# ---- block 1 ----
**Block 1: cell placement**

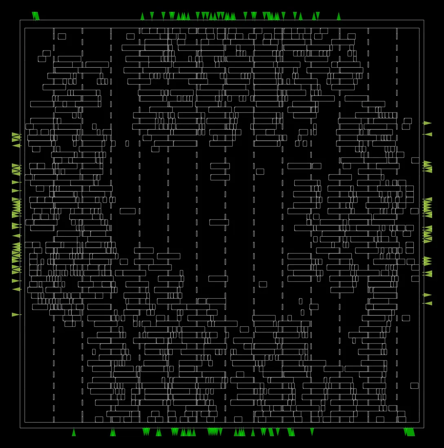

### config.mk
export PLATFORM = sky130hd
export DESIGN_NAME = if_inst_queue
export DESIGN_NICKNAME = d
export VERILOG_FILES = /design/src/rtl/if_inst_queue_pkg.sv /design/src/rtl/if_queue_ptr.sv /design/src/rtl/if_inst_queue.sv
export SDC_FILE = /design/constraint.sdc
export NUM_CORES = 1
export LEC_CHECK = 0
export ABC_AREA = 1
export ABC_CLOCK_PERIOD_IN_PS = 7900
export CORE_AREA = 2 2 193 195
export DETAILED_ROUTE_END_ITERATION = 8
export DIE_AREA = 0 0 195 197
export GPL_TIMING_DRIVEN = 0
export PLACE_DENSITY = 0.57
export SKIP_LAST_GASP = 1
export SYNTH_ARGS = -nofsm -noshare
export SYNTH_HDL_FRONTEND = slang
export SYNTH_SLANG_ARGS = --single-unit
### constraint.sdc
create_clock -name clk -period 7.9 [get_ports clk]
set_input_delay 1.58 -clock clk [delete_from_list [all_inputs] [get_ports clk]]
set_output_delay 1.58 -clock clk [all_outputs]
set_load 0.02 [all_outputs]
### src/rtl/if_inst_queue_pkg.sv
// rtl/if_inst_queue_pkg.sv - shared defaults and entry type for the IF/ID instruction queue
package if_inst_queue_pkg;

    localparam int IQ_DEPTH = 4;
    localparam int IQ_DW    = 32;

    // One fetched instruction as it crosses the IF/ID boundary.
    typedef struct packed {
        logic [IQ_DW-1:0] pc;
        logic [IQ_DW-1:0] inst;
    } fetch_entry_t;

endpackage

### src/rtl/if_queue_ptr.sv
// rtl/if_queue_ptr.sv - wrapping pointer register with synchronous clear and increment enable
module if_queue_ptr #(
    parameter int W = 2
) (
    input  logic         clk,
    input  logic         rst,
    input  logic         clr,
    input  logic         inc,
    output logic [W-1:0] ptr
);

    // Wrap is implicit: the queue depth is a power of two equal to 2**W.
    always_ff @(posedge clk) begin
        if (rst || clr) begin
            ptr <= '0;
        end else if (inc) begin
            ptr <= ptr + W'(1);
        end
    end

endmodule

### src/rtl/if_inst_queue.sv
// rtl/if_inst_queue.sv - IF-to-ID instruction queue; IF_INST_QUEUE_BYPASS_EN enables zero-latency pass-through when empty
module if_inst_queue
    import if_inst_queue_pkg::*;
#(
    parameter  int DEPTH = IQ_DEPTH,
    parameter  int DW    = IQ_DW,
    localparam int CW    = $clog2(DEPTH) + 1
) (
    input  logic          clk,
    input  logic          rst,
    input  logic          in_valid,
    input  logic [DW-1:0] in_pc,
    input  logic [DW-1:0] in_inst,
    output logic          freeze,
    input  logic          flush,
    output logic          out_valid,
    output logic [DW-1:0] out_pc,
    output logic [DW-1:0] out_inst,
    input  logic          id_ready,
    output logic [CW-1:0] count
);

    localparam int PW = $clog2(DEPTH);

    fetch_entry_t  mem [DEPTH];
    fetch_entry_t  wr_entry;
    fetch_entry_t  head;
    logic [PW-1:0] rd_ptr;
    logic [PW-1:0] wr_ptr;
    logic [CW-1:0] cnt;
    logic          full;
    logic          empty;
    logic          push;
    logic          pop;

    assign full     = (cnt == CW'(DEPTH));
    assign empty    = (cnt == '0);
    assign freeze   = full;
    assign count    = cnt;
    assign wr_entry = '{pc: IQ_DW'(in_pc), inst: IQ_DW'(in_inst)};
    assign head     = mem[rd_ptr];
    assign pop      = ~empty & id_ready & ~flush;

`ifdef IF_INST_QUEUE_BYPASS_EN
    logic bypass;

    // An entry consumed straight through never touches the array.
    assign bypass    = empty & in_valid & ~flush;
    assign push      = in_valid & ~full & ~flush & ~(bypass & id_ready);
    assign out_valid = ~empty | bypass;
    assign out_pc    = empty ? (bypass ? in_pc   : '0) : DW'(head.pc);
    assign out_inst  = empty ? (bypass ? in_inst : '0) : DW'(head.inst);
`else
    assign push      = in_valid & ~full & ~flush;
    assign out_valid = ~empty;
    assign out_pc    = empty ? '0 : DW'(head.pc);
    assign out_inst  = empty ? '0 : DW'(head.inst);
`endif

    if_queue_ptr #(.W(PW)) u_rd_ptr (
        .clk (clk),
        .rst (rst),
        .clr (flush),
        .inc (pop),
        .ptr (rd_ptr)
    );

    if_queue_ptr #(.W(PW)) u_wr_ptr (
        .clk (clk),
        .rst (rst),
        .clr (flush),
        .inc (push),
        .ptr (wr_ptr)
    );

    // Array is left unreset; outputs are gated on empty so stale data never escapes.
    always_ff @(posedge clk) begin
        if (push) begin
            mem[wr_ptr] <= wr_entry;
        end
    end

    always_ff @(posedge clk) begin
        if (rst || flush) begin
            cnt <= '0;
        end else if (push && !pop) begin
            cnt <= cnt + CW'(1);
        end else if (pop && !push) begin
            cnt <= cnt - CW'(1);
        end
    end

endmodule

# ---- block 2 ----
$ cat src/rtl/div_pkg.sv
// Shared definitions for the sequential restoring divider: FSM states,
// iteration-count width and the divide-by-zero quotient pattern.
package div_pkg;

    typedef enum logic [1:0] {IDLE, CALC, FIN} state_t;

    // Sliced down to the operand width where used.
    localparam logic [63:0] DZ_QUOT = '1;

    function automatic int cnt_w(input int n);
        return $clog2(n + 1);
    endfunction

endpackage

$ cat src/rtl/divider_addsub_stage.sv
// Parameterised W-bit adder/subtractor used for the divider's trial subtraction.
// neg is the sign bit of the result, which doubles as the borrow indicator.
module divider_addsub_stage #(
    parameter int W = 9
) (
    input  logic [W-1:0] a,
    input  logic [W-1:0] b,
    input  logic         sub,
    output logic [W-1:0] sum,
    output logic         neg
);

    logic [W-1:0] b_op;

    assign b_op = sub ? ~b : b;
    assign sum  = a + b_op + W'(sub);
    assign neg  = sum[W-1];

endmodule

$ cat src/rtl/seq_divider.sv
// Iterative restoring divider, one quotient bit per clock, truncating semantics.
// Define DIVIDER_SIGNED_EN for two's-complement operands; otherwise operands are unsigned.
module seq_divider
    import div_pkg::*;
#(
    parameter int N = 8
) (
    input  logic         clk,
    input  logic         rst,
    input  logic         start,
    input  logic [N-1:0] dividend,
    input  logic [N-1:0] divisor,
    output logic         busy,
    output logic         done,
    output logic [N-1:0] quotient,
    output logic [N-1:0] remainder,
    output logic         dz,
    output logic         ovf
);

    localparam int CW = cnt_w(N);

    state_t        state, state_nx;
    logic [CW-1:0] cnt;
    logic [N:0]    rem;
    logic [N-1:0]  quo;
    logic [N-1:0]  dmag;
    logic          q_neg, r_neg;

    logic          dvd_sign, dvs_sign;
    logic [N-1:0]  dvd_mag, dvs_mag;
    logic          is_zero, is_ovf, accept, last;
    logic [N:0]    rem_sh, trial, rem_nx;
    logic          trial_neg;
    logic [N-1:0]  quo_nx;

    function automatic logic [N-1:0] neg_if(input logic s, input logic [N-1:0] v);
        return s ? (~v + N'(1)) : v;
    endfunction

`ifdef DIVIDER_SIGNED_EN
    assign dvd_sign = dividend[N-1];
    assign dvs_sign = divisor[N-1];
    assign is_ovf   = (dividend == {1'b1, {(N-1){1'b0}}}) && (divisor == '1);
`else
    assign dvd_sign = 1'b0;
    assign dvs_sign = 1'b0;
    assign is_ovf   = 1'b0;
`endif

    assign dvd_mag = neg_if(dvd_sign, dividend);
    assign dvs_mag = neg_if(dvs_sign, divisor);
    assign is_zero = (divisor == '0);
    assign accept  = (state == IDLE) && start;
    assign last    = (cnt == CW'(1));

    // {rem, quo} shifts left; the dividend bits leave quo as quotient bits enter.
    assign rem_sh = (rem << 1) | {{N{1'b0}}, quo[N-1]};

    divider_addsub_stage #(.W(N + 1)) u_trial (
        .a   (rem_sh),
        .b   ({1'b0, dmag}),
        .sub (1'b1),
        .sum (trial),
        .neg (trial_neg)
    );

    assign rem_nx = trial_neg ? rem_sh : trial;
    assign quo_nx = {quo[N-2:0], ~trial_neg};

    assign busy = (state == CALC);
    assign done = (state == FIN);

    always_comb begin
        state_nx = state;
        case (state)
            IDLE: if (start) state_nx = (is_zero || is_ovf) ? FIN : CALC;
            CALC: if (last) state_nx = FIN;
            FIN:  state_nx = IDLE;
            default: state_nx = IDLE;
        endcase
    end

    always_ff @(posedge clk) begin
        if (rst) state <= IDLE;
        else     state <= state_nx;
    end

    always_ff @(posedge clk) begin
        if (rst) begin
            cnt       <= '0;
            dz        <= 1'b0;
            ovf       <= 1'b0;
            quotient  <= '0;
            remainder <= '0;
        end else if (accept) begin
            cnt <= CW'(N);
            dz  <= is_zero;
            ovf <= is_ovf;
            if (is_zero) begin
                quotient  <= DZ_QUOT[N-1:0];
                remainder <= dividend;
            end else if (is_ovf) begin
                quotient  <= {1'b1, {(N-1){1'b0}}};
                remainder <= '0;
            end
        end else if (state == CALC) begin
            cnt <= cnt - CW'(1);
            // Sign fix applied on the final iteration so results are valid with done.
            if (last) begin
                quotient  <= neg_if(q_neg, quo_nx);
                remainder <= neg_if(r_neg, rem_nx[N-1:0]);
            end
        end
    end

    always_ff @(posedge clk) begin
        if (accept) begin
            rem   <= '0;
            quo   <= dvd_mag;
            dmag  <= dvs_mag;
            q_neg <= dvd_sign ^ dvs_sign;
            r_neg <= dvd_sign;
        end else if (state == CALC) begin
            rem <= rem_nx;
            quo <= quo_nx;
        end
    end

endmodule

$ cat config.mk
export PLATFORM = sky130hd
export DESIGN_NAME = seq_divider
export DESIGN_NICKNAME = d
export VERILOG_FILES = /design/src/rtl/div_pkg.sv /design/src/rtl/divider_addsub_stage.sv /design/src/rtl/seq_divider.sv
export SDC_FILE = /design/constraint.sdc
export NUM_CORES = 1
export LEC_CHECK = 0
export ABC_CLOCK_PERIOD_IN_PS = 3200
export CAP_MARGIN = 10
export CORE_MARGIN = 2
export CORE_UTILIZATION = 45
export DETAILED_ROUTE_END_ITERATION = 8
export GPL_TIMING_DRIVEN = 0
export PLACE_DENSITY = 0.67
export SLEW_MARGIN = 30
export SYNTH_ARGS = -nofsm -noshare
export SYNTH_HDL_FRONTEND = slang
export SYNTH_SLANG_ARGS = --single-unit
$ cat constraint.sdc
create_clock -name clk -period 3.2 [get_ports clk]
set_clock_uncertainty 0.05 [all_clocks]
set_input_delay 0.64 -clock clk [delete_from_list [all_inputs] [get_ports clk]]
set_output_delay 0.64 -clock clk [all_outputs]
set_load 0.05 [all_outputs]
# ---- block 3 ----
`src/rtl/d_ext_pipe_pkg.sv`:
```
`default_nettype none
// ============================================================================
//  Module      : d_ext_pipe_pkg
//  Description : Shared definitions for the decode-stage immediate extender.
//                Holds the mode codes and the default widths.
//  Revision    : 1.0  initial release
// ============================================================================
`ifndef D_EXT_IN_W_DEFAULT
`define D_EXT_IN_W_DEFAULT 16
`endif
`ifndef D_EXT_OUT_W_DEFAULT
`define D_EXT_OUT_W_DEFAULT 32
`endif

package d_ext_pipe_pkg;

  localparam int EXT_MODE_W    = 3;
  localparam int EXT_IN_W_DEF  = `D_EXT_IN_W_DEFAULT;
  localparam int EXT_OUT_W_DEF = `D_EXT_OUT_W_DEFAULT;

  localparam logic [EXT_MODE_W-1:0] EXT_ZERO = 3'd0;
  localparam logic [EXT_MODE_W-1:0] EXT_SIGN = 3'd1;
  localparam logic [EXT_MODE_W-1:0] EXT_LUI  = 3'd2;
  localparam logic [EXT_MODE_W-1:0] EXT_BR   = 3'd3;
  localparam logic [EXT_MODE_W-1:0] EXT_ONES = 3'd4;

endpackage

`default_nettype wire

```
`src/rtl/d_ext_pipe_ext_core.sv`:
```
`default_nettype none
// ============================================================================
//  Module      : d_ext_pipe_ext_core
//  Description : Purely combinational immediate extension. Produces the
//                OUT_W-bit result and an error flag for unknown mode codes
//                (unknown codes fall back to zero extension).
//  Ports       : imm_i  (IN_W)   raw immediate
//                mode_i (MODE_W) extension mode
//                data_o (OUT_W)  extended value
//                err_o  (1)      mode code was illegal
//  Revision    : 1.0  initial release
// ============================================================================
module d_ext_pipe_ext_core
  import d_ext_pipe_pkg::*;
#(
  parameter int IN_W   = EXT_IN_W_DEF,
  parameter int OUT_W  = EXT_OUT_W_DEF,
  parameter int MODE_W = EXT_MODE_W
) (
  input  logic [IN_W-1:0]   imm_i,
  input  logic [MODE_W-1:0] mode_i,
  output logic [OUT_W-1:0]  data_o,
  output logic              err_o
);

  localparam int PAD_W = OUT_W - IN_W;

  logic [OUT_W-1:0] w_sext;
  assign w_sext = {{PAD_W{imm_i[IN_W-1]}}, imm_i};

  always_comb begin
    data_o = {{PAD_W{1'b0}}, imm_i};
    err_o  = 1'b0;
    case (mode_i)
      MODE_W'(EXT_ZERO): data_o = {{PAD_W{1'b0}}, imm_i};
      MODE_W'(EXT_SIGN): data_o = w_sext;
      MODE_W'(EXT_LUI):  data_o = {imm_i, {PAD_W{1'b0}}};
      // Branch offset: word offset to byte offset, top two bits fall off.
      MODE_W'(EXT_BR):   data_o = {w_sext[OUT_W-3:0], 2'b00};
      MODE_W'(EXT_ONES): data_o = {{PAD_W{1'b1}}, imm_i};
      default:           err_o  = 1'b1;
    endcase
  end

endmodule

`default_nettype wire

```
`src/rtl/d_ext_pipe.sv`:
```
`default_nettype none
// ============================================================================
//  Module      : d_ext_pipe
//  Description : Pipelined immediate extender with a 2-entry skid buffer
//                (main register M drives the outputs, skid register S catches
//                the beat accepted while the output is stalled). in_ready is
//                registered, so there is no combinational ready path.
//  Ports       : clk_i, rst_ni (async active-low), flush_i (sync clear)
//                in_valid_i / in_ready_o / in_imm_i / in_mode_i   upstream
//                out_valid_o / out_ready_i / out_data_o / out_err_o downstream
//  Config      : EXT_BYPASS_EN - when defined, a beat accepted while EMPTY
//                with out_ready_i=1 and no flush goes straight to the output
//                in the same cycle and is not stored.
//  Revision    : 1.0  initial release
// ============================================================================
module d_ext_pipe
  import d_ext_pipe_pkg::*;
#(
  parameter int IN_W   = EXT_IN_W_DEF,
  parameter int OUT_W  = EXT_OUT_W_DEF,
  parameter int MODE_W = EXT_MODE_W
) (
  input  logic              clk_i,
  input  logic              rst_ni,
  input  logic              flush_i,
  input  logic              in_valid_i,
  output logic              in_ready_o,
  input  logic [IN_W-1:0]   in_imm_i,
  input  logic [MODE_W-1:0] in_mode_i,
  output logic              out_valid_o,
  input  logic              out_ready_i,
  output logic [OUT_W-1:0]  out_data_o,
  output logic              out_err_o
);

  // Occupancy: EMPTY (none), ONE (M), FULL (M and S).
  localparam logic [1:0] ST_EMPTY = 2'd0;
  localparam logic [1:0] ST_ONE   = 2'd1;
  localparam logic [1:0] ST_FULL  = 2'd2;

  logic [1:0]       state_q,    state_d;
  logic             in_ready_q, in_ready_d;
  logic [OUT_W-1:0] m_data_q,   m_data_d;
  logic             m_err_q,    m_err_d;
  logic [OUT_W-1:0] s_data_q,   s_data_d;
  logic             s_err_q,    s_err_d;

  logic [OUT_W-1:0] w_core_data;
  logic             w_core_err;
  logic             w_m_valid;
  logic             w_bypass;
  logic             w_acc;
  logic             w_pop;

  d_ext_pipe_ext_core #(
    .IN_W   (IN_W),
    .OUT_W  (OUT_W),
    .MODE_W (MODE_W)
  ) u_core (
    .imm_i  (in_imm_i),
    .mode_i (in_mode_i),
    .data_o (w_core_data),
    .err_o  (w_core_err)
  );

  assign w_m_valid = (state_q != ST_EMPTY);
  assign w_acc     = in_valid_i && in_ready_q;
  // Pop of a stored entry only; a bypassed beat never enters M.
  assign w_pop     = w_m_valid && out_ready_i;

`ifdef EXT_BYPASS_EN
  assign w_bypass    = (state_q == ST_EMPTY) && out_ready_i && !flush_i && in_valid_i;
  assign out_valid_o = w_m_valid || w_bypass;
  assign out_data_o  = w_bypass ? w_core_data : m_data_q;
  assign out_err_o   = w_bypass ? w_core_err  : m_err_q;
`else
  assign w_bypass    = 1'b0;
  assign out_valid_o = w_m_valid;
  assign out_data_o  = m_data_q;
  assign out_err_o   = m_err_q;
`endif

  assign in_ready_o = in_ready_q;

  always_comb begin
    state_d  = state_q;
    m_data_d = m_data_q;
    m_err_d  = m_err_q;
    s_data_d = s_data_q;
    s_err_d  = s_err_q;
    case (state_q)
      ST_EMPTY: begin
        if (w_acc && !w_bypass) begin
          m_data_d = w_core_data;
          m_err_d  = w_core_err;
          state_d  = ST_ONE;
        end
      end
      ST_ONE: begin
        if (w_acc && w_pop) begin
          m_data_d = w_core_data;
          m_err_d  = w_core_err;
        end else if (w_acc) begin
          s_data_d = w_core_data;
          s_err_d  = w_core_err;
          state_d  = ST_FULL;
        end else if (w_pop) begin
          state_d  = ST_EMPTY;
        end
      end
      ST_FULL: begin
        // in_ready is low here, so only the drain path applies.
        if (w_pop) begin
          m_data_d = s_data_q;
          m_err_d  = s_err_q;
          state_d  = ST_ONE;
        end
      end
      default: state_d = ST_EMPTY;
    endcase
    // Flush wins over any same-cycle accept or pop; data regs may update but
    // are invisible once the occupancy is EMPTY.
    if (flush_i) begin
      state_d = ST_EMPTY;
    end
    in_ready_d = (state_d != ST_FULL);
  end

  always_ff @(posedge clk_i or negedge rst_ni) begin
    if (!rst_ni) begin
      state_q    <= ST_EMPTY;
      in_ready_q <= 1'b1;
      m_data_q   <= '0;
      m_err_q    <= 1'b0;
      s_data_q   <= '0;
      s_err_q    <= 1'b0;
    end else begin
      state_q    <= state_d;
      in_ready_q <= in_ready_d;
      m_data_q   <= m_data_d;
      m_err_q    <= m_err_d;
      s_data_q   <= s_data_d;
      s_err_q    <= s_err_d;
    end
  end

endmodule

`default_nettype wire
```
`config.mk`:
```
export PLATFORM = sky130hd
export DESIGN_NAME = d_ext_pipe
export DESIGN_NICKNAME = d
export VERILOG_FILES = /design/src/rtl/d_ext_pipe_pkg.sv /design/src/rtl/d_ext_pipe_ext_core.sv /design/src/rtl/d_ext_pipe.sv
export SDC_FILE = /design/constraint.sdc
export NUM_CORES = 1
export LEC_CHECK = 0
export ABC_CLOCK_PERIOD_IN_PS = 2000
export CAP_MARGIN = 20
export CORE_AREA = 2 2 96 98
export DETAILED_ROUTE_END_ITERATION = 6
export DIE_AREA = 0 0 98 100
export RECOVER_POWER = 100
export REMOVE_ABC_BUFFERS = 1
export SYNTH_ARGS = -nofsm -noshare
export SYNTH_HDL_FRONTEND = slang
export SYNTH_SLANG_ARGS = --single-unit
```
`constraint.sdc`:
```
create_clock -name clk_i -period 2 [get_ports clk_i]
set_input_delay 0.4 -clock clk_i [delete_from_list [all_inputs] [get_ports clk_i]]
set_output_delay 0.4 -clock clk_i [all_outputs]
set_load 0.02 [all_outputs]
```
**Block 3: cell placement**

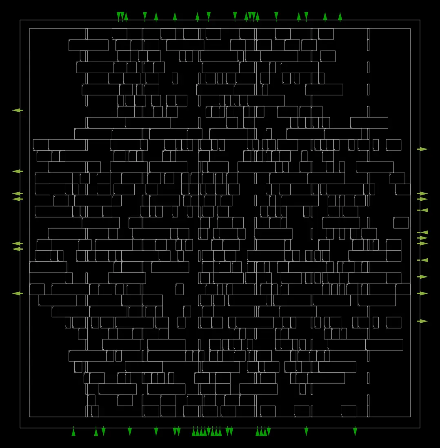
Fillers: 881
row cnt: 35
Seq area share: 39.4%

==> run notes, block 3 <==
fresh numbers from the pnr run: Seq cells=69, Slew HR=-1.93%, sequential share of power=46.0%, fin area=4380 um^2, post-cts resize count=1, Seq/Total Area, Yosys=between 50% and 60%, die x size=98 um, Metal-1 WL=4.00 mm, status=complete, but fails checks, Max-area cell class=flip-flops and latches, MI comb area=between 1000 and 1500 um^2, Most Crowded Layer GR=met2, worst slew pin tran=about 1500 ps, max cap viols=1, Synth top area share=49.6%, Buffers excl. clock=~84, critical path's top delay family=buffers and inverters, Well Taps=~110, grt met3 use=under 10%, dpl cells=about 540, first-pass GRT wire length=14.3 mm, Final Max Slew Viols=~70, met2 global-route usage=28.9%, Clock Power=1.20 mW, failing checks=capacitance limit, slew limit, Post-route DRC=0
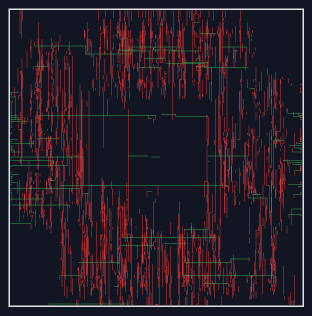
**Above:** block 1 (signal wires by layer).
Scale: 1.5 px per um. Only two layers are drawn.
- metal 2: red (wire length 12600 um)
- metal 3: green (wire length 1400 um)
total routed wirelength: 26.5 mm
GRT Overall Usage: 13.7%
WL/cell: 17.7 um
Via Count: 6735

**Block 1: port wiring**

Scale: 1.5 px per um.
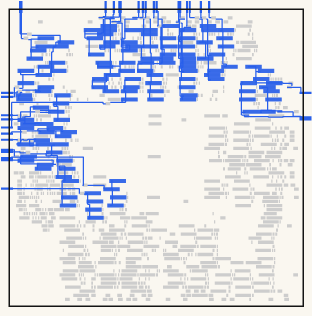
- in_pc: blue (direction input; edge 17 top, 12 left, 3 right; end cells 128; buffers 32; wire 1860 um)
io pins: 138
port buffer count: 137

About 'cell placement' of block 1:
Seq cells: 265
fin cells: 1494

==> run notes, block 1 <==
fresh numbers from the pnr run: status=complete, no violations, Core Util, Final=37.2%, Init Core Util=28.7%, fin area=approximately 13000 um^2, Mapped Area=10400 um^2, Max-area cell class=flip-flops and latches, Worst Hold Slack=507 ps, cells after synthesis=828, PnR worst setup slack=3610 ps, CTS Buf Count=30, hold buffers post-CTS=0, dpl cells=1441, Post-Synth Adder-Cell Area=0.793%, maximum achievable frequency=approximately 230 MHz, RSZ-0062 raised after global routing=no, Leading power group=sequential cells, grt met3 use=2.69%, Max VDD drop=139 uV, core box area=36300 um^2, ao+oa area frac=a little under a tenth, Worst-Skew Late Latency=540 ps, Comb area share=about 16%, pre-CTS setup slack=4020 ps, final hold vios=0
**Block 2: port wiring**

Scale: 3 px per um.
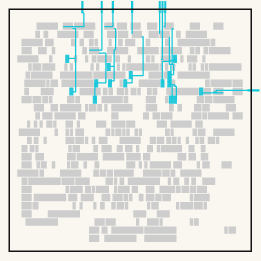
- dividend: cyan (direction input; edge 7 top, 1 right; end cells 15; buffers 8; wire 249 um)
io pins: 39
port buffer count: 37

==> run notes, block 2 <==
fresh numbers from the pnr run: CTS max path bufs=2, yosys simple share=25.8%, hold buffers post-CTS=0, max cap viols=0, total combinational power=496 uW, Init Core Util=47.2%, status=complete, no violations, Buf+Inv Stages, Crit Path=4, biggest combinational cell group after synthesis=simple AND/OR/NAND/NOR gates, worst slew pin tran=898 ps, clock slew seen by the registers of the worst setup and hold paths=90 ps, first-pass GRT wire length=10.4 mm, Iter 0 DRT Violations=132, critical path type=reg2out, fin cells=about 420

# ---- block 4 ----
**Block 4: port wiring**

Scale: 1 px per um.
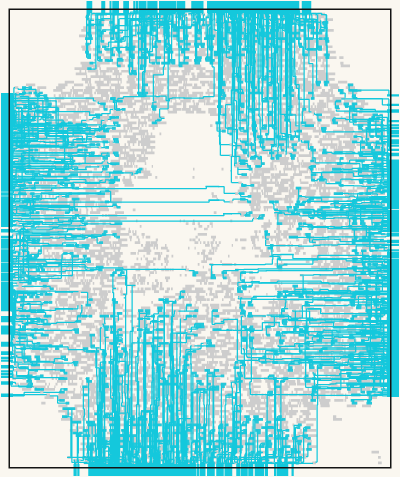

===== src/rtl/cr_jpeg_pkg.sv =====
// Shared definitions for the Cr JPEG coefficient path.
//   COEFF_W / N_COEFF : coefficient width and coefficients per 8x8 block
//   coeff_t           : signed DCT coefficient
//   zz_idx_t          : 6-bit position within a block (zigzag or row-major)
//   state_t           : transmit FSM states
package cr_jpeg_pkg;

   localparam int COEFF_W = 11;
   localparam int N_COEFF = 64;

   typedef logic signed [COEFF_W-1:0] coeff_t;
   typedef logic [5:0]                zz_idx_t;

   typedef enum logic {IDLE, STREAM} state_t;

endpackage


===== src/rtl/cr_zigzag_rom.sv =====
// Zigzag lookup: maps a zigzag scan position (0..63) to the row-major
// index of that coefficient inside an 8x8 block. Purely combinational.
//   pos : zigzag position
//   rm  : row-major index (8*row + col, zero based)
module cr_zigzag_rom
   import cr_jpeg_pkg::*;
(
   input  zz_idx_t pos,
   output zz_idx_t rm
);

   localparam zz_idx_t ZZ [N_COEFF] = '{
      6'd0,  6'd1,  6'd8,  6'd16, 6'd9,  6'd2,  6'd3,  6'd10,
      6'd17, 6'd24, 6'd32, 6'd25, 6'd18, 6'd11, 6'd4,  6'd5,
      6'd12, 6'd19, 6'd26, 6'd33, 6'd40, 6'd48, 6'd41, 6'd34,
      6'd27, 6'd20, 6'd13, 6'd6,  6'd7,  6'd14, 6'd21, 6'd28,
      6'd35, 6'd42, 6'd49, 6'd56, 6'd57, 6'd50, 6'd43, 6'd36,
      6'd29, 6'd22, 6'd15, 6'd23, 6'd30, 6'd37, 6'd44, 6'd51,
      6'd58, 6'd59, 6'd52, 6'd45, 6'd38, 6'd31, 6'd39, 6'd46,
      6'd53, 6'd60, 6'd61, 6'd54, 6'd47, 6'd55, 6'd62, 6'd63
   };

   assign rm = ZZ[pos];

endmodule


===== src/rtl/cr_coeff_zigzag_tx.sv =====
// Cr coefficient transmitter: captures an 8x8 block of signed DCT
// coefficients on a single in_valid pulse and streams them out one per
// valid/ready handshake in JPEG zigzag order. One extra block can be held
// pending while the active block drains; a third arriving block is dropped.
//   clk, rst   : clock, asynchronous active-high reset
//   in_valid   : 1-cycle block strobe (DCT output_enable)
//   coeff_in   : row-major packed block, element k at [k*COEFF_W +: COEFF_W]
//   in_ready   : pending slot empty (registered)
//   out_valid  : coeff_out/out_index/out_last valid
//   out_ready  : downstream accepts current coefficient
//   coeff_out  : coefficient in zigzag order
//   out_index  : zigzag position of coeff_out
//   out_last   : high on zigzag position 63
//   overflow   : 1-cycle pulse when a block is dropped
module cr_coeff_zigzag_tx
   import cr_jpeg_pkg::*;
(
   input  logic                       clk,
   input  logic                       rst,
   input  logic                       in_valid,
   input  logic [N_COEFF*COEFF_W-1:0] coeff_in,
   output logic                       in_ready,
   output logic                       out_valid,
   input  logic                       out_ready,
   output coeff_t                     coeff_out,
   output zz_idx_t                    out_index,
   output logic                       out_last,
   output logic                       overflow
);

   state_t  state, state_nxt;
   coeff_t  active [N_COEFF];
   coeff_t  pend   [N_COEFF];
   coeff_t  blk_in [N_COEFF];
   logic    pend_full, pend_nxt;
   zz_idx_t idx, rm;
   logic    hs, eob;
   logic    ld_act_in, ld_act_pend, ld_pend, idx_clr, idx_inc, ovf;

   for (genvar k = 0; k < N_COEFF; k++) begin : g_unpack
      assign blk_in[k] = coeff_in[k*COEFF_W +: COEFF_W];
   end

   cr_zigzag_rom u_rom (
      .pos (idx),
      .rm  (rm)
   );

   assign hs  = (state == STREAM) & out_ready;
   assign eob = hs & (idx == 6'd63);

   always_comb begin
      state_nxt   = state;
      pend_nxt    = pend_full;
      ld_act_in   = 1'b0;
      ld_act_pend = 1'b0;
      ld_pend     = 1'b0;
      idx_clr     = 1'b0;
      idx_inc     = 1'b0;
      ovf         = 1'b0;
      case (state)
         IDLE: begin
            if (in_valid) begin
               ld_act_in = 1'b1;
               idx_clr   = 1'b1;
               state_nxt = STREAM;
            end
         end
         STREAM: begin
            if (eob) begin
               // Last beat leaves: refill active from pending first, else
               // directly from a coincident strobe, so there is no bubble.
               idx_clr = 1'b1;
               if (pend_full) begin
                  ld_act_pend = 1'b1;
                  if (in_valid) ld_pend  = 1'b1;
                  else          pend_nxt = 1'b0;
               end else if (in_valid) begin
                  ld_act_in = 1'b1;
               end else begin
                  state_nxt = IDLE;
               end
            end else begin
               idx_inc = hs;
               if (in_valid) begin
                  if (!pend_full) begin
                     ld_pend  = 1'b1;
                     pend_nxt = 1'b1;
                  end else begin
                     ovf = 1'b1;
                  end
               end
            end
         end
         default: state_nxt = IDLE;
      endcase
   end

   always_ff @(posedge clk or posedge rst) begin
      if (rst) begin
         state     <= IDLE;
         idx       <= '0;
         pend_full <= 1'b0;
         in_ready  <= 1'b1;
         overflow  <= 1'b0;
         for (int k = 0; k < N_COEFF; k++) begin
            active[k] <= '0;
            pend[k]   <= '0;
         end
      end else begin
         state     <= state_nxt;
         pend_full <= pend_nxt;
         in_ready  <= ~pend_nxt;
         overflow  <= ovf;
         // idx is also cleared on the return to IDLE so out_index reads 0
         if (idx_clr)      idx <= '0;
         else if (idx_inc) idx <= idx + 6'd1;
         for (int k = 0; k < N_COEFF; k++) begin
            if (ld_act_in)        active[k] <= blk_in[k];
            else if (ld_act_pend) active[k] <= pend[k];
            if (ld_pend)          pend[k]   <= blk_in[k];
         end
      end
   end

   assign out_valid = (state == STREAM);
   assign coeff_out = out_valid ? active[rm] : '0;
   assign out_index = idx;
   assign out_last  = out_valid & (idx == 6'd63);

endmodule


===== config.mk =====
export PLATFORM = sky130hd
export DESIGN_NAME = cr_coeff_zigzag_tx
export DESIGN_NICKNAME = d
export VERILOG_FILES = /design/src/rtl/cr_jpeg_pkg.sv /design/src/rtl/cr_zigzag_rom.sv /design/src/rtl/cr_coeff_zigzag_tx.sv
export SDC_FILE = /design/constraint.sdc
export NUM_CORES = 2
export LEC_CHECK = 0
export ABC_CLOCK_PERIOD_IN_PS = 45600
export CAP_MARGIN = 20
export CORE_AREA = 2 2 378 455
export CTS_CLUSTER_SIZE = 30
export DETAILED_ROUTE_END_ITERATION = 10
export DIE_AREA = 0 0 380 457
export GPL_TIMING_DRIVEN = 0
export PLACE_DENSITY = 0.6
export SLEW_MARGIN = 20
export SYNTH_ARGS = -nofsm -noshare
export SYNTH_HDL_FRONTEND = slang
export SYNTH_HIERARCHICAL = 1
export SYNTH_SLANG_ARGS = --single-unit

===== constraint.sdc =====
create_clock -name clk -period 45.6 [get_ports clk]
set_input_delay 6.84 -clock clk [delete_from_list [all_inputs] [get_ports clk]]
set_output_delay 6.84 -clock clk [all_outputs]
set_load 0.05 [all_outputs]

# ---- block 5 ----
<file path="src/rtl/psum_channel_accumulator.sv">
`default_nettype none
// ============================================================================
// Module   : psum_channel_accumulator
// Brief    : Drains the per-input-channel partial-sum BRAMs of the conv layer.
//            Each (output channel, PE) lane sums IN_FM_CH partial sums, adds the
//            output-channel bias, applies optional ReLU, saturates to OUT_W and
//            streams the word out over valid/ready.
// Revision : 1.0 - initial release
// ============================================================================
module psum_channel_accumulator #(
  parameter int NUM_PE     = 2,
  parameter int IN_FM_CH   = 3,
  parameter int OUT_FM_CH  = 2,
  parameter int DEPTH_MAIN = 250,
  parameter int DEPTH_LAST = 250,
  parameter int IN_W       = 48,
  parameter int OUT_W      = 30,
  parameter int BIAS_W     = 18,
  parameter int RELU       = 1,
  localparam int N_WORDS   = (NUM_PE == 1) ? DEPTH_MAIN :
                             ((DEPTH_MAIN > DEPTH_LAST) ? DEPTH_MAIN : DEPTH_LAST),
  localparam int AW        = $clog2(N_WORDS) + 1
) (
  input  logic                                   i_clk,
  input  logic                                   i_rst_n,
  input  logic                                   i_start,
  input  logic [OUT_FM_CH*BIAS_W-1:0]            i_bias,
  input  logic [IN_FM_CH*OUT_FM_CH*NUM_PE*IN_W-1:0] i_psum_data,
  output logic [AW-1:0]                          o_bram_r_addr,
  output logic                                   o_valid,
  input  logic                                   i_ready,
  output logic [OUT_FM_CH*NUM_PE*OUT_W-1:0]      o_data,
  output logic [NUM_PE-1:0]                      o_lane_mask,
  output logic [AW-1:0]                          o_word_idx,
  output logic                                   o_busy,
  output logic                                   o_done
);

  // Accumulator is wide enough for IN_FM_CH psums plus one bias term.
  localparam int c_acc_w = IN_W + $clog2(IN_FM_CH + 1);

  localparam logic [AW-1:0] c_last_addr  = AW'(N_WORDS - 1);
  localparam logic [AW-1:0] c_depth_main = AW'(DEPTH_MAIN);
  localparam logic [AW-1:0] c_depth_last = AW'((NUM_PE == 1) ? DEPTH_MAIN : DEPTH_LAST);

  localparam logic signed [c_acc_w-1:0] c_pos_max =
    {{(c_acc_w-OUT_W+1){1'b0}}, {(OUT_W-1){1'b1}}};
  localparam logic signed [c_acc_w-1:0] c_neg_min =
    {{(c_acc_w-OUT_W+1){1'b1}}, {(OUT_W-1){1'b0}}};

  typedef enum logic [1:0] {
    S_IDLE  = 2'd0,
    S_RUN   = 2'd1,
    S_DRAIN = 2'd2,
    S_DONE  = 2'd3
  } state_t;

  state_t                          r_state;
  state_t                          w_state_nxt;
  logic [AW-1:0]                   r_issue_addr;
  logic [AW-1:0]                   r_fetch_addr;
  logic                            r_fetch_vld;
  logic [OUT_FM_CH*BIAS_W-1:0]     r_bias;
  logic                            w_stall;
  logic                            w_out_free;
  logic                            w_issue;
  logic                            w_start_acc;
  logic                            w_last_xfer;
  logic [NUM_PE-1:0]               w_mask;
  logic [OUT_FM_CH*NUM_PE*OUT_W-1:0] w_data;

  assign w_stall     = o_valid & ~i_ready;
  assign w_out_free  = ~w_stall;
  assign w_issue     = (r_state == S_RUN) & w_out_free;
  assign w_start_acc = (r_state == S_IDLE) & i_start;
  assign w_last_xfer = (r_state == S_DRAIN) & ~r_fetch_vld & o_valid & i_ready;

  // While stalled, re-drive the already fetched address so its data is still
  // present on i_psum_data when the output register frees up.
  assign o_bram_r_addr = w_stall ? r_fetch_addr : r_issue_addr;

  // FSM state register.
  always_ff @(posedge i_clk or negedge i_rst_n) begin
    if (!i_rst_n) r_state <= S_IDLE;
    else          r_state <= w_state_nxt;
  end

  // FSM next-state and status outputs.
  always_comb begin
    w_state_nxt = r_state;
    o_busy      = 1'b0;
    o_done      = 1'b0;
    case (r_state)
      S_IDLE:  if (i_start) w_state_nxt = S_RUN;
      S_RUN: begin
        o_busy = 1'b1;
        if (w_issue && (r_issue_addr == c_last_addr)) w_state_nxt = S_DRAIN;
      end
      S_DRAIN: begin
        o_busy = 1'b1;
        if (w_last_xfer) w_state_nxt = S_DONE;
      end
      S_DONE: begin
        o_busy      = 1'b1;
        o_done      = 1'b1;
        w_state_nxt = S_IDLE;
      end
      default: w_state_nxt = S_IDLE;
    endcase
  end

  // Issue address and bias capture; the address parks at the last word.
  always_ff @(posedge i_clk or negedge i_rst_n) begin
    if (!i_rst_n) begin
      r_issue_addr <= '0;
      r_bias       <= '0;
    end else if (w_start_acc) begin
      r_issue_addr <= '0;
      r_bias       <= i_bias;
    end else if (w_issue && (r_issue_addr != c_last_addr)) begin
      r_issue_addr <= r_issue_addr + AW'(1);
    end
  end

  // Fetch stage: tracks which address's data is on i_psum_data this cycle.
  always_ff @(posedge i_clk or negedge i_rst_n) begin
    if (!i_rst_n) begin
      r_fetch_vld  <= 1'b0;
      r_fetch_addr <= '0;
    end else if (w_out_free) begin
      r_fetch_vld <= w_issue;
      if (w_issue) r_fetch_addr <= r_issue_addr;
    end
  end

  // Output stage: loads a new word whenever the previous one is gone.
  always_ff @(posedge i_clk or negedge i_rst_n) begin
    if (!i_rst_n) begin
      o_valid     <= 1'b0;
      o_data      <= '0;
      o_lane_mask <= '0;
      o_word_idx  <= '0;
    end else if (w_out_free) begin
      o_valid <= r_fetch_vld;
      if (r_fetch_vld) begin
        o_data      <= w_data;
        o_lane_mask <= w_mask;
        o_word_idx  <= r_fetch_addr;
      end
    end
  end

  // Per-PE validity of the word being fetched; the last PE has its own depth.
  for (genvar gp = 0; gp < NUM_PE; gp++) begin : g_mask
    if (gp == NUM_PE - 1) begin : g_last
      assign w_mask[gp] = (r_fetch_addr < c_depth_last);
    end else begin : g_main
      assign w_mask[gp] = (r_fetch_addr < c_depth_main);
    end
  end

  for (genvar go = 0; go < OUT_FM_CH; go++) begin : g_och
    for (genvar gp = 0; gp < NUM_PE; gp++) begin : g_pe
      logic signed [c_acc_w-1:0] w_acc;
      logic [OUT_W-1:0]          w_res;

      // Sign-extended sum of bias and all input-channel partial sums.
      always_comb begin
        w_acc = {{(c_acc_w-BIAS_W){r_bias[go*BIAS_W+BIAS_W-1]}},
                 r_bias[go*BIAS_W +: BIAS_W]};
        for (int c = 0; c < IN_FM_CH; c++) begin
          w_acc = w_acc +
            {{(c_acc_w-IN_W){i_psum_data[((c*OUT_FM_CH+go)*NUM_PE+gp)*IN_W+IN_W-1]}},
             i_psum_data[((c*OUT_FM_CH+go)*NUM_PE+gp)*IN_W +: IN_W]};
        end
      end

      // ReLU clamp, then saturate to the feature-map width.
      always_comb begin
        if ((RELU != 0) && w_acc[c_acc_w-1]) w_res = '0;
        else if (w_acc > c_pos_max)          w_res = c_pos_max[OUT_W-1:0];
        else if (w_acc < c_neg_min)          w_res = c_neg_min[OUT_W-1:0];
        else                                 w_res = w_acc[OUT_W-1:0];
      end

      assign w_data[(go*NUM_PE+gp)*OUT_W +: OUT_W] = w_mask[gp] ? w_res : '0;
    end
  end

endmodule
`default_nettype wire

</file>
<file path="config.mk">
export PLATFORM = sky130hd
export DESIGN_NAME = psum_channel_accumulator
export DESIGN_NICKNAME = d
export VERILOG_FILES = /design/src/rtl/psum_channel_accumulator.sv
export SDC_FILE = /design/constraint.sdc
export NUM_CORES = 1
export LEC_CHECK = 0
export CORE_AREA = 5 5 292 294
export CTS_CLUSTER_DIAMETER = 60
export CTS_CLUSTER_SIZE = 8
export DETAILED_ROUTE_END_ITERATION = 8
export DIE_AREA = 0 0 297 299
export PLACE_DENSITY = 0.71
export SLEW_MARGIN = 20
export SYNTH_ARGS = -nofsm -noshare
export SYNTH_HDL_FRONTEND = slang
export SYNTH_SLANG_ARGS = --single-unit
export TNS_END_PERCENT = 50
</file>
<file path="constraint.sdc">
create_clock -name i_clk -period 9.4 [get_ports i_clk]
set_clock_uncertainty 0.05 [all_clocks]
set_input_delay 0.94 -clock i_clk [delete_from_list [all_inputs] [get_ports i_clk]]
set_output_delay 0.94 -clock i_clk [all_outputs]
set_load 0.05 [all_outputs]
</file>
# ---- block 6 ----
## src/rtl/prog_seq_pkg.sv

```systemverilog
// ---------------------------------------------------------------------------
// prog_seq_pkg
// Shared types and constants for the program sequencer.
//   seq_state_t : run-control states (IDLE, RUN, DONE)
//   pc_sel_t    : next-PC source selected each cycle
//   LUT_DEFAULT : default jump-target table, entry i = i*4 (the caller
//                 truncates the result to the PC width, i.e. mod 2**D)
// No ports; imported by prog_sequencer and ret_stack.
// ---------------------------------------------------------------------------
package prog_seq_pkg;

    typedef enum logic [1:0] {
        IDLE,
        RUN,
        DONE
    } seq_state_t;

    typedef enum logic [2:0] {
        HOLD,
        INC,
        REL,
        ABS,
        CALL,
        RET
    } pc_sel_t;

    localparam int unsigned LUT_STEP = 4;

    // Default jump target for a LUT index, before truncation to D bits.
    function automatic int unsigned LUT_DEFAULT(input int unsigned idx);
        return idx * LUT_STEP;
    endfunction

endpackage

```

## src/rtl/ret_stack.sv

```systemverilog
// ---------------------------------------------------------------------------
// ret_stack
// Hardware LIFO of return addresses for call/return.
// Parameters: D (address width), S (depth in entries, S >= 1).
// Ports:
//   i_clk, i_rst_n : clock, asynchronous active-low reset
//   i_clr          : synchronous clear of the occupancy (stack emptied)
//   i_push, i_dat  : push i_dat (ignored when full)
//   i_pop          : discard the top entry (ignored when empty)
//   o_top          : current top entry (valid when not empty)
//   o_full/o_empty : occupancy flags
//   o_count        : occupancy 0..S
// ---------------------------------------------------------------------------
module ret_stack
    import prog_seq_pkg::*;
#(
    parameter int D = 9,
    parameter int S = 4
) (
    input  logic                   i_clk,
    input  logic                   i_rst_n,
    input  logic                   i_clr,
    input  logic                   i_push,
    input  logic                   i_pop,
    input  logic [D-1:0]           i_dat,
    output logic [D-1:0]           o_top,
    output logic                   o_full,
    output logic                   o_empty,
    output logic [$clog2(S+1)-1:0] o_count
);

    localparam int CW = $clog2(S+1);
    localparam int IW = (S > 1) ? $clog2(S) : 1;

    logic [D-1:0]  r_mem [S];
    logic [CW-1:0] r_count;

    // The top entry sits one below the occupancy count.
    assign o_top   = r_mem[IW'(r_count - CW'(1))];
    assign o_full  = (r_count == CW'(S));
    assign o_empty = (r_count == '0);
    assign o_count = r_count;

    // Storage and occupancy; clear wins over push/pop so a finished run
    // always hands back an empty stack.
    always_ff @(posedge i_clk or negedge i_rst_n) begin
        if (!i_rst_n) begin
            r_count <= '0;
            for (int i = 0; i < S; i++) begin
                r_mem[i] <= '0;
            end
        end else if (i_clr) begin
            r_count <= '0;
        end else if (i_push && !o_full) begin
            r_mem[IW'(r_count)] <= i_dat;
            r_count             <= r_count + CW'(1);
        end else if (i_pop && !o_empty) begin
            r_count <= r_count - CW'(1);
        end
    end

endmodule

```

## src/rtl/prog_sequencer.sv

```systemverilog
// ---------------------------------------------------------------------------
// prog_sequencer
// Program sequencer: starts a run on i_req, steps o_prog_ctr, resolves
// relative/absolute jumps through a target LUT, and supports call/return
// through ret_stack, stall hold, halt and a 4-phase req/done handshake.
// Parameters: D (PC width), L (LUT index width), S (stack depth),
//             END_PC (address that completes the program).
// Ports:
//   i_clk, i_rst_n      : clock, asynchronous active-low reset
//   i_req / o_done      : 4-phase start/finish handshake
//   o_busy              : high while running
//   o_fault             : run ended by stack overflow/underflow
//   i_stall             : freeze the sequencer this cycle
//   i_halt              : end the run
//   i_reljump_en        : PC <= PC + lut[i_lut_idx]
//   i_absjump_en        : PC <= lut[i_lut_idx]
//   i_call_en           : push PC+1, PC <= lut[i_lut_idx]
//   i_ret_en            : PC <= popped address
//   i_lut_idx           : LUT index for jump/call
//   o_prog_ctr          : current instruction address
//   o_sp                : return-stack occupancy
// Optional macro PROG_SEQ_LUT_WR_EN adds i_lut_wr_en/i_lut_wr_idx/
// i_lut_wr_dat: LUT writes accepted only in IDLE; reset restores defaults.
// Without it the LUT is the constant default table.
// ---------------------------------------------------------------------------
module prog_sequencer
    import prog_seq_pkg::*;
#(
    parameter int D      = 9,
    parameter int L      = 5,
    parameter int S      = 4,
    parameter int END_PC = 128
) (
    input  logic                   i_clk,
    input  logic                   i_rst_n,
    input  logic                   i_req,
    output logic                   o_done,
    output logic                   o_busy,
    output logic                   o_fault,
    input  logic                   i_stall,
    input  logic                   i_halt,
    input  logic                   i_reljump_en,
    input  logic                   i_absjump_en,
    input  logic                   i_call_en,
    input  logic                   i_ret_en,
    input  logic [L-1:0]           i_lut_idx,
    output logic [D-1:0]           o_prog_ctr,
    output logic [$clog2(S+1)-1:0] o_sp
`ifdef PROG_SEQ_LUT_WR_EN
    ,
    input  logic                   i_lut_wr_en,
    input  logic [L-1:0]           i_lut_wr_idx,
    input  logic [D-1:0]           i_lut_wr_dat
`endif
);

    localparam int N = 2 ** L;

    seq_state_t   r_state;
    logic [D-1:0] r_pc;
    logic         r_done;
    logic         r_busy;
    logic         r_fault;

    pc_sel_t      w_pcSel;
    logic         w_endRun;
    logic         w_faultRun;
    logic [D-1:0] w_lutVal;
    logic [D-1:0] w_nextPc;
    logic [D-1:0] w_stackTop;
    logic         w_full;
    logic         w_empty;
    logic         w_push;
    logic         w_pop;
    logic         w_clr;

`ifdef PROG_SEQ_LUT_WR_EN
    logic [D-1:0] r_lut [N];

    // Writable target table; writes outside IDLE are dropped so a running
    // program never sees its jump targets change underneath it.
    always_ff @(posedge i_clk or negedge i_rst_n) begin
        if (!i_rst_n) begin
            for (int i = 0; i < N; i++) begin
                r_lut[i] <= D'(LUT_DEFAULT(i));
            end
        end else if (i_lut_wr_en && (r_state == IDLE)) begin
            r_lut[i_lut_wr_idx] <= i_lut_wr_dat;
        end
    end

    assign w_lutVal = r_lut[i_lut_idx];
`else
    logic [D-1:0] w_lut [N];

    for (genvar g = 0; g < N; g++) begin : g_lut
        assign w_lut[g] = D'(LUT_DEFAULT(g));
    end

    assign w_lutVal = w_lut[i_lut_idx];
`endif

    // Priority decode of the strobes: end > ret > call > absj > relj > inc.
    // A stack fault ends the run instead of moving the PC.
    always_comb begin
        w_pcSel    = HOLD;
        w_endRun   = 1'b0;
        w_faultRun = 1'b0;
        if ((r_state == RUN) && !i_stall) begin
            if ((r_pc == D'(END_PC)) || i_halt) begin
                w_endRun = 1'b1;
            end else if (i_ret_en) begin
                if (w_empty) begin
                    w_endRun   = 1'b1;
                    w_faultRun = 1'b1;
                end else begin
                    w_pcSel = RET;
                end
            end else if (i_call_en) begin
                if (w_full) begin
                    w_endRun   = 1'b1;
                    w_faultRun = 1'b1;
                end else begin
                    w_pcSel = CALL;
                end
            end else if (i_absjump_en) begin
                w_pcSel = ABS;
            end else if (i_reljump_en) begin
                w_pcSel = REL;
            end else begin
                w_pcSel = INC;
            end
        end
    end

    // Next-PC mux; all additions wrap modulo 2**D by truncation.
    always_comb begin
        w_nextPc = r_pc;
        case (w_pcSel)
            INC:         w_nextPc = r_pc + D'(1);
            REL:         w_nextPc = r_pc + w_lutVal;
            ABS, CALL:   w_nextPc = w_lutVal;
            RET:         w_nextPc = w_stackTop;
            default:     w_nextPc = r_pc;
        endcase
    end

    assign w_push = (w_pcSel == CALL);
    assign w_pop  = (w_pcSel == RET);
    assign w_clr  = (r_state == DONE) && !i_req;

    ret_stack #(
        .D(D),
        .S(S)
    ) u_retStack (
        .i_clk   (i_clk),
        .i_rst_n (i_rst_n),
        .i_clr   (w_clr),
        .i_push  (w_push),
        .i_pop   (w_pop),
        .i_dat   (r_pc + D'(1)),
        .o_top   (w_stackTop),
        .o_full  (w_full),
        .o_empty (w_empty),
        .o_count (o_sp)
    );

    // Run-control FSM with registered handshake outputs. The PC freezes in
    // DONE so the finishing address stays observable until req drops.
    always_ff @(posedge i_clk or negedge i_rst_n) begin
        if (!i_rst_n) begin
            r_state <= IDLE;
            r_pc    <= '0;
            r_done  <= 1'b0;
            r_busy  <= 1'b0;
            r_fault <= 1'b0;
        end else begin
            case (r_state)
                IDLE: begin
                    if (i_req) begin
                        r_state <= RUN;
                        r_pc    <= '0;
                        r_busy  <= 1'b1;
                    end
                end
                RUN: begin
                    if (w_endRun) begin
                        r_state <= DONE;
                        r_busy  <= 1'b0;
                        r_done  <= 1'b1;
                        r_fault <= w_faultRun;
                    end else begin
                        r_pc <= w_nextPc;
                    end
                end
                DONE: begin
                    if (!i_req) begin
                        r_state <= IDLE;
                        r_done  <= 1'b0;
                        r_fault <= 1'b0;
                    end
                end
                default: r_state <= IDLE;
            endcase
        end
    end

    assign o_prog_ctr = r_pc;
    assign o_done     = r_done;
    assign o_busy     = r_busy;
    assign o_fault    = r_fault;

endmodule

```

## config.mk

```make
export PLATFORM = sky130hd
export DESIGN_NAME = prog_sequencer
export DESIGN_NICKNAME = d
export VERILOG_FILES = /design/src/rtl/prog_seq_pkg.sv /design/src/rtl/ret_stack.sv /design/src/rtl/prog_sequencer.sv
export SDC_FILE = /design/constraint.sdc
export NUM_CORES = 1
export LEC_CHECK = 0
export ABC_AREA = 1
export ABC_CLOCK_PERIOD_IN_PS = 3000
export CAP_MARGIN = 20
export CORE_MARGIN = 1
export CORE_UTILIZATION = 30
export CTS_CLUSTER_SIZE = 20
export DETAILED_ROUTE_END_ITERATION = 10
export GPL_ROUTABILITY_DRIVEN = 0
export SYNTH_ARGS = -nofsm -noshare
export SYNTH_HDL_FRONTEND = slang
export SYNTH_HIERARCHICAL = 1
export SYNTH_SLANG_ARGS = --single-unit
```

## constraint.sdc

```tcl
create_clock -name i_clk -period 3 [get_ports i_clk]
set_input_delay 0.6 -clock i_clk [delete_from_list [all_inputs] [get_ports i_clk]]
set_output_delay 0.6 -clock i_clk [all_outputs]
set_load 0.005 [all_outputs]
```

# ---- block 7 ----
### config.mk
export PLATFORM = sky130hd
export DESIGN_NAME = lampfpu_sqrt_arbiter
export DESIGN_NICKNAME = d
export VERILOG_FILES = /design/src/rtl/lampFPU_pkg.sv /design/src/rtl/lampfpu_rr_arbiter.sv /design/src/rtl/lampfpu_sqrt_arbiter.sv
export SDC_FILE = /design/constraint.sdc
export NUM_CORES = 1
export LEC_CHECK = 0
export CAP_MARGIN = 5
export CORE_MARGIN = 4
export CORE_UTILIZATION = 40
export CTS_CLUSTER_DIAMETER = 200
export CTS_CLUSTER_SIZE = 10
export DETAILED_ROUTE_END_ITERATION = 16
export PLACE_DENSITY = 0.82
export REMOVE_ABC_BUFFERS = 1
export SLEW_MARGIN = 20
export SYNTH_ARGS = -nofsm -noshare
export SYNTH_HDL_FRONTEND = slang
export SYNTH_HIERARCHICAL = 1
export SYNTH_SLANG_ARGS = --single-unit
### constraint.sdc
create_clock -name clk -period 4 [get_ports clk]
set_clock_uncertainty 0.2 [all_clocks]
set_input_delay 0.4 -clock clk [delete_from_list [all_inputs] [get_ports clk]]
set_output_delay 0.4 -clock clk [all_outputs]
set_load 0.05 [all_outputs]
### src/rtl/lampFPU_pkg.sv
// LAMP FPU shared definitions: float field widths and square-root arbiter types.
package lampFPU_pkg;

  localparam int unsigned LAMP_FLOAT_F_DW  = 7;
  localparam int unsigned LAMP_FLOAT_S_DW  = 1 + LAMP_FLOAT_F_DW;
  localparam int unsigned LAMP_SQRT_RES_DW = 2 * LAMP_FLOAT_S_DW;

  localparam int unsigned SQRT_ARB_TIMEOUT_DEF = 64;

  typedef enum logic [1:0] {
    SQRT_ARB_IDLE  = 2'd0,
    SQRT_ARB_ISSUE = 2'd1,
    SQRT_ARB_WAIT  = 2'd2,
    SQRT_ARB_RESP  = 2'd3
  } sqrt_arb_state_t;

endpackage

### src/rtl/lampfpu_rr_arbiter.sv
// Combinational round-robin pick: first set request at or after ptr, wrapping.
module lampfpu_rr_arbiter #(
  parameter  int unsigned N_REQ = 4,
  localparam int unsigned IDX_W = $clog2(N_REQ)
) (
  input  logic [N_REQ-1:0] req,
  input  logic [IDX_W-1:0] ptr,
  output logic [N_REQ-1:0] gnt,
  output logic [IDX_W-1:0] idx
);

  logic              found;
  int unsigned       cand;
  logic [IDX_W-1:0]  cand_idx;

  always_comb begin
    gnt      = '0;
    idx      = '0;
    found    = 1'b0;
    cand     = 0;
    cand_idx = '0;
    for (int unsigned k = 0; k < N_REQ; k++) begin
      cand     = (32'(ptr) + k) % N_REQ;
      cand_idx = IDX_W'(cand);
      if (!found && req[cand_idx]) begin
        found         = 1'b1;
        gnt[cand_idx] = 1'b1;
        idx           = cand_idx;
      end
    end
  end

endmodule

### src/rtl/lampfpu_sqrt_arbiter.sv
// Round-robin scheduler sharing one LAMP FPU sqrt unit among N_REQ requesters.
// Optional watchdog abort of a stuck unit: define LAMP_SQRT_ARB_TIMEOUT_EN.
module lampfpu_sqrt_arbiter
  import lampFPU_pkg::*;
#(
  parameter int unsigned N_REQ       = 4,
  parameter int unsigned TIMEOUT_CYC = SQRT_ARB_TIMEOUT_DEF
) (
  input  logic                            clk,
  input  logic                            rst,
  input  logic [N_REQ-1:0]                req_i,
  input  logic [N_REQ*LAMP_FLOAT_S_DW-1:0] s_i,
  input  logic [N_REQ-1:0]                is_exp_odd_i,
  input  logic [N_REQ-1:0]                invSqrt_i,
  input  logic [N_REQ-1:0]                special_case_i,
  output logic [N_REQ-1:0]                gnt_o,
  output logic [N_REQ-1:0]                done_o,
  output logic [LAMP_SQRT_RES_DW-1:0]     res_o,
  output logic                            err_o,
  output logic                            busy_o,
  output logic                            sq_doSqrt_o,
  output logic [LAMP_FLOAT_S_DW-1:0]      sq_s_o,
  output logic                            sq_is_exp_odd_o,
  output logic                            sq_invSqrt_o,
  output logic                            sq_special_case_o,
  output logic                            sq_rst_o,
  input  logic                            sq_valid_i,
  input  logic [LAMP_SQRT_RES_DW-1:0]     sq_res_i
);

  localparam int unsigned IDX_W = $clog2(N_REQ);
  localparam int unsigned S_W   = LAMP_FLOAT_S_DW;
  localparam int unsigned R_W   = LAMP_SQRT_RES_DW;

  if (N_REQ < 2 || N_REQ > 8 || TIMEOUT_CYC < 1) begin : g_param_check
    $error("lampfpu_sqrt_arbiter: N_REQ must be 2..8 and TIMEOUT_CYC >= 1");
  end

  sqrt_arb_state_t   state_q, state_d;
  logic [IDX_W-1:0]  ptr_q, ptr_d;
  logic [IDX_W-1:0]  idx_q, idx_d;
  logic [N_REQ-1:0]  gnt_q, gnt_d;
  logic [N_REQ-1:0]  done_q, done_d;
  logic              do_sqrt_q, do_sqrt_d;
  logic              busy_q, busy_d;
  logic [R_W-1:0]    res_q, res_d;
  logic [S_W-1:0]    s_q, s_d;
  logic              odd_q, odd_d;
  logic              inv_q, inv_d;
  logic              spc_q, spc_d;

  logic [N_REQ-1:0]  arb_gnt;
  logic [IDX_W-1:0]  arb_idx;
  logic [S_W-1:0]    s_sel;

`ifdef LAMP_SQRT_ARB_TIMEOUT_EN
  localparam int unsigned CNT_W = $clog2(TIMEOUT_CYC + 1);
  logic [CNT_W-1:0]  cnt_q, cnt_d;
  logic              err_q, err_d;
  logic              abort_q, abort_d;
`endif

  lampfpu_rr_arbiter #(.N_REQ(N_REQ)) u_rr (
    .req (req_i),
    .ptr (ptr_q),
    .gnt (arb_gnt),
    .idx (arb_idx)
  );

  // Significand slice of the requester the arbiter is about to grant.
  always_comb begin
    s_sel = '0;
    for (int unsigned k = 0; k < N_REQ; k++) begin
      if (arb_idx == IDX_W'(k)) s_sel = s_i[k*S_W +: S_W];
    end
  end

  always_comb begin
    state_d   = state_q;
    ptr_d     = ptr_q;
    idx_d     = idx_q;
    s_d       = s_q;
    odd_d     = odd_q;
    inv_d     = inv_q;
    spc_d     = spc_q;
    res_d     = res_q;
    gnt_d     = '0;
    done_d    = '0;
    do_sqrt_d = 1'b0;
`ifdef LAMP_SQRT_ARB_TIMEOUT_EN
    cnt_d     = cnt_q;
    err_d     = err_q;
    abort_d   = 1'b0;
`endif
    case (state_q)
      SQRT_ARB_IDLE: begin
        if (|req_i) begin
          state_d   = SQRT_ARB_ISSUE;
          idx_d     = arb_idx;
          ptr_d     = (arb_idx == IDX_W'(N_REQ - 1)) ? '0 : arb_idx + IDX_W'(1);
          s_d       = s_sel;
          odd_d     = is_exp_odd_i[arb_idx];
          inv_d     = invSqrt_i[arb_idx];
          spc_d     = special_case_i[arb_idx];
          gnt_d     = arb_gnt;
          do_sqrt_d = 1'b1;
        end
      end
      SQRT_ARB_ISSUE: begin
        state_d = SQRT_ARB_WAIT;
`ifdef LAMP_SQRT_ARB_TIMEOUT_EN
        cnt_d   = '0;
`endif
      end
      SQRT_ARB_WAIT: begin
        // A result arriving on the timeout cycle still wins over the abort.
        if (sq_valid_i) begin
          state_d = SQRT_ARB_RESP;
          res_d   = sq_res_i;
          done_d  = N_REQ'(1) << idx_q;
`ifdef LAMP_SQRT_ARB_TIMEOUT_EN
          err_d   = 1'b0;
        end else if (cnt_q == CNT_W'(TIMEOUT_CYC - 1)) begin
          state_d = SQRT_ARB_RESP;
          res_d   = '0;
          err_d   = 1'b1;
          abort_d = 1'b1;
          done_d  = N_REQ'(1) << idx_q;
        end else begin
          cnt_d   = cnt_q + CNT_W'(1);
`endif
        end
      end
      SQRT_ARB_RESP: state_d = SQRT_ARB_IDLE;
      default:       state_d = SQRT_ARB_IDLE;
    endcase
    busy_d = (state_d != SQRT_ARB_IDLE);
  end

  always_ff @(posedge clk) begin
    if (rst) begin
      state_q   <= SQRT_ARB_IDLE;
      ptr_q     <= '0;
      idx_q     <= '0;
      gnt_q     <= '0;
      done_q    <= '0;
      do_sqrt_q <= 1'b0;
      busy_q    <= 1'b0;
      res_q     <= '0;
      s_q       <= '0;
      odd_q     <= 1'b0;
      inv_q     <= 1'b0;
      spc_q     <= 1'b0;
`ifdef LAMP_SQRT_ARB_TIMEOUT_EN
      cnt_q     <= '0;
      err_q     <= 1'b0;
      abort_q   <= 1'b0;
`endif
    end else begin
      state_q   <= state_d;
      ptr_q     <= ptr_d;
      idx_q     <= idx_d;
      gnt_q     <= gnt_d;
      done_q    <= done_d;
      do_sqrt_q <= do_sqrt_d;
      busy_q    <= busy_d;
      res_q     <= res_d;
      s_q       <= s_d;
      odd_q     <= odd_d;
      inv_q     <= inv_d;
      spc_q     <= spc_d;
`ifdef LAMP_SQRT_ARB_TIMEOUT_EN
      cnt_q     <= cnt_d;
      err_q     <= err_d;
      abort_q   <= abort_d;
`endif
    end
  end

  assign gnt_o             = gnt_q;
  assign done_o            = done_q;
  assign res_o             = res_q;
  assign busy_o            = busy_q;
  assign sq_doSqrt_o       = do_sqrt_q;
  assign sq_s_o            = s_q;
  assign sq_is_exp_odd_o   = odd_q;
  assign sq_invSqrt_o      = inv_q;
  assign sq_special_case_o = spc_q;

  // The unit resets together with the arbiter, and also after a watchdog abort.
`ifdef LAMP_SQRT_ARB_TIMEOUT_EN
  assign err_o    = err_q;
  assign sq_rst_o = rst | abort_q;
`else
  assign err_o    = 1'b0;
  assign sq_rst_o = rst;
`endif

endmodule

**Block 7: signal wires by layer**

Scale: 3 px per um. Only two layers are drawn.
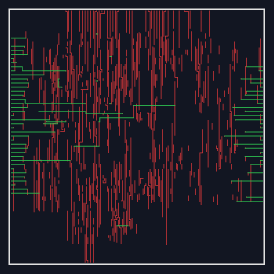
- metal 2: red (wire length 2980 um)
- metal 3: green (wire length 459 um)
Via Count: 2228
total routed wirelength: 6.09 mm
WL/cell: 14.2 um
GRT Overall Usage: 16.4%

==> run notes, block 7 <==
fresh numbers from the pnr run: met3 wire length=458 um, CTS Sinks=43, critical path's top delay family=AND-OR/OR-AND gates, Synth mux share=between 9 and 10%, Seq area share=24.6%, Tcrit/Tclk final=86.9%, yosys stat area=2340 um^2, Initial DRT Pass Iterations=4, Min-Delay Endpoint=res_o[1]$_SDFFE_PP0P_, Post-Synth Adder-Cell Area=6.41%, critical path's slowest cell=clkdlybuf4s50_1, most frequent logic cell in the layout=clkdlybuf4s50_1, die x size=84.5 um, Layout clock area frac=2.43%, RSZ-0062 raised after global routing=no, status=complete, no violations, critical path depth=10, setup bufs post-CTS=0, Arr. time, crit path=3470 ps, total grt overflow=0, DRT antenna net count=0, FF/Latch Area=between 800 and 900 um^2, Worst-Skew Late Latency=280 ps, Setup crit end=sq_s_o[4]$_SDFFE_PP0P_, CP startpoint kind=input port, hold buffers post-CTS=0, Reg2Reg Setup Slack=approximately 640 ps
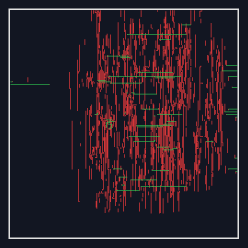
**Above:** block 6 (signal wires by layer).
Scale: 2 px per um. Only two layers are drawn.
- metal 3: green (wire length 401 um)
- metal 2: red (wire length 4320 um)
GRT Overall Usage: 15.2%
Via Count: 3400
WL/cell: 12.9 um
total routed wirelength: 9.11 mm

==> run notes, block 6 <==
fresh numbers from the pnr run: status=complete, no violations, most used cell, CP=inv_1, Buf+Inv Stages, Crit Path=4, critical path depth=13, Comb area share=about half, CTS Buf Count=5, Reg2Reg Setup Slack=between 300 and 400 ps, Die Height=approximately 110 um, yosys warning tally=6, Setup crit end kind=flop, row cnt=approximately 40, Init Core Util=31.0%, dpl hpwl=between 6 and 7 mm, pre-CTS setup slack=247 ps, Synth area leader=dfrtp_1, maximum achievable frequency=380 MHz, first-pass GRT wire length=roughly 16 mm, most frequent logic cell in the layout=nand2_1, CLK BUF=6, Fillers=1286, r2r worst-path depth=13, Worst path max stage delay=420 ps
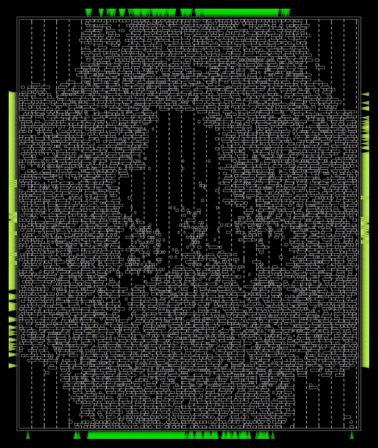
**Above:** block 4 (cell placement).
fin cells: 8526
Core Util, Final: 49.6%
row cnt: 166
Well Taps: 2268

About 'port wiring' of block 4:
- coeff_in: cyan (direction input; edge 181 right, 179 bottom, 174 left, 170 top; end cells 1408; buffers 704; wire 53.9 mm)
port buffer count: 727
io pins: 729

==> run notes, block 4 <==
fresh numbers from the pnr run: Die Size=174000 um^2, Synth top cell by count=dfrtp_1, Setup crit end kind=output pin, net count after synthesis=slightly below 6000, Largest cells by area=dfrtp_1 (53%), mux2_4 (12%), mux2i_1 (11%), largest net degree at the start of global routing=35, total grt overflow=0, Synth area leader=dfrtp_1, worst reg2reg path startpoint=out_index[1]$_DFFE_PP0P_, DRT antenna net count=0, Post-route DRC=0, Slew HR=20.0%, Buffers excl. clock=approximately 1200, maximum achievable frequency=65.8 MHz, status=complete, no violations, total routed wirelength=247 mm, Logic Gate Count=3335, r2r worst-path depth=11, Comb area share=35.3%, DR WL met2=118 mm, CLK BUF=222, Min-Delay Endpoint=active[49]$_DFFE_PP0P_
**Block 5: signal wires by layer**

Scale: 1 px per um. Only two layers are drawn.
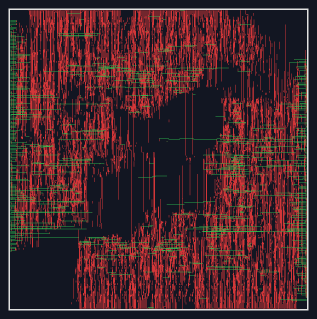
- metal 2: red (wire length 56.7 mm)
- metal 3: green (wire length 7900 um)
total routed wirelength: 119 mm
GRT Overall Usage: 26.2%
WL/cell: 22.0 um
Via Count: 29207

**Block 5: port wiring**

Scale: 1 px per um.
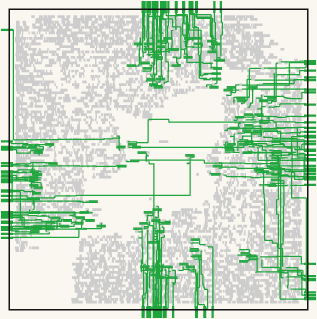
- o_data: green (direction output; edge 39 right, 31 left, 29 top, 21 bottom; end cells 120; buffers 120; wire 10000 um)
io pins: 759
port buffer count: 758

==> run notes, block 5 <==
fresh numbers from the pnr run: Most Crowded Layer GR=met2, yosys stat area=around 30000 um^2, max cap viols=0, buffering overhead=19.4%, Core Util, Final=between 40% and 50%, setup bufs post-CTS=0, CTS tree=yes, GR Util met1=34.7%, Worst Hold Slack=around 370 ps, ratio of cells with drive above 1 in the final layout=2.95%, xor+xnor area frac=4.23%, net count after synthesis=4901, maximum achievable frequency=148 MHz, final hold vios=0, Synth top area share=25.3%, row cnt=around 110, status=complete, no violations, dpl hpwl=102 mm, Comb area share=56.0%, vias in the first global route=29716, Die Height=299 um, CLK BUF=18, # nets final=around 5500, Diodes inserted=1, FF/Latch Area=4710 um^2, Slew HR=25.9%

==> gallery <==
Ports around the boundary.
Plate I
Scale: 4 px per um. Pins as bars across the die edge, other pins in gray.
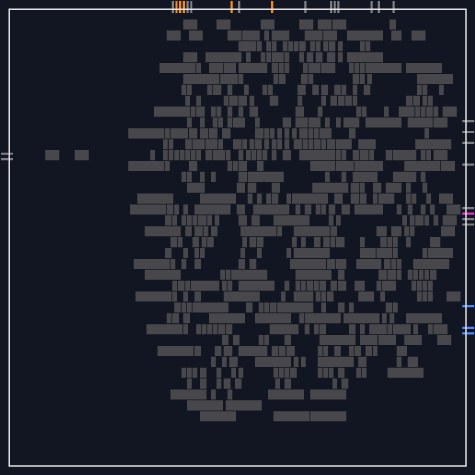
Plate II
Scale: 1.5 px per um. Pins as bars across the die edge, other pins in gray.
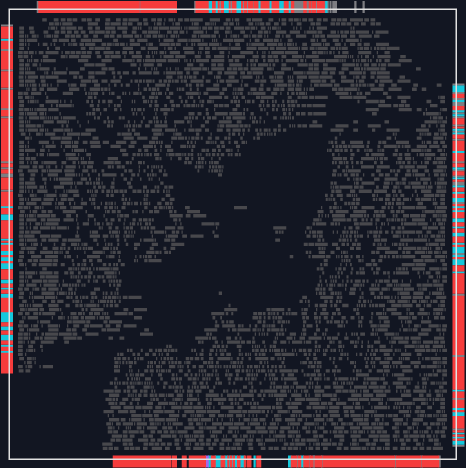
Plate III
Scale: 6 px per um. Pins as bars across the die edge, other pins in gray.
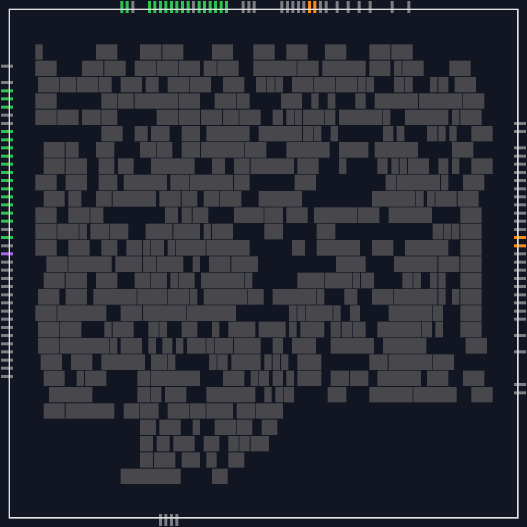
Plate IV
Scale: 1 px per um. Pins as bars across the die edge, other pins in gray.
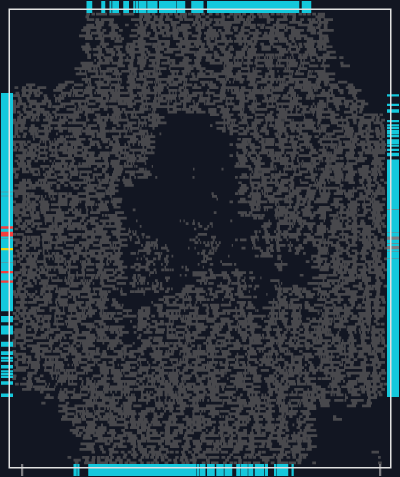
| from | picture |
|---|---|
| block 4 | Plate IV |
| block 5 | Plate II |
| block 7 | Plate III |
| block 6 | Plate I |
The one with the largest die is Plate IV.
The one with the smallest die is Plate III.

Key to Plate I:
- i_lut_idx: orange (pins 5; direction input; edge top)
- i_absjump_en: magenta (pins 1; direction input; edge right)
- o_sp: blue (pins 3; direction output; edge right)
- all pins by edge: 16 top, 11 right, 2 left


# ---- block 8 ----
**Block 8: signal wires by layer**

Scale: 4 px per um. Only two layers are drawn.
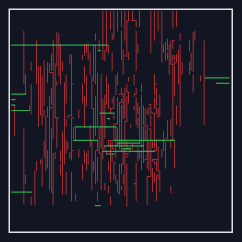

--- src/rtl/disp_cmd_writer.sv ---
// Paced writer into an external async display-command FIFO (nWR strobe, nFF flag).
// Optional sticky full-wait timeout flag: define DISP_CMD_WR_TIMEOUT_EN.
module disp_cmd_writer #(
    parameter int unsigned SETUP_CYCLES   = 2,
    parameter int unsigned PULSE_CYCLES   = 4,
    parameter int unsigned HOLD_CYCLES    = 2,
    parameter logic [15:0] TIMEOUT_CYCLES = 16'd50000
) (
    input  logic       clk,
    input  logic       rst,
    input  logic [7:0] cmd_data,
    input  logic       cmd_valid,
    output logic       cmd_ready,
    input  logic       nff_in,
    output logic [7:0] fifo_data,
    output logic       fifo_nwr,
    output logic       busy,
    output logic       full_timeout
);

    typedef enum logic [1:0] {IDLE, SETUP, STROBE, HOLD} state_t;

    localparam logic [7:0] SETUP_LD = 8'(SETUP_CYCLES - 1);
    localparam logic [7:0] PULSE_LD = 8'(PULSE_CYCLES - 1);
    localparam logic [7:0] HOLD_LD  = 8'(HOLD_CYCLES - 1);

    state_t     state_q, state_d;
    logic [7:0] cnt_q, cnt_d;
    logic [7:0] data_q, data_d;
    logic       nwr_q, nwr_d;
    logic       nff_meta_q, nff_s_q;
    logic       accept;

    assign cmd_ready = (state_q == IDLE) && nff_s_q && !rst;
    assign accept    = cmd_valid && cmd_ready;
    assign fifo_data = data_q;
    assign fifo_nwr  = nwr_q;
    assign busy      = (state_q != IDLE);

    always_comb begin
        state_d = state_q;
        cnt_d   = cnt_q;
        data_d  = data_q;
        nwr_d   = nwr_q;
        case (state_q)
            IDLE: begin
                nwr_d = 1'b1;
                if (accept) begin
                    data_d  = cmd_data;
                    cnt_d   = SETUP_LD;
                    state_d = SETUP;
                end
            end
            SETUP: begin
                // Expired setup parks here while the FIFO reads full
                if (cnt_q != 8'd0) begin
                    cnt_d = cnt_q - 8'd1;
                end else if (nff_s_q) begin
                    nwr_d   = 1'b0;
                    cnt_d   = PULSE_LD;
                    state_d = STROBE;
                end
            end
            STROBE: begin
                if (cnt_q != 8'd0) begin
                    cnt_d = cnt_q - 8'd1;
                end else begin
                    nwr_d   = 1'b1;
                    cnt_d   = HOLD_LD;
                    state_d = HOLD;
                end
            end
            HOLD: begin
                if (cnt_q != 8'd0) begin
                    cnt_d = cnt_q - 8'd1;
                end else begin
                    state_d = IDLE;
                end
            end
            default: begin
                nwr_d   = 1'b1;
                cnt_d   = 8'd0;
                state_d = IDLE;
            end
        endcase
    end

    always_ff @(posedge clk) begin
        if (rst) begin
            state_q    <= IDLE;
            cnt_q      <= 8'd0;
            data_q     <= 8'h00;
            nwr_q      <= 1'b1;
            nff_meta_q <= 1'b0;
            nff_s_q    <= 1'b0;
        end else begin
            state_q    <= state_d;
            cnt_q      <= cnt_d;
            data_q     <= data_d;
            nwr_q      <= nwr_d;
            nff_meta_q <= nff_in;
            nff_s_q    <= nff_meta_q;
        end
    end

`ifdef DISP_CMD_WR_TIMEOUT_EN
    logic        full_wait;
    logic [15:0] tmo_cnt_q, tmo_cnt_d;
    logic        tmo_flag_q, tmo_flag_d;

    assign full_wait = (state_q == SETUP) && (cnt_q == 8'd0) && !nff_s_q;

    always_comb begin
        tmo_cnt_d  = 16'd0;
        tmo_flag_d = tmo_flag_q;
        if (full_wait) begin
            tmo_cnt_d = (tmo_cnt_q == 16'hFFFF) ? tmo_cnt_q : tmo_cnt_q + 16'd1;
            if (tmo_cnt_d >= TIMEOUT_CYCLES) begin
                tmo_flag_d = 1'b1;
            end
        end
    end

    always_ff @(posedge clk) begin
        if (rst) begin
            tmo_cnt_q  <= 16'd0;
            tmo_flag_q <= 1'b0;
        end else begin
            tmo_cnt_q  <= tmo_cnt_d;
            tmo_flag_q <= tmo_flag_d;
        end
    end

    assign full_timeout = tmo_flag_q;
`else
    logic unused_tmo;
    assign unused_tmo   = ^TIMEOUT_CYCLES;
    assign full_timeout = 1'b0;
`endif

endmodule
--- config.mk ---
export PLATFORM = sky130hd
export DESIGN_NAME = disp_cmd_writer
export DESIGN_NICKNAME = d
export VERILOG_FILES = /design/src/rtl/disp_cmd_writer.sv
export SDC_FILE = /design/constraint.sdc
export NUM_CORES = 1
export LEC_CHECK = 0
export ABC_CLOCK_PERIOD_IN_PS = 2150
export CAP_MARGIN = 15
export CORE_MARGIN = 3
export CORE_UTILIZATION = 47
export CTS_BUF_LIST = sky130_fd_sc_hd__clkbuf_4
export CTS_CLUSTER_DIAMETER = 80
export CTS_CLUSTER_SIZE = 10
export DETAILED_ROUTE_END_ITERATION = 7
export PLACE_DENSITY = 0.77
export SYNTH_ARGS = -nofsm -noshare
export SYNTH_HDL_FRONTEND = slang
export SYNTH_SLANG_ARGS = --single-unit
export TNS_END_PERCENT = 5
--- constraint.sdc ---
create_clock -name clk -period 2.15 [get_ports clk]
set_clock_uncertainty 0.15 [all_clocks]
set_input_delay 0.3225 -clock clk [delete_from_list [all_inputs] [get_ports clk]]
set_output_delay 0.3225 -clock clk [all_outputs]
set_load 0.02 [all_outputs]
# ---- block 9 ----
===== src/rtl/mux_select_arbiter_if.sv =====
`default_nettype none
// ============================================================================
// Module      : mux_select_arbiter_if
// Description : Request/grant bundle between requesters and the mux-select
//               arbiter.
// Revision    : 1.0 - initial release
// ============================================================================
interface mux_select_arbiter_if;
    logic [3:0] req;
    logic       done;
    logic [1:0] select;
    logic [3:0] grant;
    logic       grant_valid;
    logic       timeout;

    // Requester side
    modport master (
        output req,
        output done,
        input  select,
        input  grant,
        input  grant_valid,
        input  timeout
    );

    // Arbiter side
    modport slave (
        input  req,
        input  done,
        output select,
        output grant,
        output grant_valid,
        output timeout
    );
endinterface
`default_nettype wire


===== src/rtl/mux_select_arbiter.sv =====
`default_nettype none
// ============================================================================
// Module      : mux_select_arbiter
// Description : Round-robin arbiter driving the select of a 4:1 mux, with
//               owner release and hold-limit forced release.
// Revision    : 1.0 - initial release
// ============================================================================
module mux_select_arbiter #(
    parameter int MAX_HOLD = 8,
    parameter int CNT_W    = 4
) (
    input  wire logic            clk,
    input  wire logic            reset,
    mux_select_arbiter_if.slave  bus
);

    localparam logic [0:0]       c_IDLE      = 1'b0;
    localparam logic [0:0]       c_BUSY      = 1'b1;
    localparam logic [CNT_W-1:0] c_HOLD_LAST = CNT_W'(MAX_HOLD - 1);

    logic [0:0]       r_state;
    logic [1:0]       r_select;
    logic [3:0]       r_grant;
    logic             r_grant_valid;
    logic             r_timeout;
    logic [1:0]       r_last;
    logic [CNT_W-1:0] r_hold_cnt;

    logic [0:0]       w_state_nxt;
    logic [1:0]       w_select_nxt;
    logic [3:0]       w_grant_nxt;
    logic             w_grant_valid_nxt;
    logic             w_timeout_nxt;
    logic [1:0]       w_last_nxt;
    logic [CNT_W-1:0] w_hold_cnt_nxt;

    logic             w_found;
    logic [1:0]       w_winner;
    logic             w_at_limit;
    logic             w_release;
    logic             w_limit_only;

    // Round-robin search starting just after the last winner
    always_comb begin
        logic [1:0] idx;
        w_found  = 1'b0;
        w_winner = r_last;
        idx      = r_last;
        for (int k = 1; k <= 4; k++) begin
            idx = r_last + 2'(k);
            if (!w_found && bus.req[idx]) begin
                w_found  = 1'b1;
                w_winner = idx;
            end
        end
    end

    assign w_at_limit   = (r_hold_cnt == c_HOLD_LAST);
    assign w_release    = bus.done | ~bus.req[r_select] | w_at_limit;
    // timeout only flags releases the owner did not ask for itself
    assign w_limit_only = w_at_limit & ~bus.done & bus.req[r_select];

    always_ff @(posedge clk) begin
        if (reset) begin
            r_state       <= c_IDLE;
            r_select      <= 2'd0;
            r_grant       <= 4'b0000;
            r_grant_valid <= 1'b0;
            r_timeout     <= 1'b0;
            r_last        <= 2'd3;
            r_hold_cnt    <= '0;
        end else begin
            r_state       <= w_state_nxt;
            r_select      <= w_select_nxt;
            r_grant       <= w_grant_nxt;
            r_grant_valid <= w_grant_valid_nxt;
            r_timeout     <= w_timeout_nxt;
            r_last        <= w_last_nxt;
            r_hold_cnt    <= w_hold_cnt_nxt;
        end
    end

    always_comb begin
        w_state_nxt = r_state;
        case (r_state)
            c_IDLE:  if (w_found)   w_state_nxt = c_BUSY;
            c_BUSY:  if (w_release) w_state_nxt = c_IDLE;
            default:                w_state_nxt = c_IDLE;
        endcase
    end

    // select is held across IDLE so the mux output stays quiet between grants
    always_comb begin
        w_select_nxt      = r_select;
        w_grant_nxt       = 4'b0000;
        w_grant_valid_nxt = 1'b0;
        w_timeout_nxt     = 1'b0;
        w_last_nxt        = r_last;
        w_hold_cnt_nxt    = r_hold_cnt;
        case (r_state)
            c_IDLE: begin
                if (w_found) begin
                    w_select_nxt      = w_winner;
                    w_grant_nxt       = 4'b0001 << w_winner;
                    w_grant_valid_nxt = 1'b1;
                    w_last_nxt        = w_winner;
                    w_hold_cnt_nxt    = '0;
                end
            end
            c_BUSY: begin
                if (w_release) begin
                    w_timeout_nxt  = w_limit_only;
                    w_hold_cnt_nxt = '0;
                end else begin
                    w_grant_nxt       = r_grant;
                    w_grant_valid_nxt = 1'b1;
                    w_hold_cnt_nxt    = r_hold_cnt + 1'b1;
                end
            end
            default: begin
                w_hold_cnt_nxt = '0;
            end
        endcase
    end

    assign bus.select      = r_select;
    assign bus.grant       = r_grant;
    assign bus.grant_valid = r_grant_valid;
    assign bus.timeout     = r_timeout;

endmodule
`default_nettype wire


===== src/flat_wrapper.sv =====
// flat-port wrapper written by rule: the top's interface ports become plain ports
module mux_select_arbiter_flat 
#(
    parameter int MAX_HOLD = 8,
    parameter int CNT_W    = 4
)
  (clk, reset, bus_req, bus_done, bus_select, bus_grant, bus_grant_valid, bus_timeout);
  mux_select_arbiter_if bus_i ();
  input  wire logic clk;
  input  wire logic reset;
  input wire logic [$bits(bus_i.req)-1:0] bus_req;
  input wire logic [$bits(bus_i.done)-1:0] bus_done;
  output wire logic [$bits(bus_i.select)-1:0] bus_select;
  output wire logic [$bits(bus_i.grant)-1:0] bus_grant;
  output wire logic [$bits(bus_i.grant_valid)-1:0] bus_grant_valid;
  output wire logic [$bits(bus_i.timeout)-1:0] bus_timeout;
  assign bus_i.req = bus_req;
  assign bus_i.done = bus_done;
  assign bus_select = bus_i.select;
  assign bus_grant = bus_i.grant;
  assign bus_grant_valid = bus_i.grant_valid;
  assign bus_timeout = bus_i.timeout;
  mux_select_arbiter #(.MAX_HOLD(MAX_HOLD), .CNT_W(CNT_W)) u_core (.clk(clk), .reset(reset), .bus(bus_i));
endmodule

===== config.mk =====
export PLATFORM = sky130hd
export DESIGN_NAME = mux_select_arbiter_flat
export DESIGN_NICKNAME = d
export VERILOG_FILES = /design/src/rtl/mux_select_arbiter_if.sv /design/src/rtl/mux_select_arbiter.sv /design/src/flat_wrapper.sv
export SDC_FILE = /design/constraint.sdc
export NUM_CORES = 1
export LEC_CHECK = 0
export CORE_MARGIN = 4
export CORE_UTILIZATION = 51
export DETAILED_ROUTE_END_ITERATION = 10
export HOLD_SLACK_MARGIN = 0.1
export PLACE_DENSITY = 0.93
export SYNTH_ARGS = -nofsm -noshare
export SYNTH_HDL_FRONTEND = slang
export SYNTH_SLANG_ARGS = --single-unit

===== constraint.sdc =====
create_clock -name clk -period 2.3 [get_ports clk]
set_input_delay 0.46 -clock clk [delete_from_list [all_inputs] [get_ports clk]]
set_output_delay 0.46 -clock clk [all_outputs]
set_load 0.01 [all_outputs]

# ---- block 10 ----
===== src/rtl/tff_counter_pkg.sv =====
// Shared definitions for the toggle-flip-flop counter: direction encoding and
// the parameter legality check used at elaboration.
package tff_counter_pkg;

   localparam logic DIR_UP   = 1'b1;
   localparam logic DIR_DOWN = 1'b0;

   // MODULO must be between 2 and 2**WIDTH inclusive.
   function automatic bit modulo_ok(input int width, input longint modulo);
      if (width < 1 || modulo < 2) begin
         return 1'b0;
      end
      if (width >= 62) begin
         return 1'b1;
      end
      return modulo <= (longint'(1) << width);
   endfunction

endpackage


===== src/rtl/tff_counter_tff_cell.sv =====
// Single toggle flip-flop: q flips on the rising edge whenever t is high,
// asynchronous active-low reset to 0.
module tff_cell (
   input  logic clock,
   input  logic reset,
   input  logic t,
   output logic q
);

   logic q_d;
   logic q_q;

   always_comb begin
      q_d = q_q ^ t;
   end

   always_ff @(posedge clock or negedge reset) begin
      if (!reset) begin
         q_q <= 1'b0;
      end else begin
         q_q <= q_d;
      end
   end

   assign q = q_q;

endmodule


===== src/rtl/tff_counter.sv =====
// Modulo-N up/down counter built from a bank of T flip-flops, with parallel
// load (saturating), count enable, combinational terminal count and wrap pulse.
module tff_counter
   import tff_counter_pkg::*;
#(
   parameter int WIDTH  = 4,
   parameter int MODULO = 16
) (
   input  logic             clock,
   input  logic             reset,
   input  logic             en,
   input  logic             up,
   input  logic             load,
   input  logic [WIDTH-1:0] load_val,
   output logic [WIDTH-1:0] count,
   output logic             tc,
   output logic             wrapped
);

   if (!modulo_ok(WIDTH, longint'(MODULO))) begin : g_bad_params
      $error("tff_counter: MODULO must lie in 2..2**WIDTH");
   end

   localparam logic [WIDTH-1:0] MAX_VAL = WIDTH'(MODULO - 1);

   logic [WIDTH-1:0] count_d;
   logic [WIDTH-1:0] toggle;
   logic             at_max;
   logic             at_zero;
   logic             wrapped_d;
   logic             wrapped_q;

   always_comb begin
      at_max    = (count == MAX_VAL);
      at_zero   = (count == '0);
      tc        = en & ~load & (((up == DIR_UP) & at_max) | ((up == DIR_DOWN) & at_zero));
      count_d   = count;
      wrapped_d = 1'b0;
      if (load) begin
         count_d = (load_val > MAX_VAL) ? MAX_VAL : load_val;
      end else if (en) begin
         if (up == DIR_UP) begin
            if (at_max) begin
               count_d   = '0;
               wrapped_d = 1'b1;
            end else begin
               count_d = count + WIDTH'(1);
            end
         end else begin
            if (at_zero) begin
               count_d   = MAX_VAL;
               wrapped_d = 1'b1;
            end else begin
               count_d = count - WIDTH'(1);
            end
         end
      end
      // A bit toggles exactly where the chosen next state differs from now.
      toggle = count ^ count_d;
   end

   for (genvar i = 0; i < WIDTH; i++) begin : g_cells
      tff_cell u_cell (
         .clock (clock),
         .reset (reset),
         .t     (toggle[i]),
         .q     (count[i])
      );
   end

   always_ff @(posedge clock or negedge reset) begin
      if (!reset) begin
         wrapped_q <= 1'b0;
      end else begin
         wrapped_q <= wrapped_d;
      end
   end

   assign wrapped = wrapped_q;

endmodule


===== config.mk =====
export PLATFORM = sky130hd
export DESIGN_NAME = tff_counter
export DESIGN_NICKNAME = d
export VERILOG_FILES = /design/src/rtl/tff_counter_pkg.sv /design/src/rtl/tff_counter_tff_cell.sv /design/src/rtl/tff_counter.sv
export SDC_FILE = /design/constraint.sdc
export NUM_CORES = 1
export LEC_CHECK = 0
export CORE_AREA = 2 2 39 41
export DETAILED_ROUTE_END_ITERATION = 12
export DIE_AREA = 0 0 41 43
export HOLD_SLACK_MARGIN = 0.05
export SLEW_MARGIN = 5
export SYNTH_ARGS = -nofsm -noshare
export SYNTH_HDL_FRONTEND = slang
export SYNTH_HIERARCHICAL = 1
export SYNTH_SLANG_ARGS = --single-unit
export TNS_END_PERCENT = 5

===== constraint.sdc =====
create_clock -name clock -period 5.7 [get_ports clock]
set_clock_uncertainty 0.2 [all_clocks]
set_input_delay 0.855 -clock clock [delete_from_list [all_inputs] [get_ports clock]]
set_output_delay 0.855 -clock clock [all_outputs]
set_load 0.01 [all_outputs]

**Block 8: port wiring**

Scale: 4 px per um.
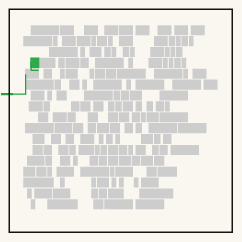
- nff_in: green (direction input; edge left; end cells 1; buffers 1; wire 12.3 um)
io pins: 24
port buffer count: 22

About 'signal wires by layer' of block 8:
- metal 2: red (wire length 1380 um)
- metal 3: green (wire length 115 um)
GRT Overall Usage: 18.9%
WL/cell: 14.0 um

==> run notes, block 8 <==
fresh numbers from the pnr run: critical path's top delay family=buffers and inverters, distinct lib cells=40, status=complete, no violations, nonclk inv count=10, Via Count=roughly 1100, Top Layout Cells=nand2_1 (20), clkdlybuf4s50_1 (20), dfxtp_1 (19), buf_4 (12), Layout clock area frac=1.83%, first-pass GRT wire length=4.73 mm, ratio of cells with drive above 1 in the final layout=14.8%, Mean Syn Cell Area=~8.4 um^2, Seq/Total Area, Yosys=36.7%, GR Util met1=23.7%, Clk pwr share=13.9%, hold buffers post-CTS=0, Synth mux share=2.84%, CTS max path bufs=2, Die Size=3070 um^2, Core Util, Final=between 60% and 70%, dpl hpwl=~2.1 mm, antenna violations before repair=0, CTS Root Cell=clkbuf_4, fin area=~1500 um^2, Synth Flop Type=dfxtp_1, total grt overflow=0, Leak Pwr=0.573 nW, H-tree Lvls=1
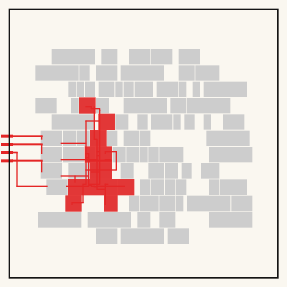
**Above:** block 9 (port wiring).
Scale: 6 px per um.
- bus_req: red (direction input; edge left; end cells 10; buffers 4; wire 134 um)
io pins: 15
port buffer count: 14

**Block 9: cell placement**

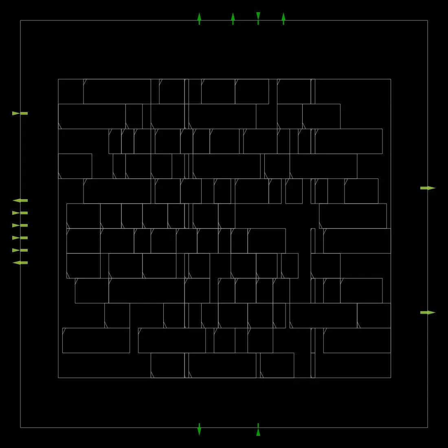
Seq area share: 33.0%
Well Taps: 14
Core Util, Final: 71.5%

==> run notes, block 9 <==
fresh numbers from the pnr run: CTS max path bufs=2, pre-CTS setup slack=102 ps, fin area=roughly 850 um^2, WL/cell=14.8 um, critical path's top delay family=simple AND/OR/NAND/NOR gates, Clock Skew=2.78 ps, RSZ-0062 raised after global routing=no, Iter 0 DRT Violations=26, core box area=between 1000 and 1500 um^2, Area Overhead vs Synth=24.9%, Post-route DRC=0, Slew HR=approximately two thirds, crit path from=bus_req[3], ratio of cells with drive above 1 in the final layout=under 10%, pwr dens=629 nW/um^2, total power=533 uW, CLK BUF=3, Comb area share=44.4%, status=complete, no violations, Tcrit/Tclk final=84.0%
**Block 10: port wiring**

Scale: 6 px per um.
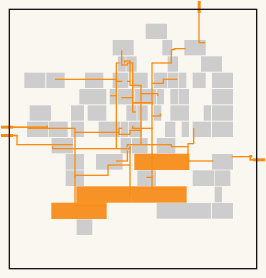
- count: orange (direction output; edge 2 left, 1 right, 1 top; end cells 4; buffers 4; wire 237 um)
io pins: 15
port buffer count: 14

==> run notes, block 10 <==
fresh numbers from the pnr run: status=complete, no violations, PnR worst setup slack=2270 ps, Worst path max stage delay=about 600 ps, hold buffers post-CTS=0, Seq area share=21.3%, Slew HR=77.3%, Initial DRT Pass Iterations=4, Synth mux share=2.47%, vias in the first global route=360, fin cells=around 80, CP startpoint kind=input port, met3 wire length=121 um, Min-Delay Endpoint=g_cells[2].u_cell/q$_DFF_PN0_, first-pass GRT wire length=1.50 mm, Via Count=406, Hold Path Class=reg2reg, Clk pwr share=14.0%, CLK BUF=4, H-tree Lvls=1, DR WL met2=398 um, critical path type=in2out, distinct lib cells=24, Top Layout Cells=clkdlybuf4s50_1 (14), a21oi_1 (6), dfrtp_1 (5), xnor2_1 (4), xor2_1 (4), Arr. time, crit path=2380 ps

# ---- block 11 ----
### src/rtl/config_seq_pkg.sv
// Shared encodings, FSM state type and default widths for the configuration sequencer.
`timescale 1ns/1ps
package config_seq_pkg;

    localparam int DEFAULT_ADDR_WIDTH   = 32;
    localparam int DEFAULT_DATA_WIDTH   = 32;
    localparam int DEFAULT_READ_LATENCY = 1;

    // Wide enough for the largest supported read latency (15).
    localparam int DELAY_W = 4;

    localparam logic [1:0] OP_WRITE  = 2'b00;
    localparam logic [1:0] OP_READ   = 2'b01;
    localparam logic [1:0] OP_VERIFY = 2'b10;
    localparam logic [1:0] OP_RSVD   = 2'b11;

    typedef enum logic [1:0] {
        IDLE,
        WRITE,
        READ_WAIT,
        RESP
    } seq_state_t;

    function automatic logic is_write_op(input logic [1:0] op);
        return op == OP_WRITE;
    endfunction

endpackage

### src/rtl/config_seq_delay.sv
// Read-latency wait counter: loads LATENCY on i_load, counts down, and flags
// o_done during the final wait cycle so the caller can capture on that edge.
`timescale 1ns/1ps
module config_seq_delay
    import config_seq_pkg::*;
#(
    parameter int LATENCY = DEFAULT_READ_LATENCY
) (
    input  logic clk,
    input  logic reset_n,
    input  logic i_load,
    output logic o_done
);

    logic [DELAY_W-1:0] r_count;

    always_ff @(posedge clk or negedge reset_n) begin
        if (!reset_n) begin
            r_count <= '0;
        end else if (i_load) begin
            r_count <= DELAY_W'(LATENCY);
        end else if (r_count != '0) begin
            r_count <= r_count - DELAY_W'(1);
        end
    end

    assign o_done = (r_count == DELAY_W'(1));

endmodule

### src/rtl/config_sequencer.sv
// Sequences WRITE/READ/VERIFY commands onto the tile configuration bus.
// Optional macro CONFIG_SEQ_ERR_CNT_EN adds a saturating 16-bit err_count output.
`timescale 1ns/1ps
module config_sequencer
    import config_seq_pkg::*;
#(
    parameter int ADDR_WIDTH   = DEFAULT_ADDR_WIDTH,
    parameter int DATA_WIDTH   = DEFAULT_DATA_WIDTH,
    parameter int READ_LATENCY = DEFAULT_READ_LATENCY
) (
    input  logic                  clk,
    input  logic                  reset_n,
    input  logic                  cmd_valid,
    output logic                  cmd_ready,
    input  logic [1:0]            cmd_op,
    input  logic [ADDR_WIDTH-1:0] cmd_addr,
    input  logic [DATA_WIDTH-1:0] cmd_data,
    output logic [ADDR_WIDTH-1:0] config_addr,
    output logic [DATA_WIDTH-1:0] config_data,
    output logic                  config_en,
    input  logic [DATA_WIDTH-1:0] read_data,
    output logic                  rsp_valid,
    input  logic                  rsp_ready,
    output logic [DATA_WIDTH-1:0] rsp_data,
    output logic                  rsp_err
`ifdef CONFIG_SEQ_ERR_CNT_EN
    ,
    output logic [15:0]           err_count
`endif
);

    seq_state_t            r_state;
    logic                  r_cmd_ready;
    logic [ADDR_WIDTH-1:0] r_config_addr;
    logic [DATA_WIDTH-1:0] r_config_data;
    logic                  r_config_en;
    logic                  r_rsp_valid;
    logic [DATA_WIDTH-1:0] r_rsp_data;
    logic                  r_rsp_err;
    logic                  r_is_verify;
    logic [DATA_WIDTH-1:0] r_expected;

    logic w_accept;
    logic w_load;
    logic w_delay_done;

    // cmd_ready is only ever high in IDLE, so it doubles as the acceptance qualifier.
    assign w_accept = r_cmd_ready && cmd_valid;
    assign w_load   = w_accept && !is_write_op(cmd_op);

    config_seq_delay #(
        .LATENCY (READ_LATENCY)
    ) u_delay (
        .clk     (clk),
        .reset_n (reset_n),
        .i_load  (w_load),
        .o_done  (w_delay_done)
    );

    always_ff @(posedge clk or negedge reset_n) begin
        if (!reset_n) begin
            r_state       <= IDLE;
            r_cmd_ready   <= 1'b0;
            r_config_addr <= '0;
            r_config_data <= '0;
            r_config_en   <= 1'b0;
            r_rsp_valid   <= 1'b0;
            r_rsp_data    <= '0;
            r_rsp_err     <= 1'b0;
            r_is_verify   <= 1'b0;
            r_expected    <= '0;
        end else begin
            case (r_state)
                IDLE: begin
                    r_cmd_ready <= 1'b1;
                    if (w_accept) begin
                        r_cmd_ready   <= 1'b0;
                        r_config_addr <= cmd_addr;
                        if (is_write_op(cmd_op)) begin
                            r_config_data <= cmd_data;
                            r_config_en   <= 1'b1;
                            r_state       <= WRITE;
                        end else begin
                            r_is_verify <= (cmd_op == OP_VERIFY);
                            r_expected  <= cmd_data;
                            r_state     <= READ_WAIT;
                        end
                    end
                end
                WRITE: begin
                    r_config_en <= 1'b0;
                    r_cmd_ready <= 1'b1;
                    r_state     <= IDLE;
                end
                READ_WAIT: begin
                    if (w_delay_done) begin
                        r_rsp_data  <= read_data;
                        r_rsp_err   <= r_is_verify && (read_data != r_expected);
                        r_rsp_valid <= 1'b1;
                        r_state     <= RESP;
                    end
                end
                RESP: begin
                    if (rsp_ready) begin
                        r_rsp_valid <= 1'b0;
                        r_cmd_ready <= 1'b1;
                        r_state     <= IDLE;
                    end
                end
                default: begin
                    r_state <= IDLE;
                end
            endcase
        end
    end

    assign cmd_ready   = r_cmd_ready;
    assign config_addr = r_config_addr;
    assign config_data = r_config_data;
    assign config_en   = r_config_en;
    assign rsp_valid   = r_rsp_valid;
    assign rsp_data    = r_rsp_data;
    assign rsp_err     = r_rsp_err;

`ifdef CONFIG_SEQ_ERR_CNT_EN
    logic [15:0] r_err_count;
    logic        w_mismatch;

    assign w_mismatch = (r_state == READ_WAIT) && w_delay_done && r_is_verify
                        && (read_data != r_expected);

    always_ff @(posedge clk or negedge reset_n) begin
        if (!reset_n) begin
            r_err_count <= '0;
        end else if (w_mismatch && (r_err_count != 16'hFFFF)) begin
            r_err_count <= r_err_count + 16'd1;
        end
    end

    assign err_count = r_err_count;
`endif

endmodule

### config.mk
export PLATFORM = sky130hd
export DESIGN_NAME = config_sequencer
export DESIGN_NICKNAME = d
export VERILOG_FILES = /design/src/rtl/config_seq_pkg.sv /design/src/rtl/config_seq_delay.sv /design/src/rtl/config_sequencer.sv
export SDC_FILE = /design/constraint.sdc
export NUM_CORES = 1
export LEC_CHECK = 0
export CORE_ASPECT_RATIO = 1.4
export CORE_UTILIZATION = 40
export CTS_CLUSTER_SIZE = 8
export DETAILED_ROUTE_END_ITERATION = 16
export PLACE_DENSITY = 0.82
export SLEW_MARGIN = 20
export SYNTH_ARGS = -nofsm -noshare
export SYNTH_HDL_FRONTEND = slang
export SYNTH_SLANG_ARGS = --single-unit
### constraint.sdc
create_clock -name clk -period 2.9 [get_ports clk]
set_input_delay 0.725 -clock clk [delete_from_list [all_inputs] [get_ports clk]]
set_output_delay 0.725 -clock clk [all_outputs]
set_load 0.01 [all_outputs]
==> run notes <==
fresh numbers from the pnr run: Clk pwr share=22.8%, Top Layout Cells=clkdlybuf4s50_1 (200), dfrtp_1 (139), mux2_2 (98), xor2_1 (32), mux2_4 (29), r2r worst-path depth=5, distinct lib cells=28, Well Taps=about 190, Hold Path Class=in2async, worst-path fanout max=2, met3 wire length=688 um, Comb area share=25.3%, FF/Latch Area=roughly 3500 um^2, worst slew pin tran=690 ps, Largest cells by area=dfrtp_1 (60%), mux2_2 (19%), mux2_4 (7.6%), Setup crit end=rsp_err$_DFFE_PN0P_, dpl hpwl=about 11 mm, Seq/Total Area, Yosys=60.3%, most frequent logic cell in the layout=clkdlybuf4s50_1, Via Count=3808, status=complete, no violations, final hold vios=0
**Block 11: port wiring**

Scale: 2 px per um.
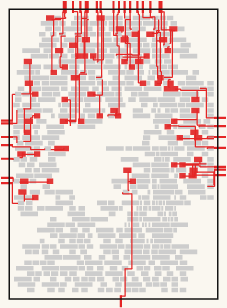
- read_data: red (direction input; edge 17 top, 7 left, 7 right, 1 bottom; end cells 64; buffers 32; wire 1270 um)
port buffer count: 201
io pins: 202

**Block 11: met2 routing**

Scale: 3 px per um.
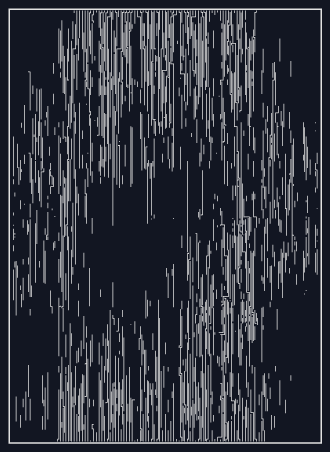
- wire length on this layer: 8320 um
- main direction: vertical
- share of all routed wire: 56%
- nets with wire on the layer: 652
total routed wirelength: 15.0 mm
met2 global-route usage: 37.3%



==> gallery <==
Met2 routing.
shot_01.png
Scale: 2 px per um.
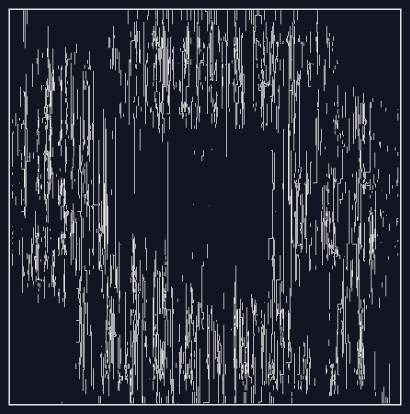
shot_02.png
Scale: 1.5 px per um.
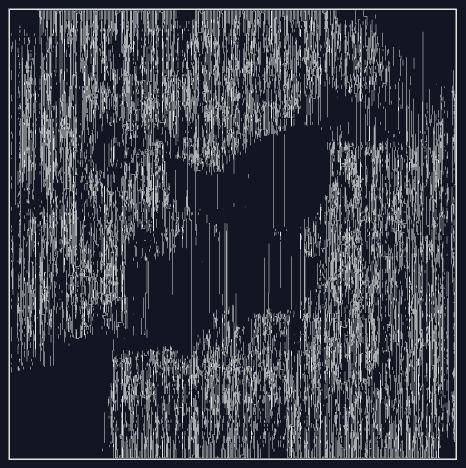
shot_03.png
Scale: 12 px per um.
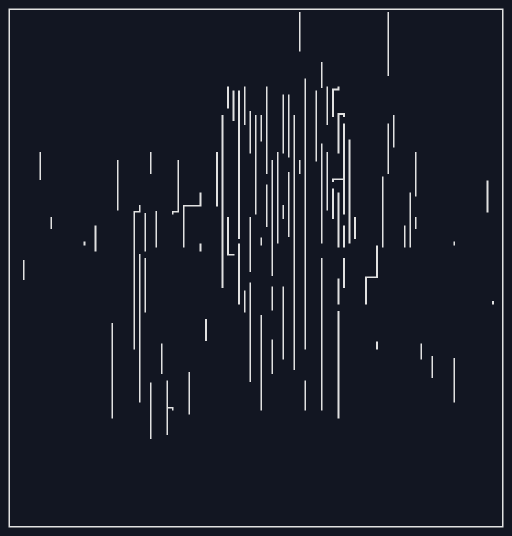
shot_04.png
Scale: 6 px per um.
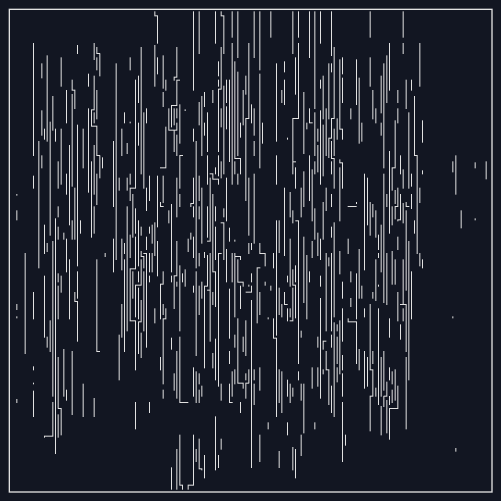
shot_05.png
Scale: 4 px per um.
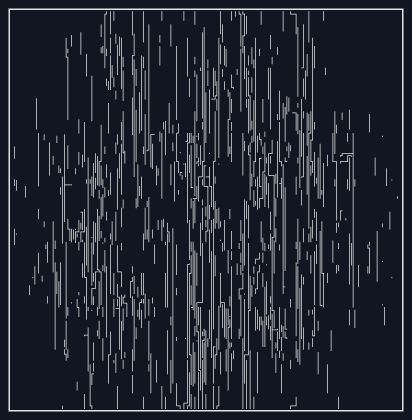
shot_06.png
Scale: 6 px per um.
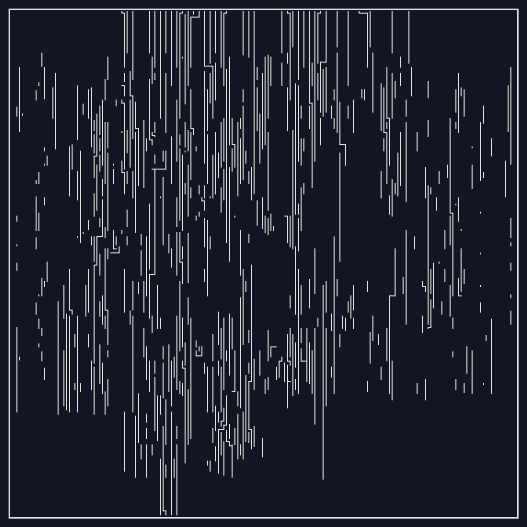
block 10 -> shot_03.png
block 5 -> shot_02.png
block 2 -> shot_04.png
block 3 -> shot_05.png
block 1 -> shot_01.png
block 7 -> shot_06.png
The one with the largest die is shot_02.png.
The one with the smallest die is shot_03.png.

Key to shot_03.png:
- share of all routed wire: 43%
- wire length on this layer: 398 um
- main direction: vertical
- longest straight run: 22.4 um


==> screenshots <==
Cell placement.
panel A
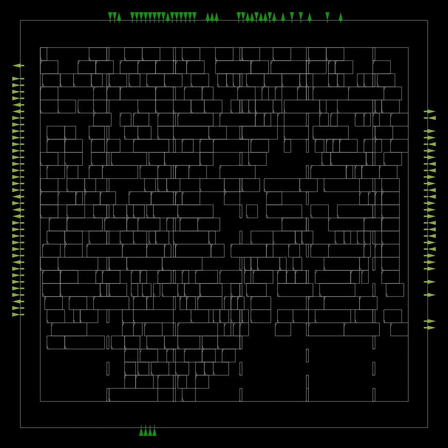
panel B
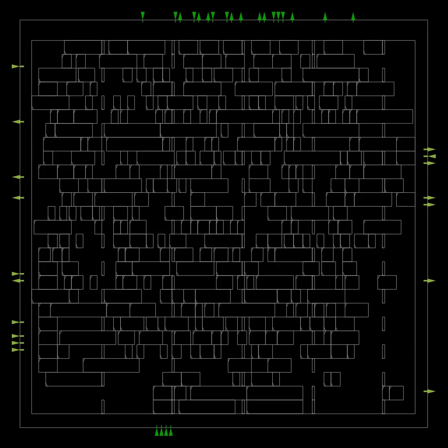
panel C
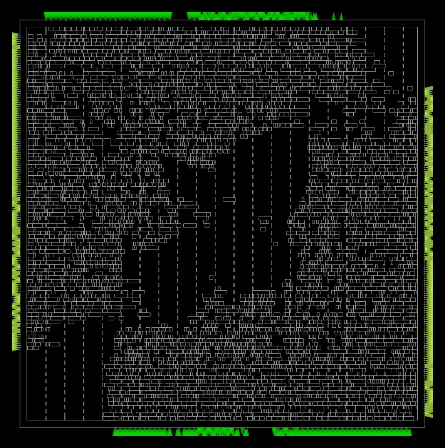
panel D
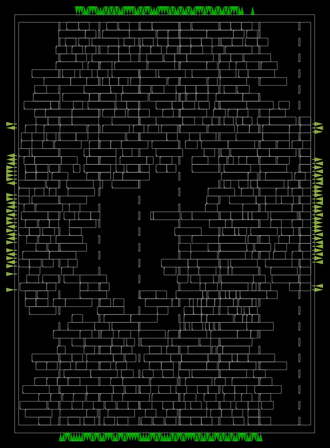
panel E
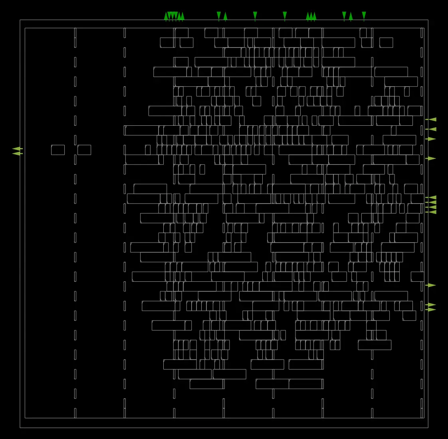
Of these, most sequential cells: panel C
Of these, most cells: panel C
Panel C is block 5.
Panel B is block 2.
Panel E is block 6.
Panel A is block 7.
Panel D is block 11.

Power is estimated from default activity; no workload was simulated.
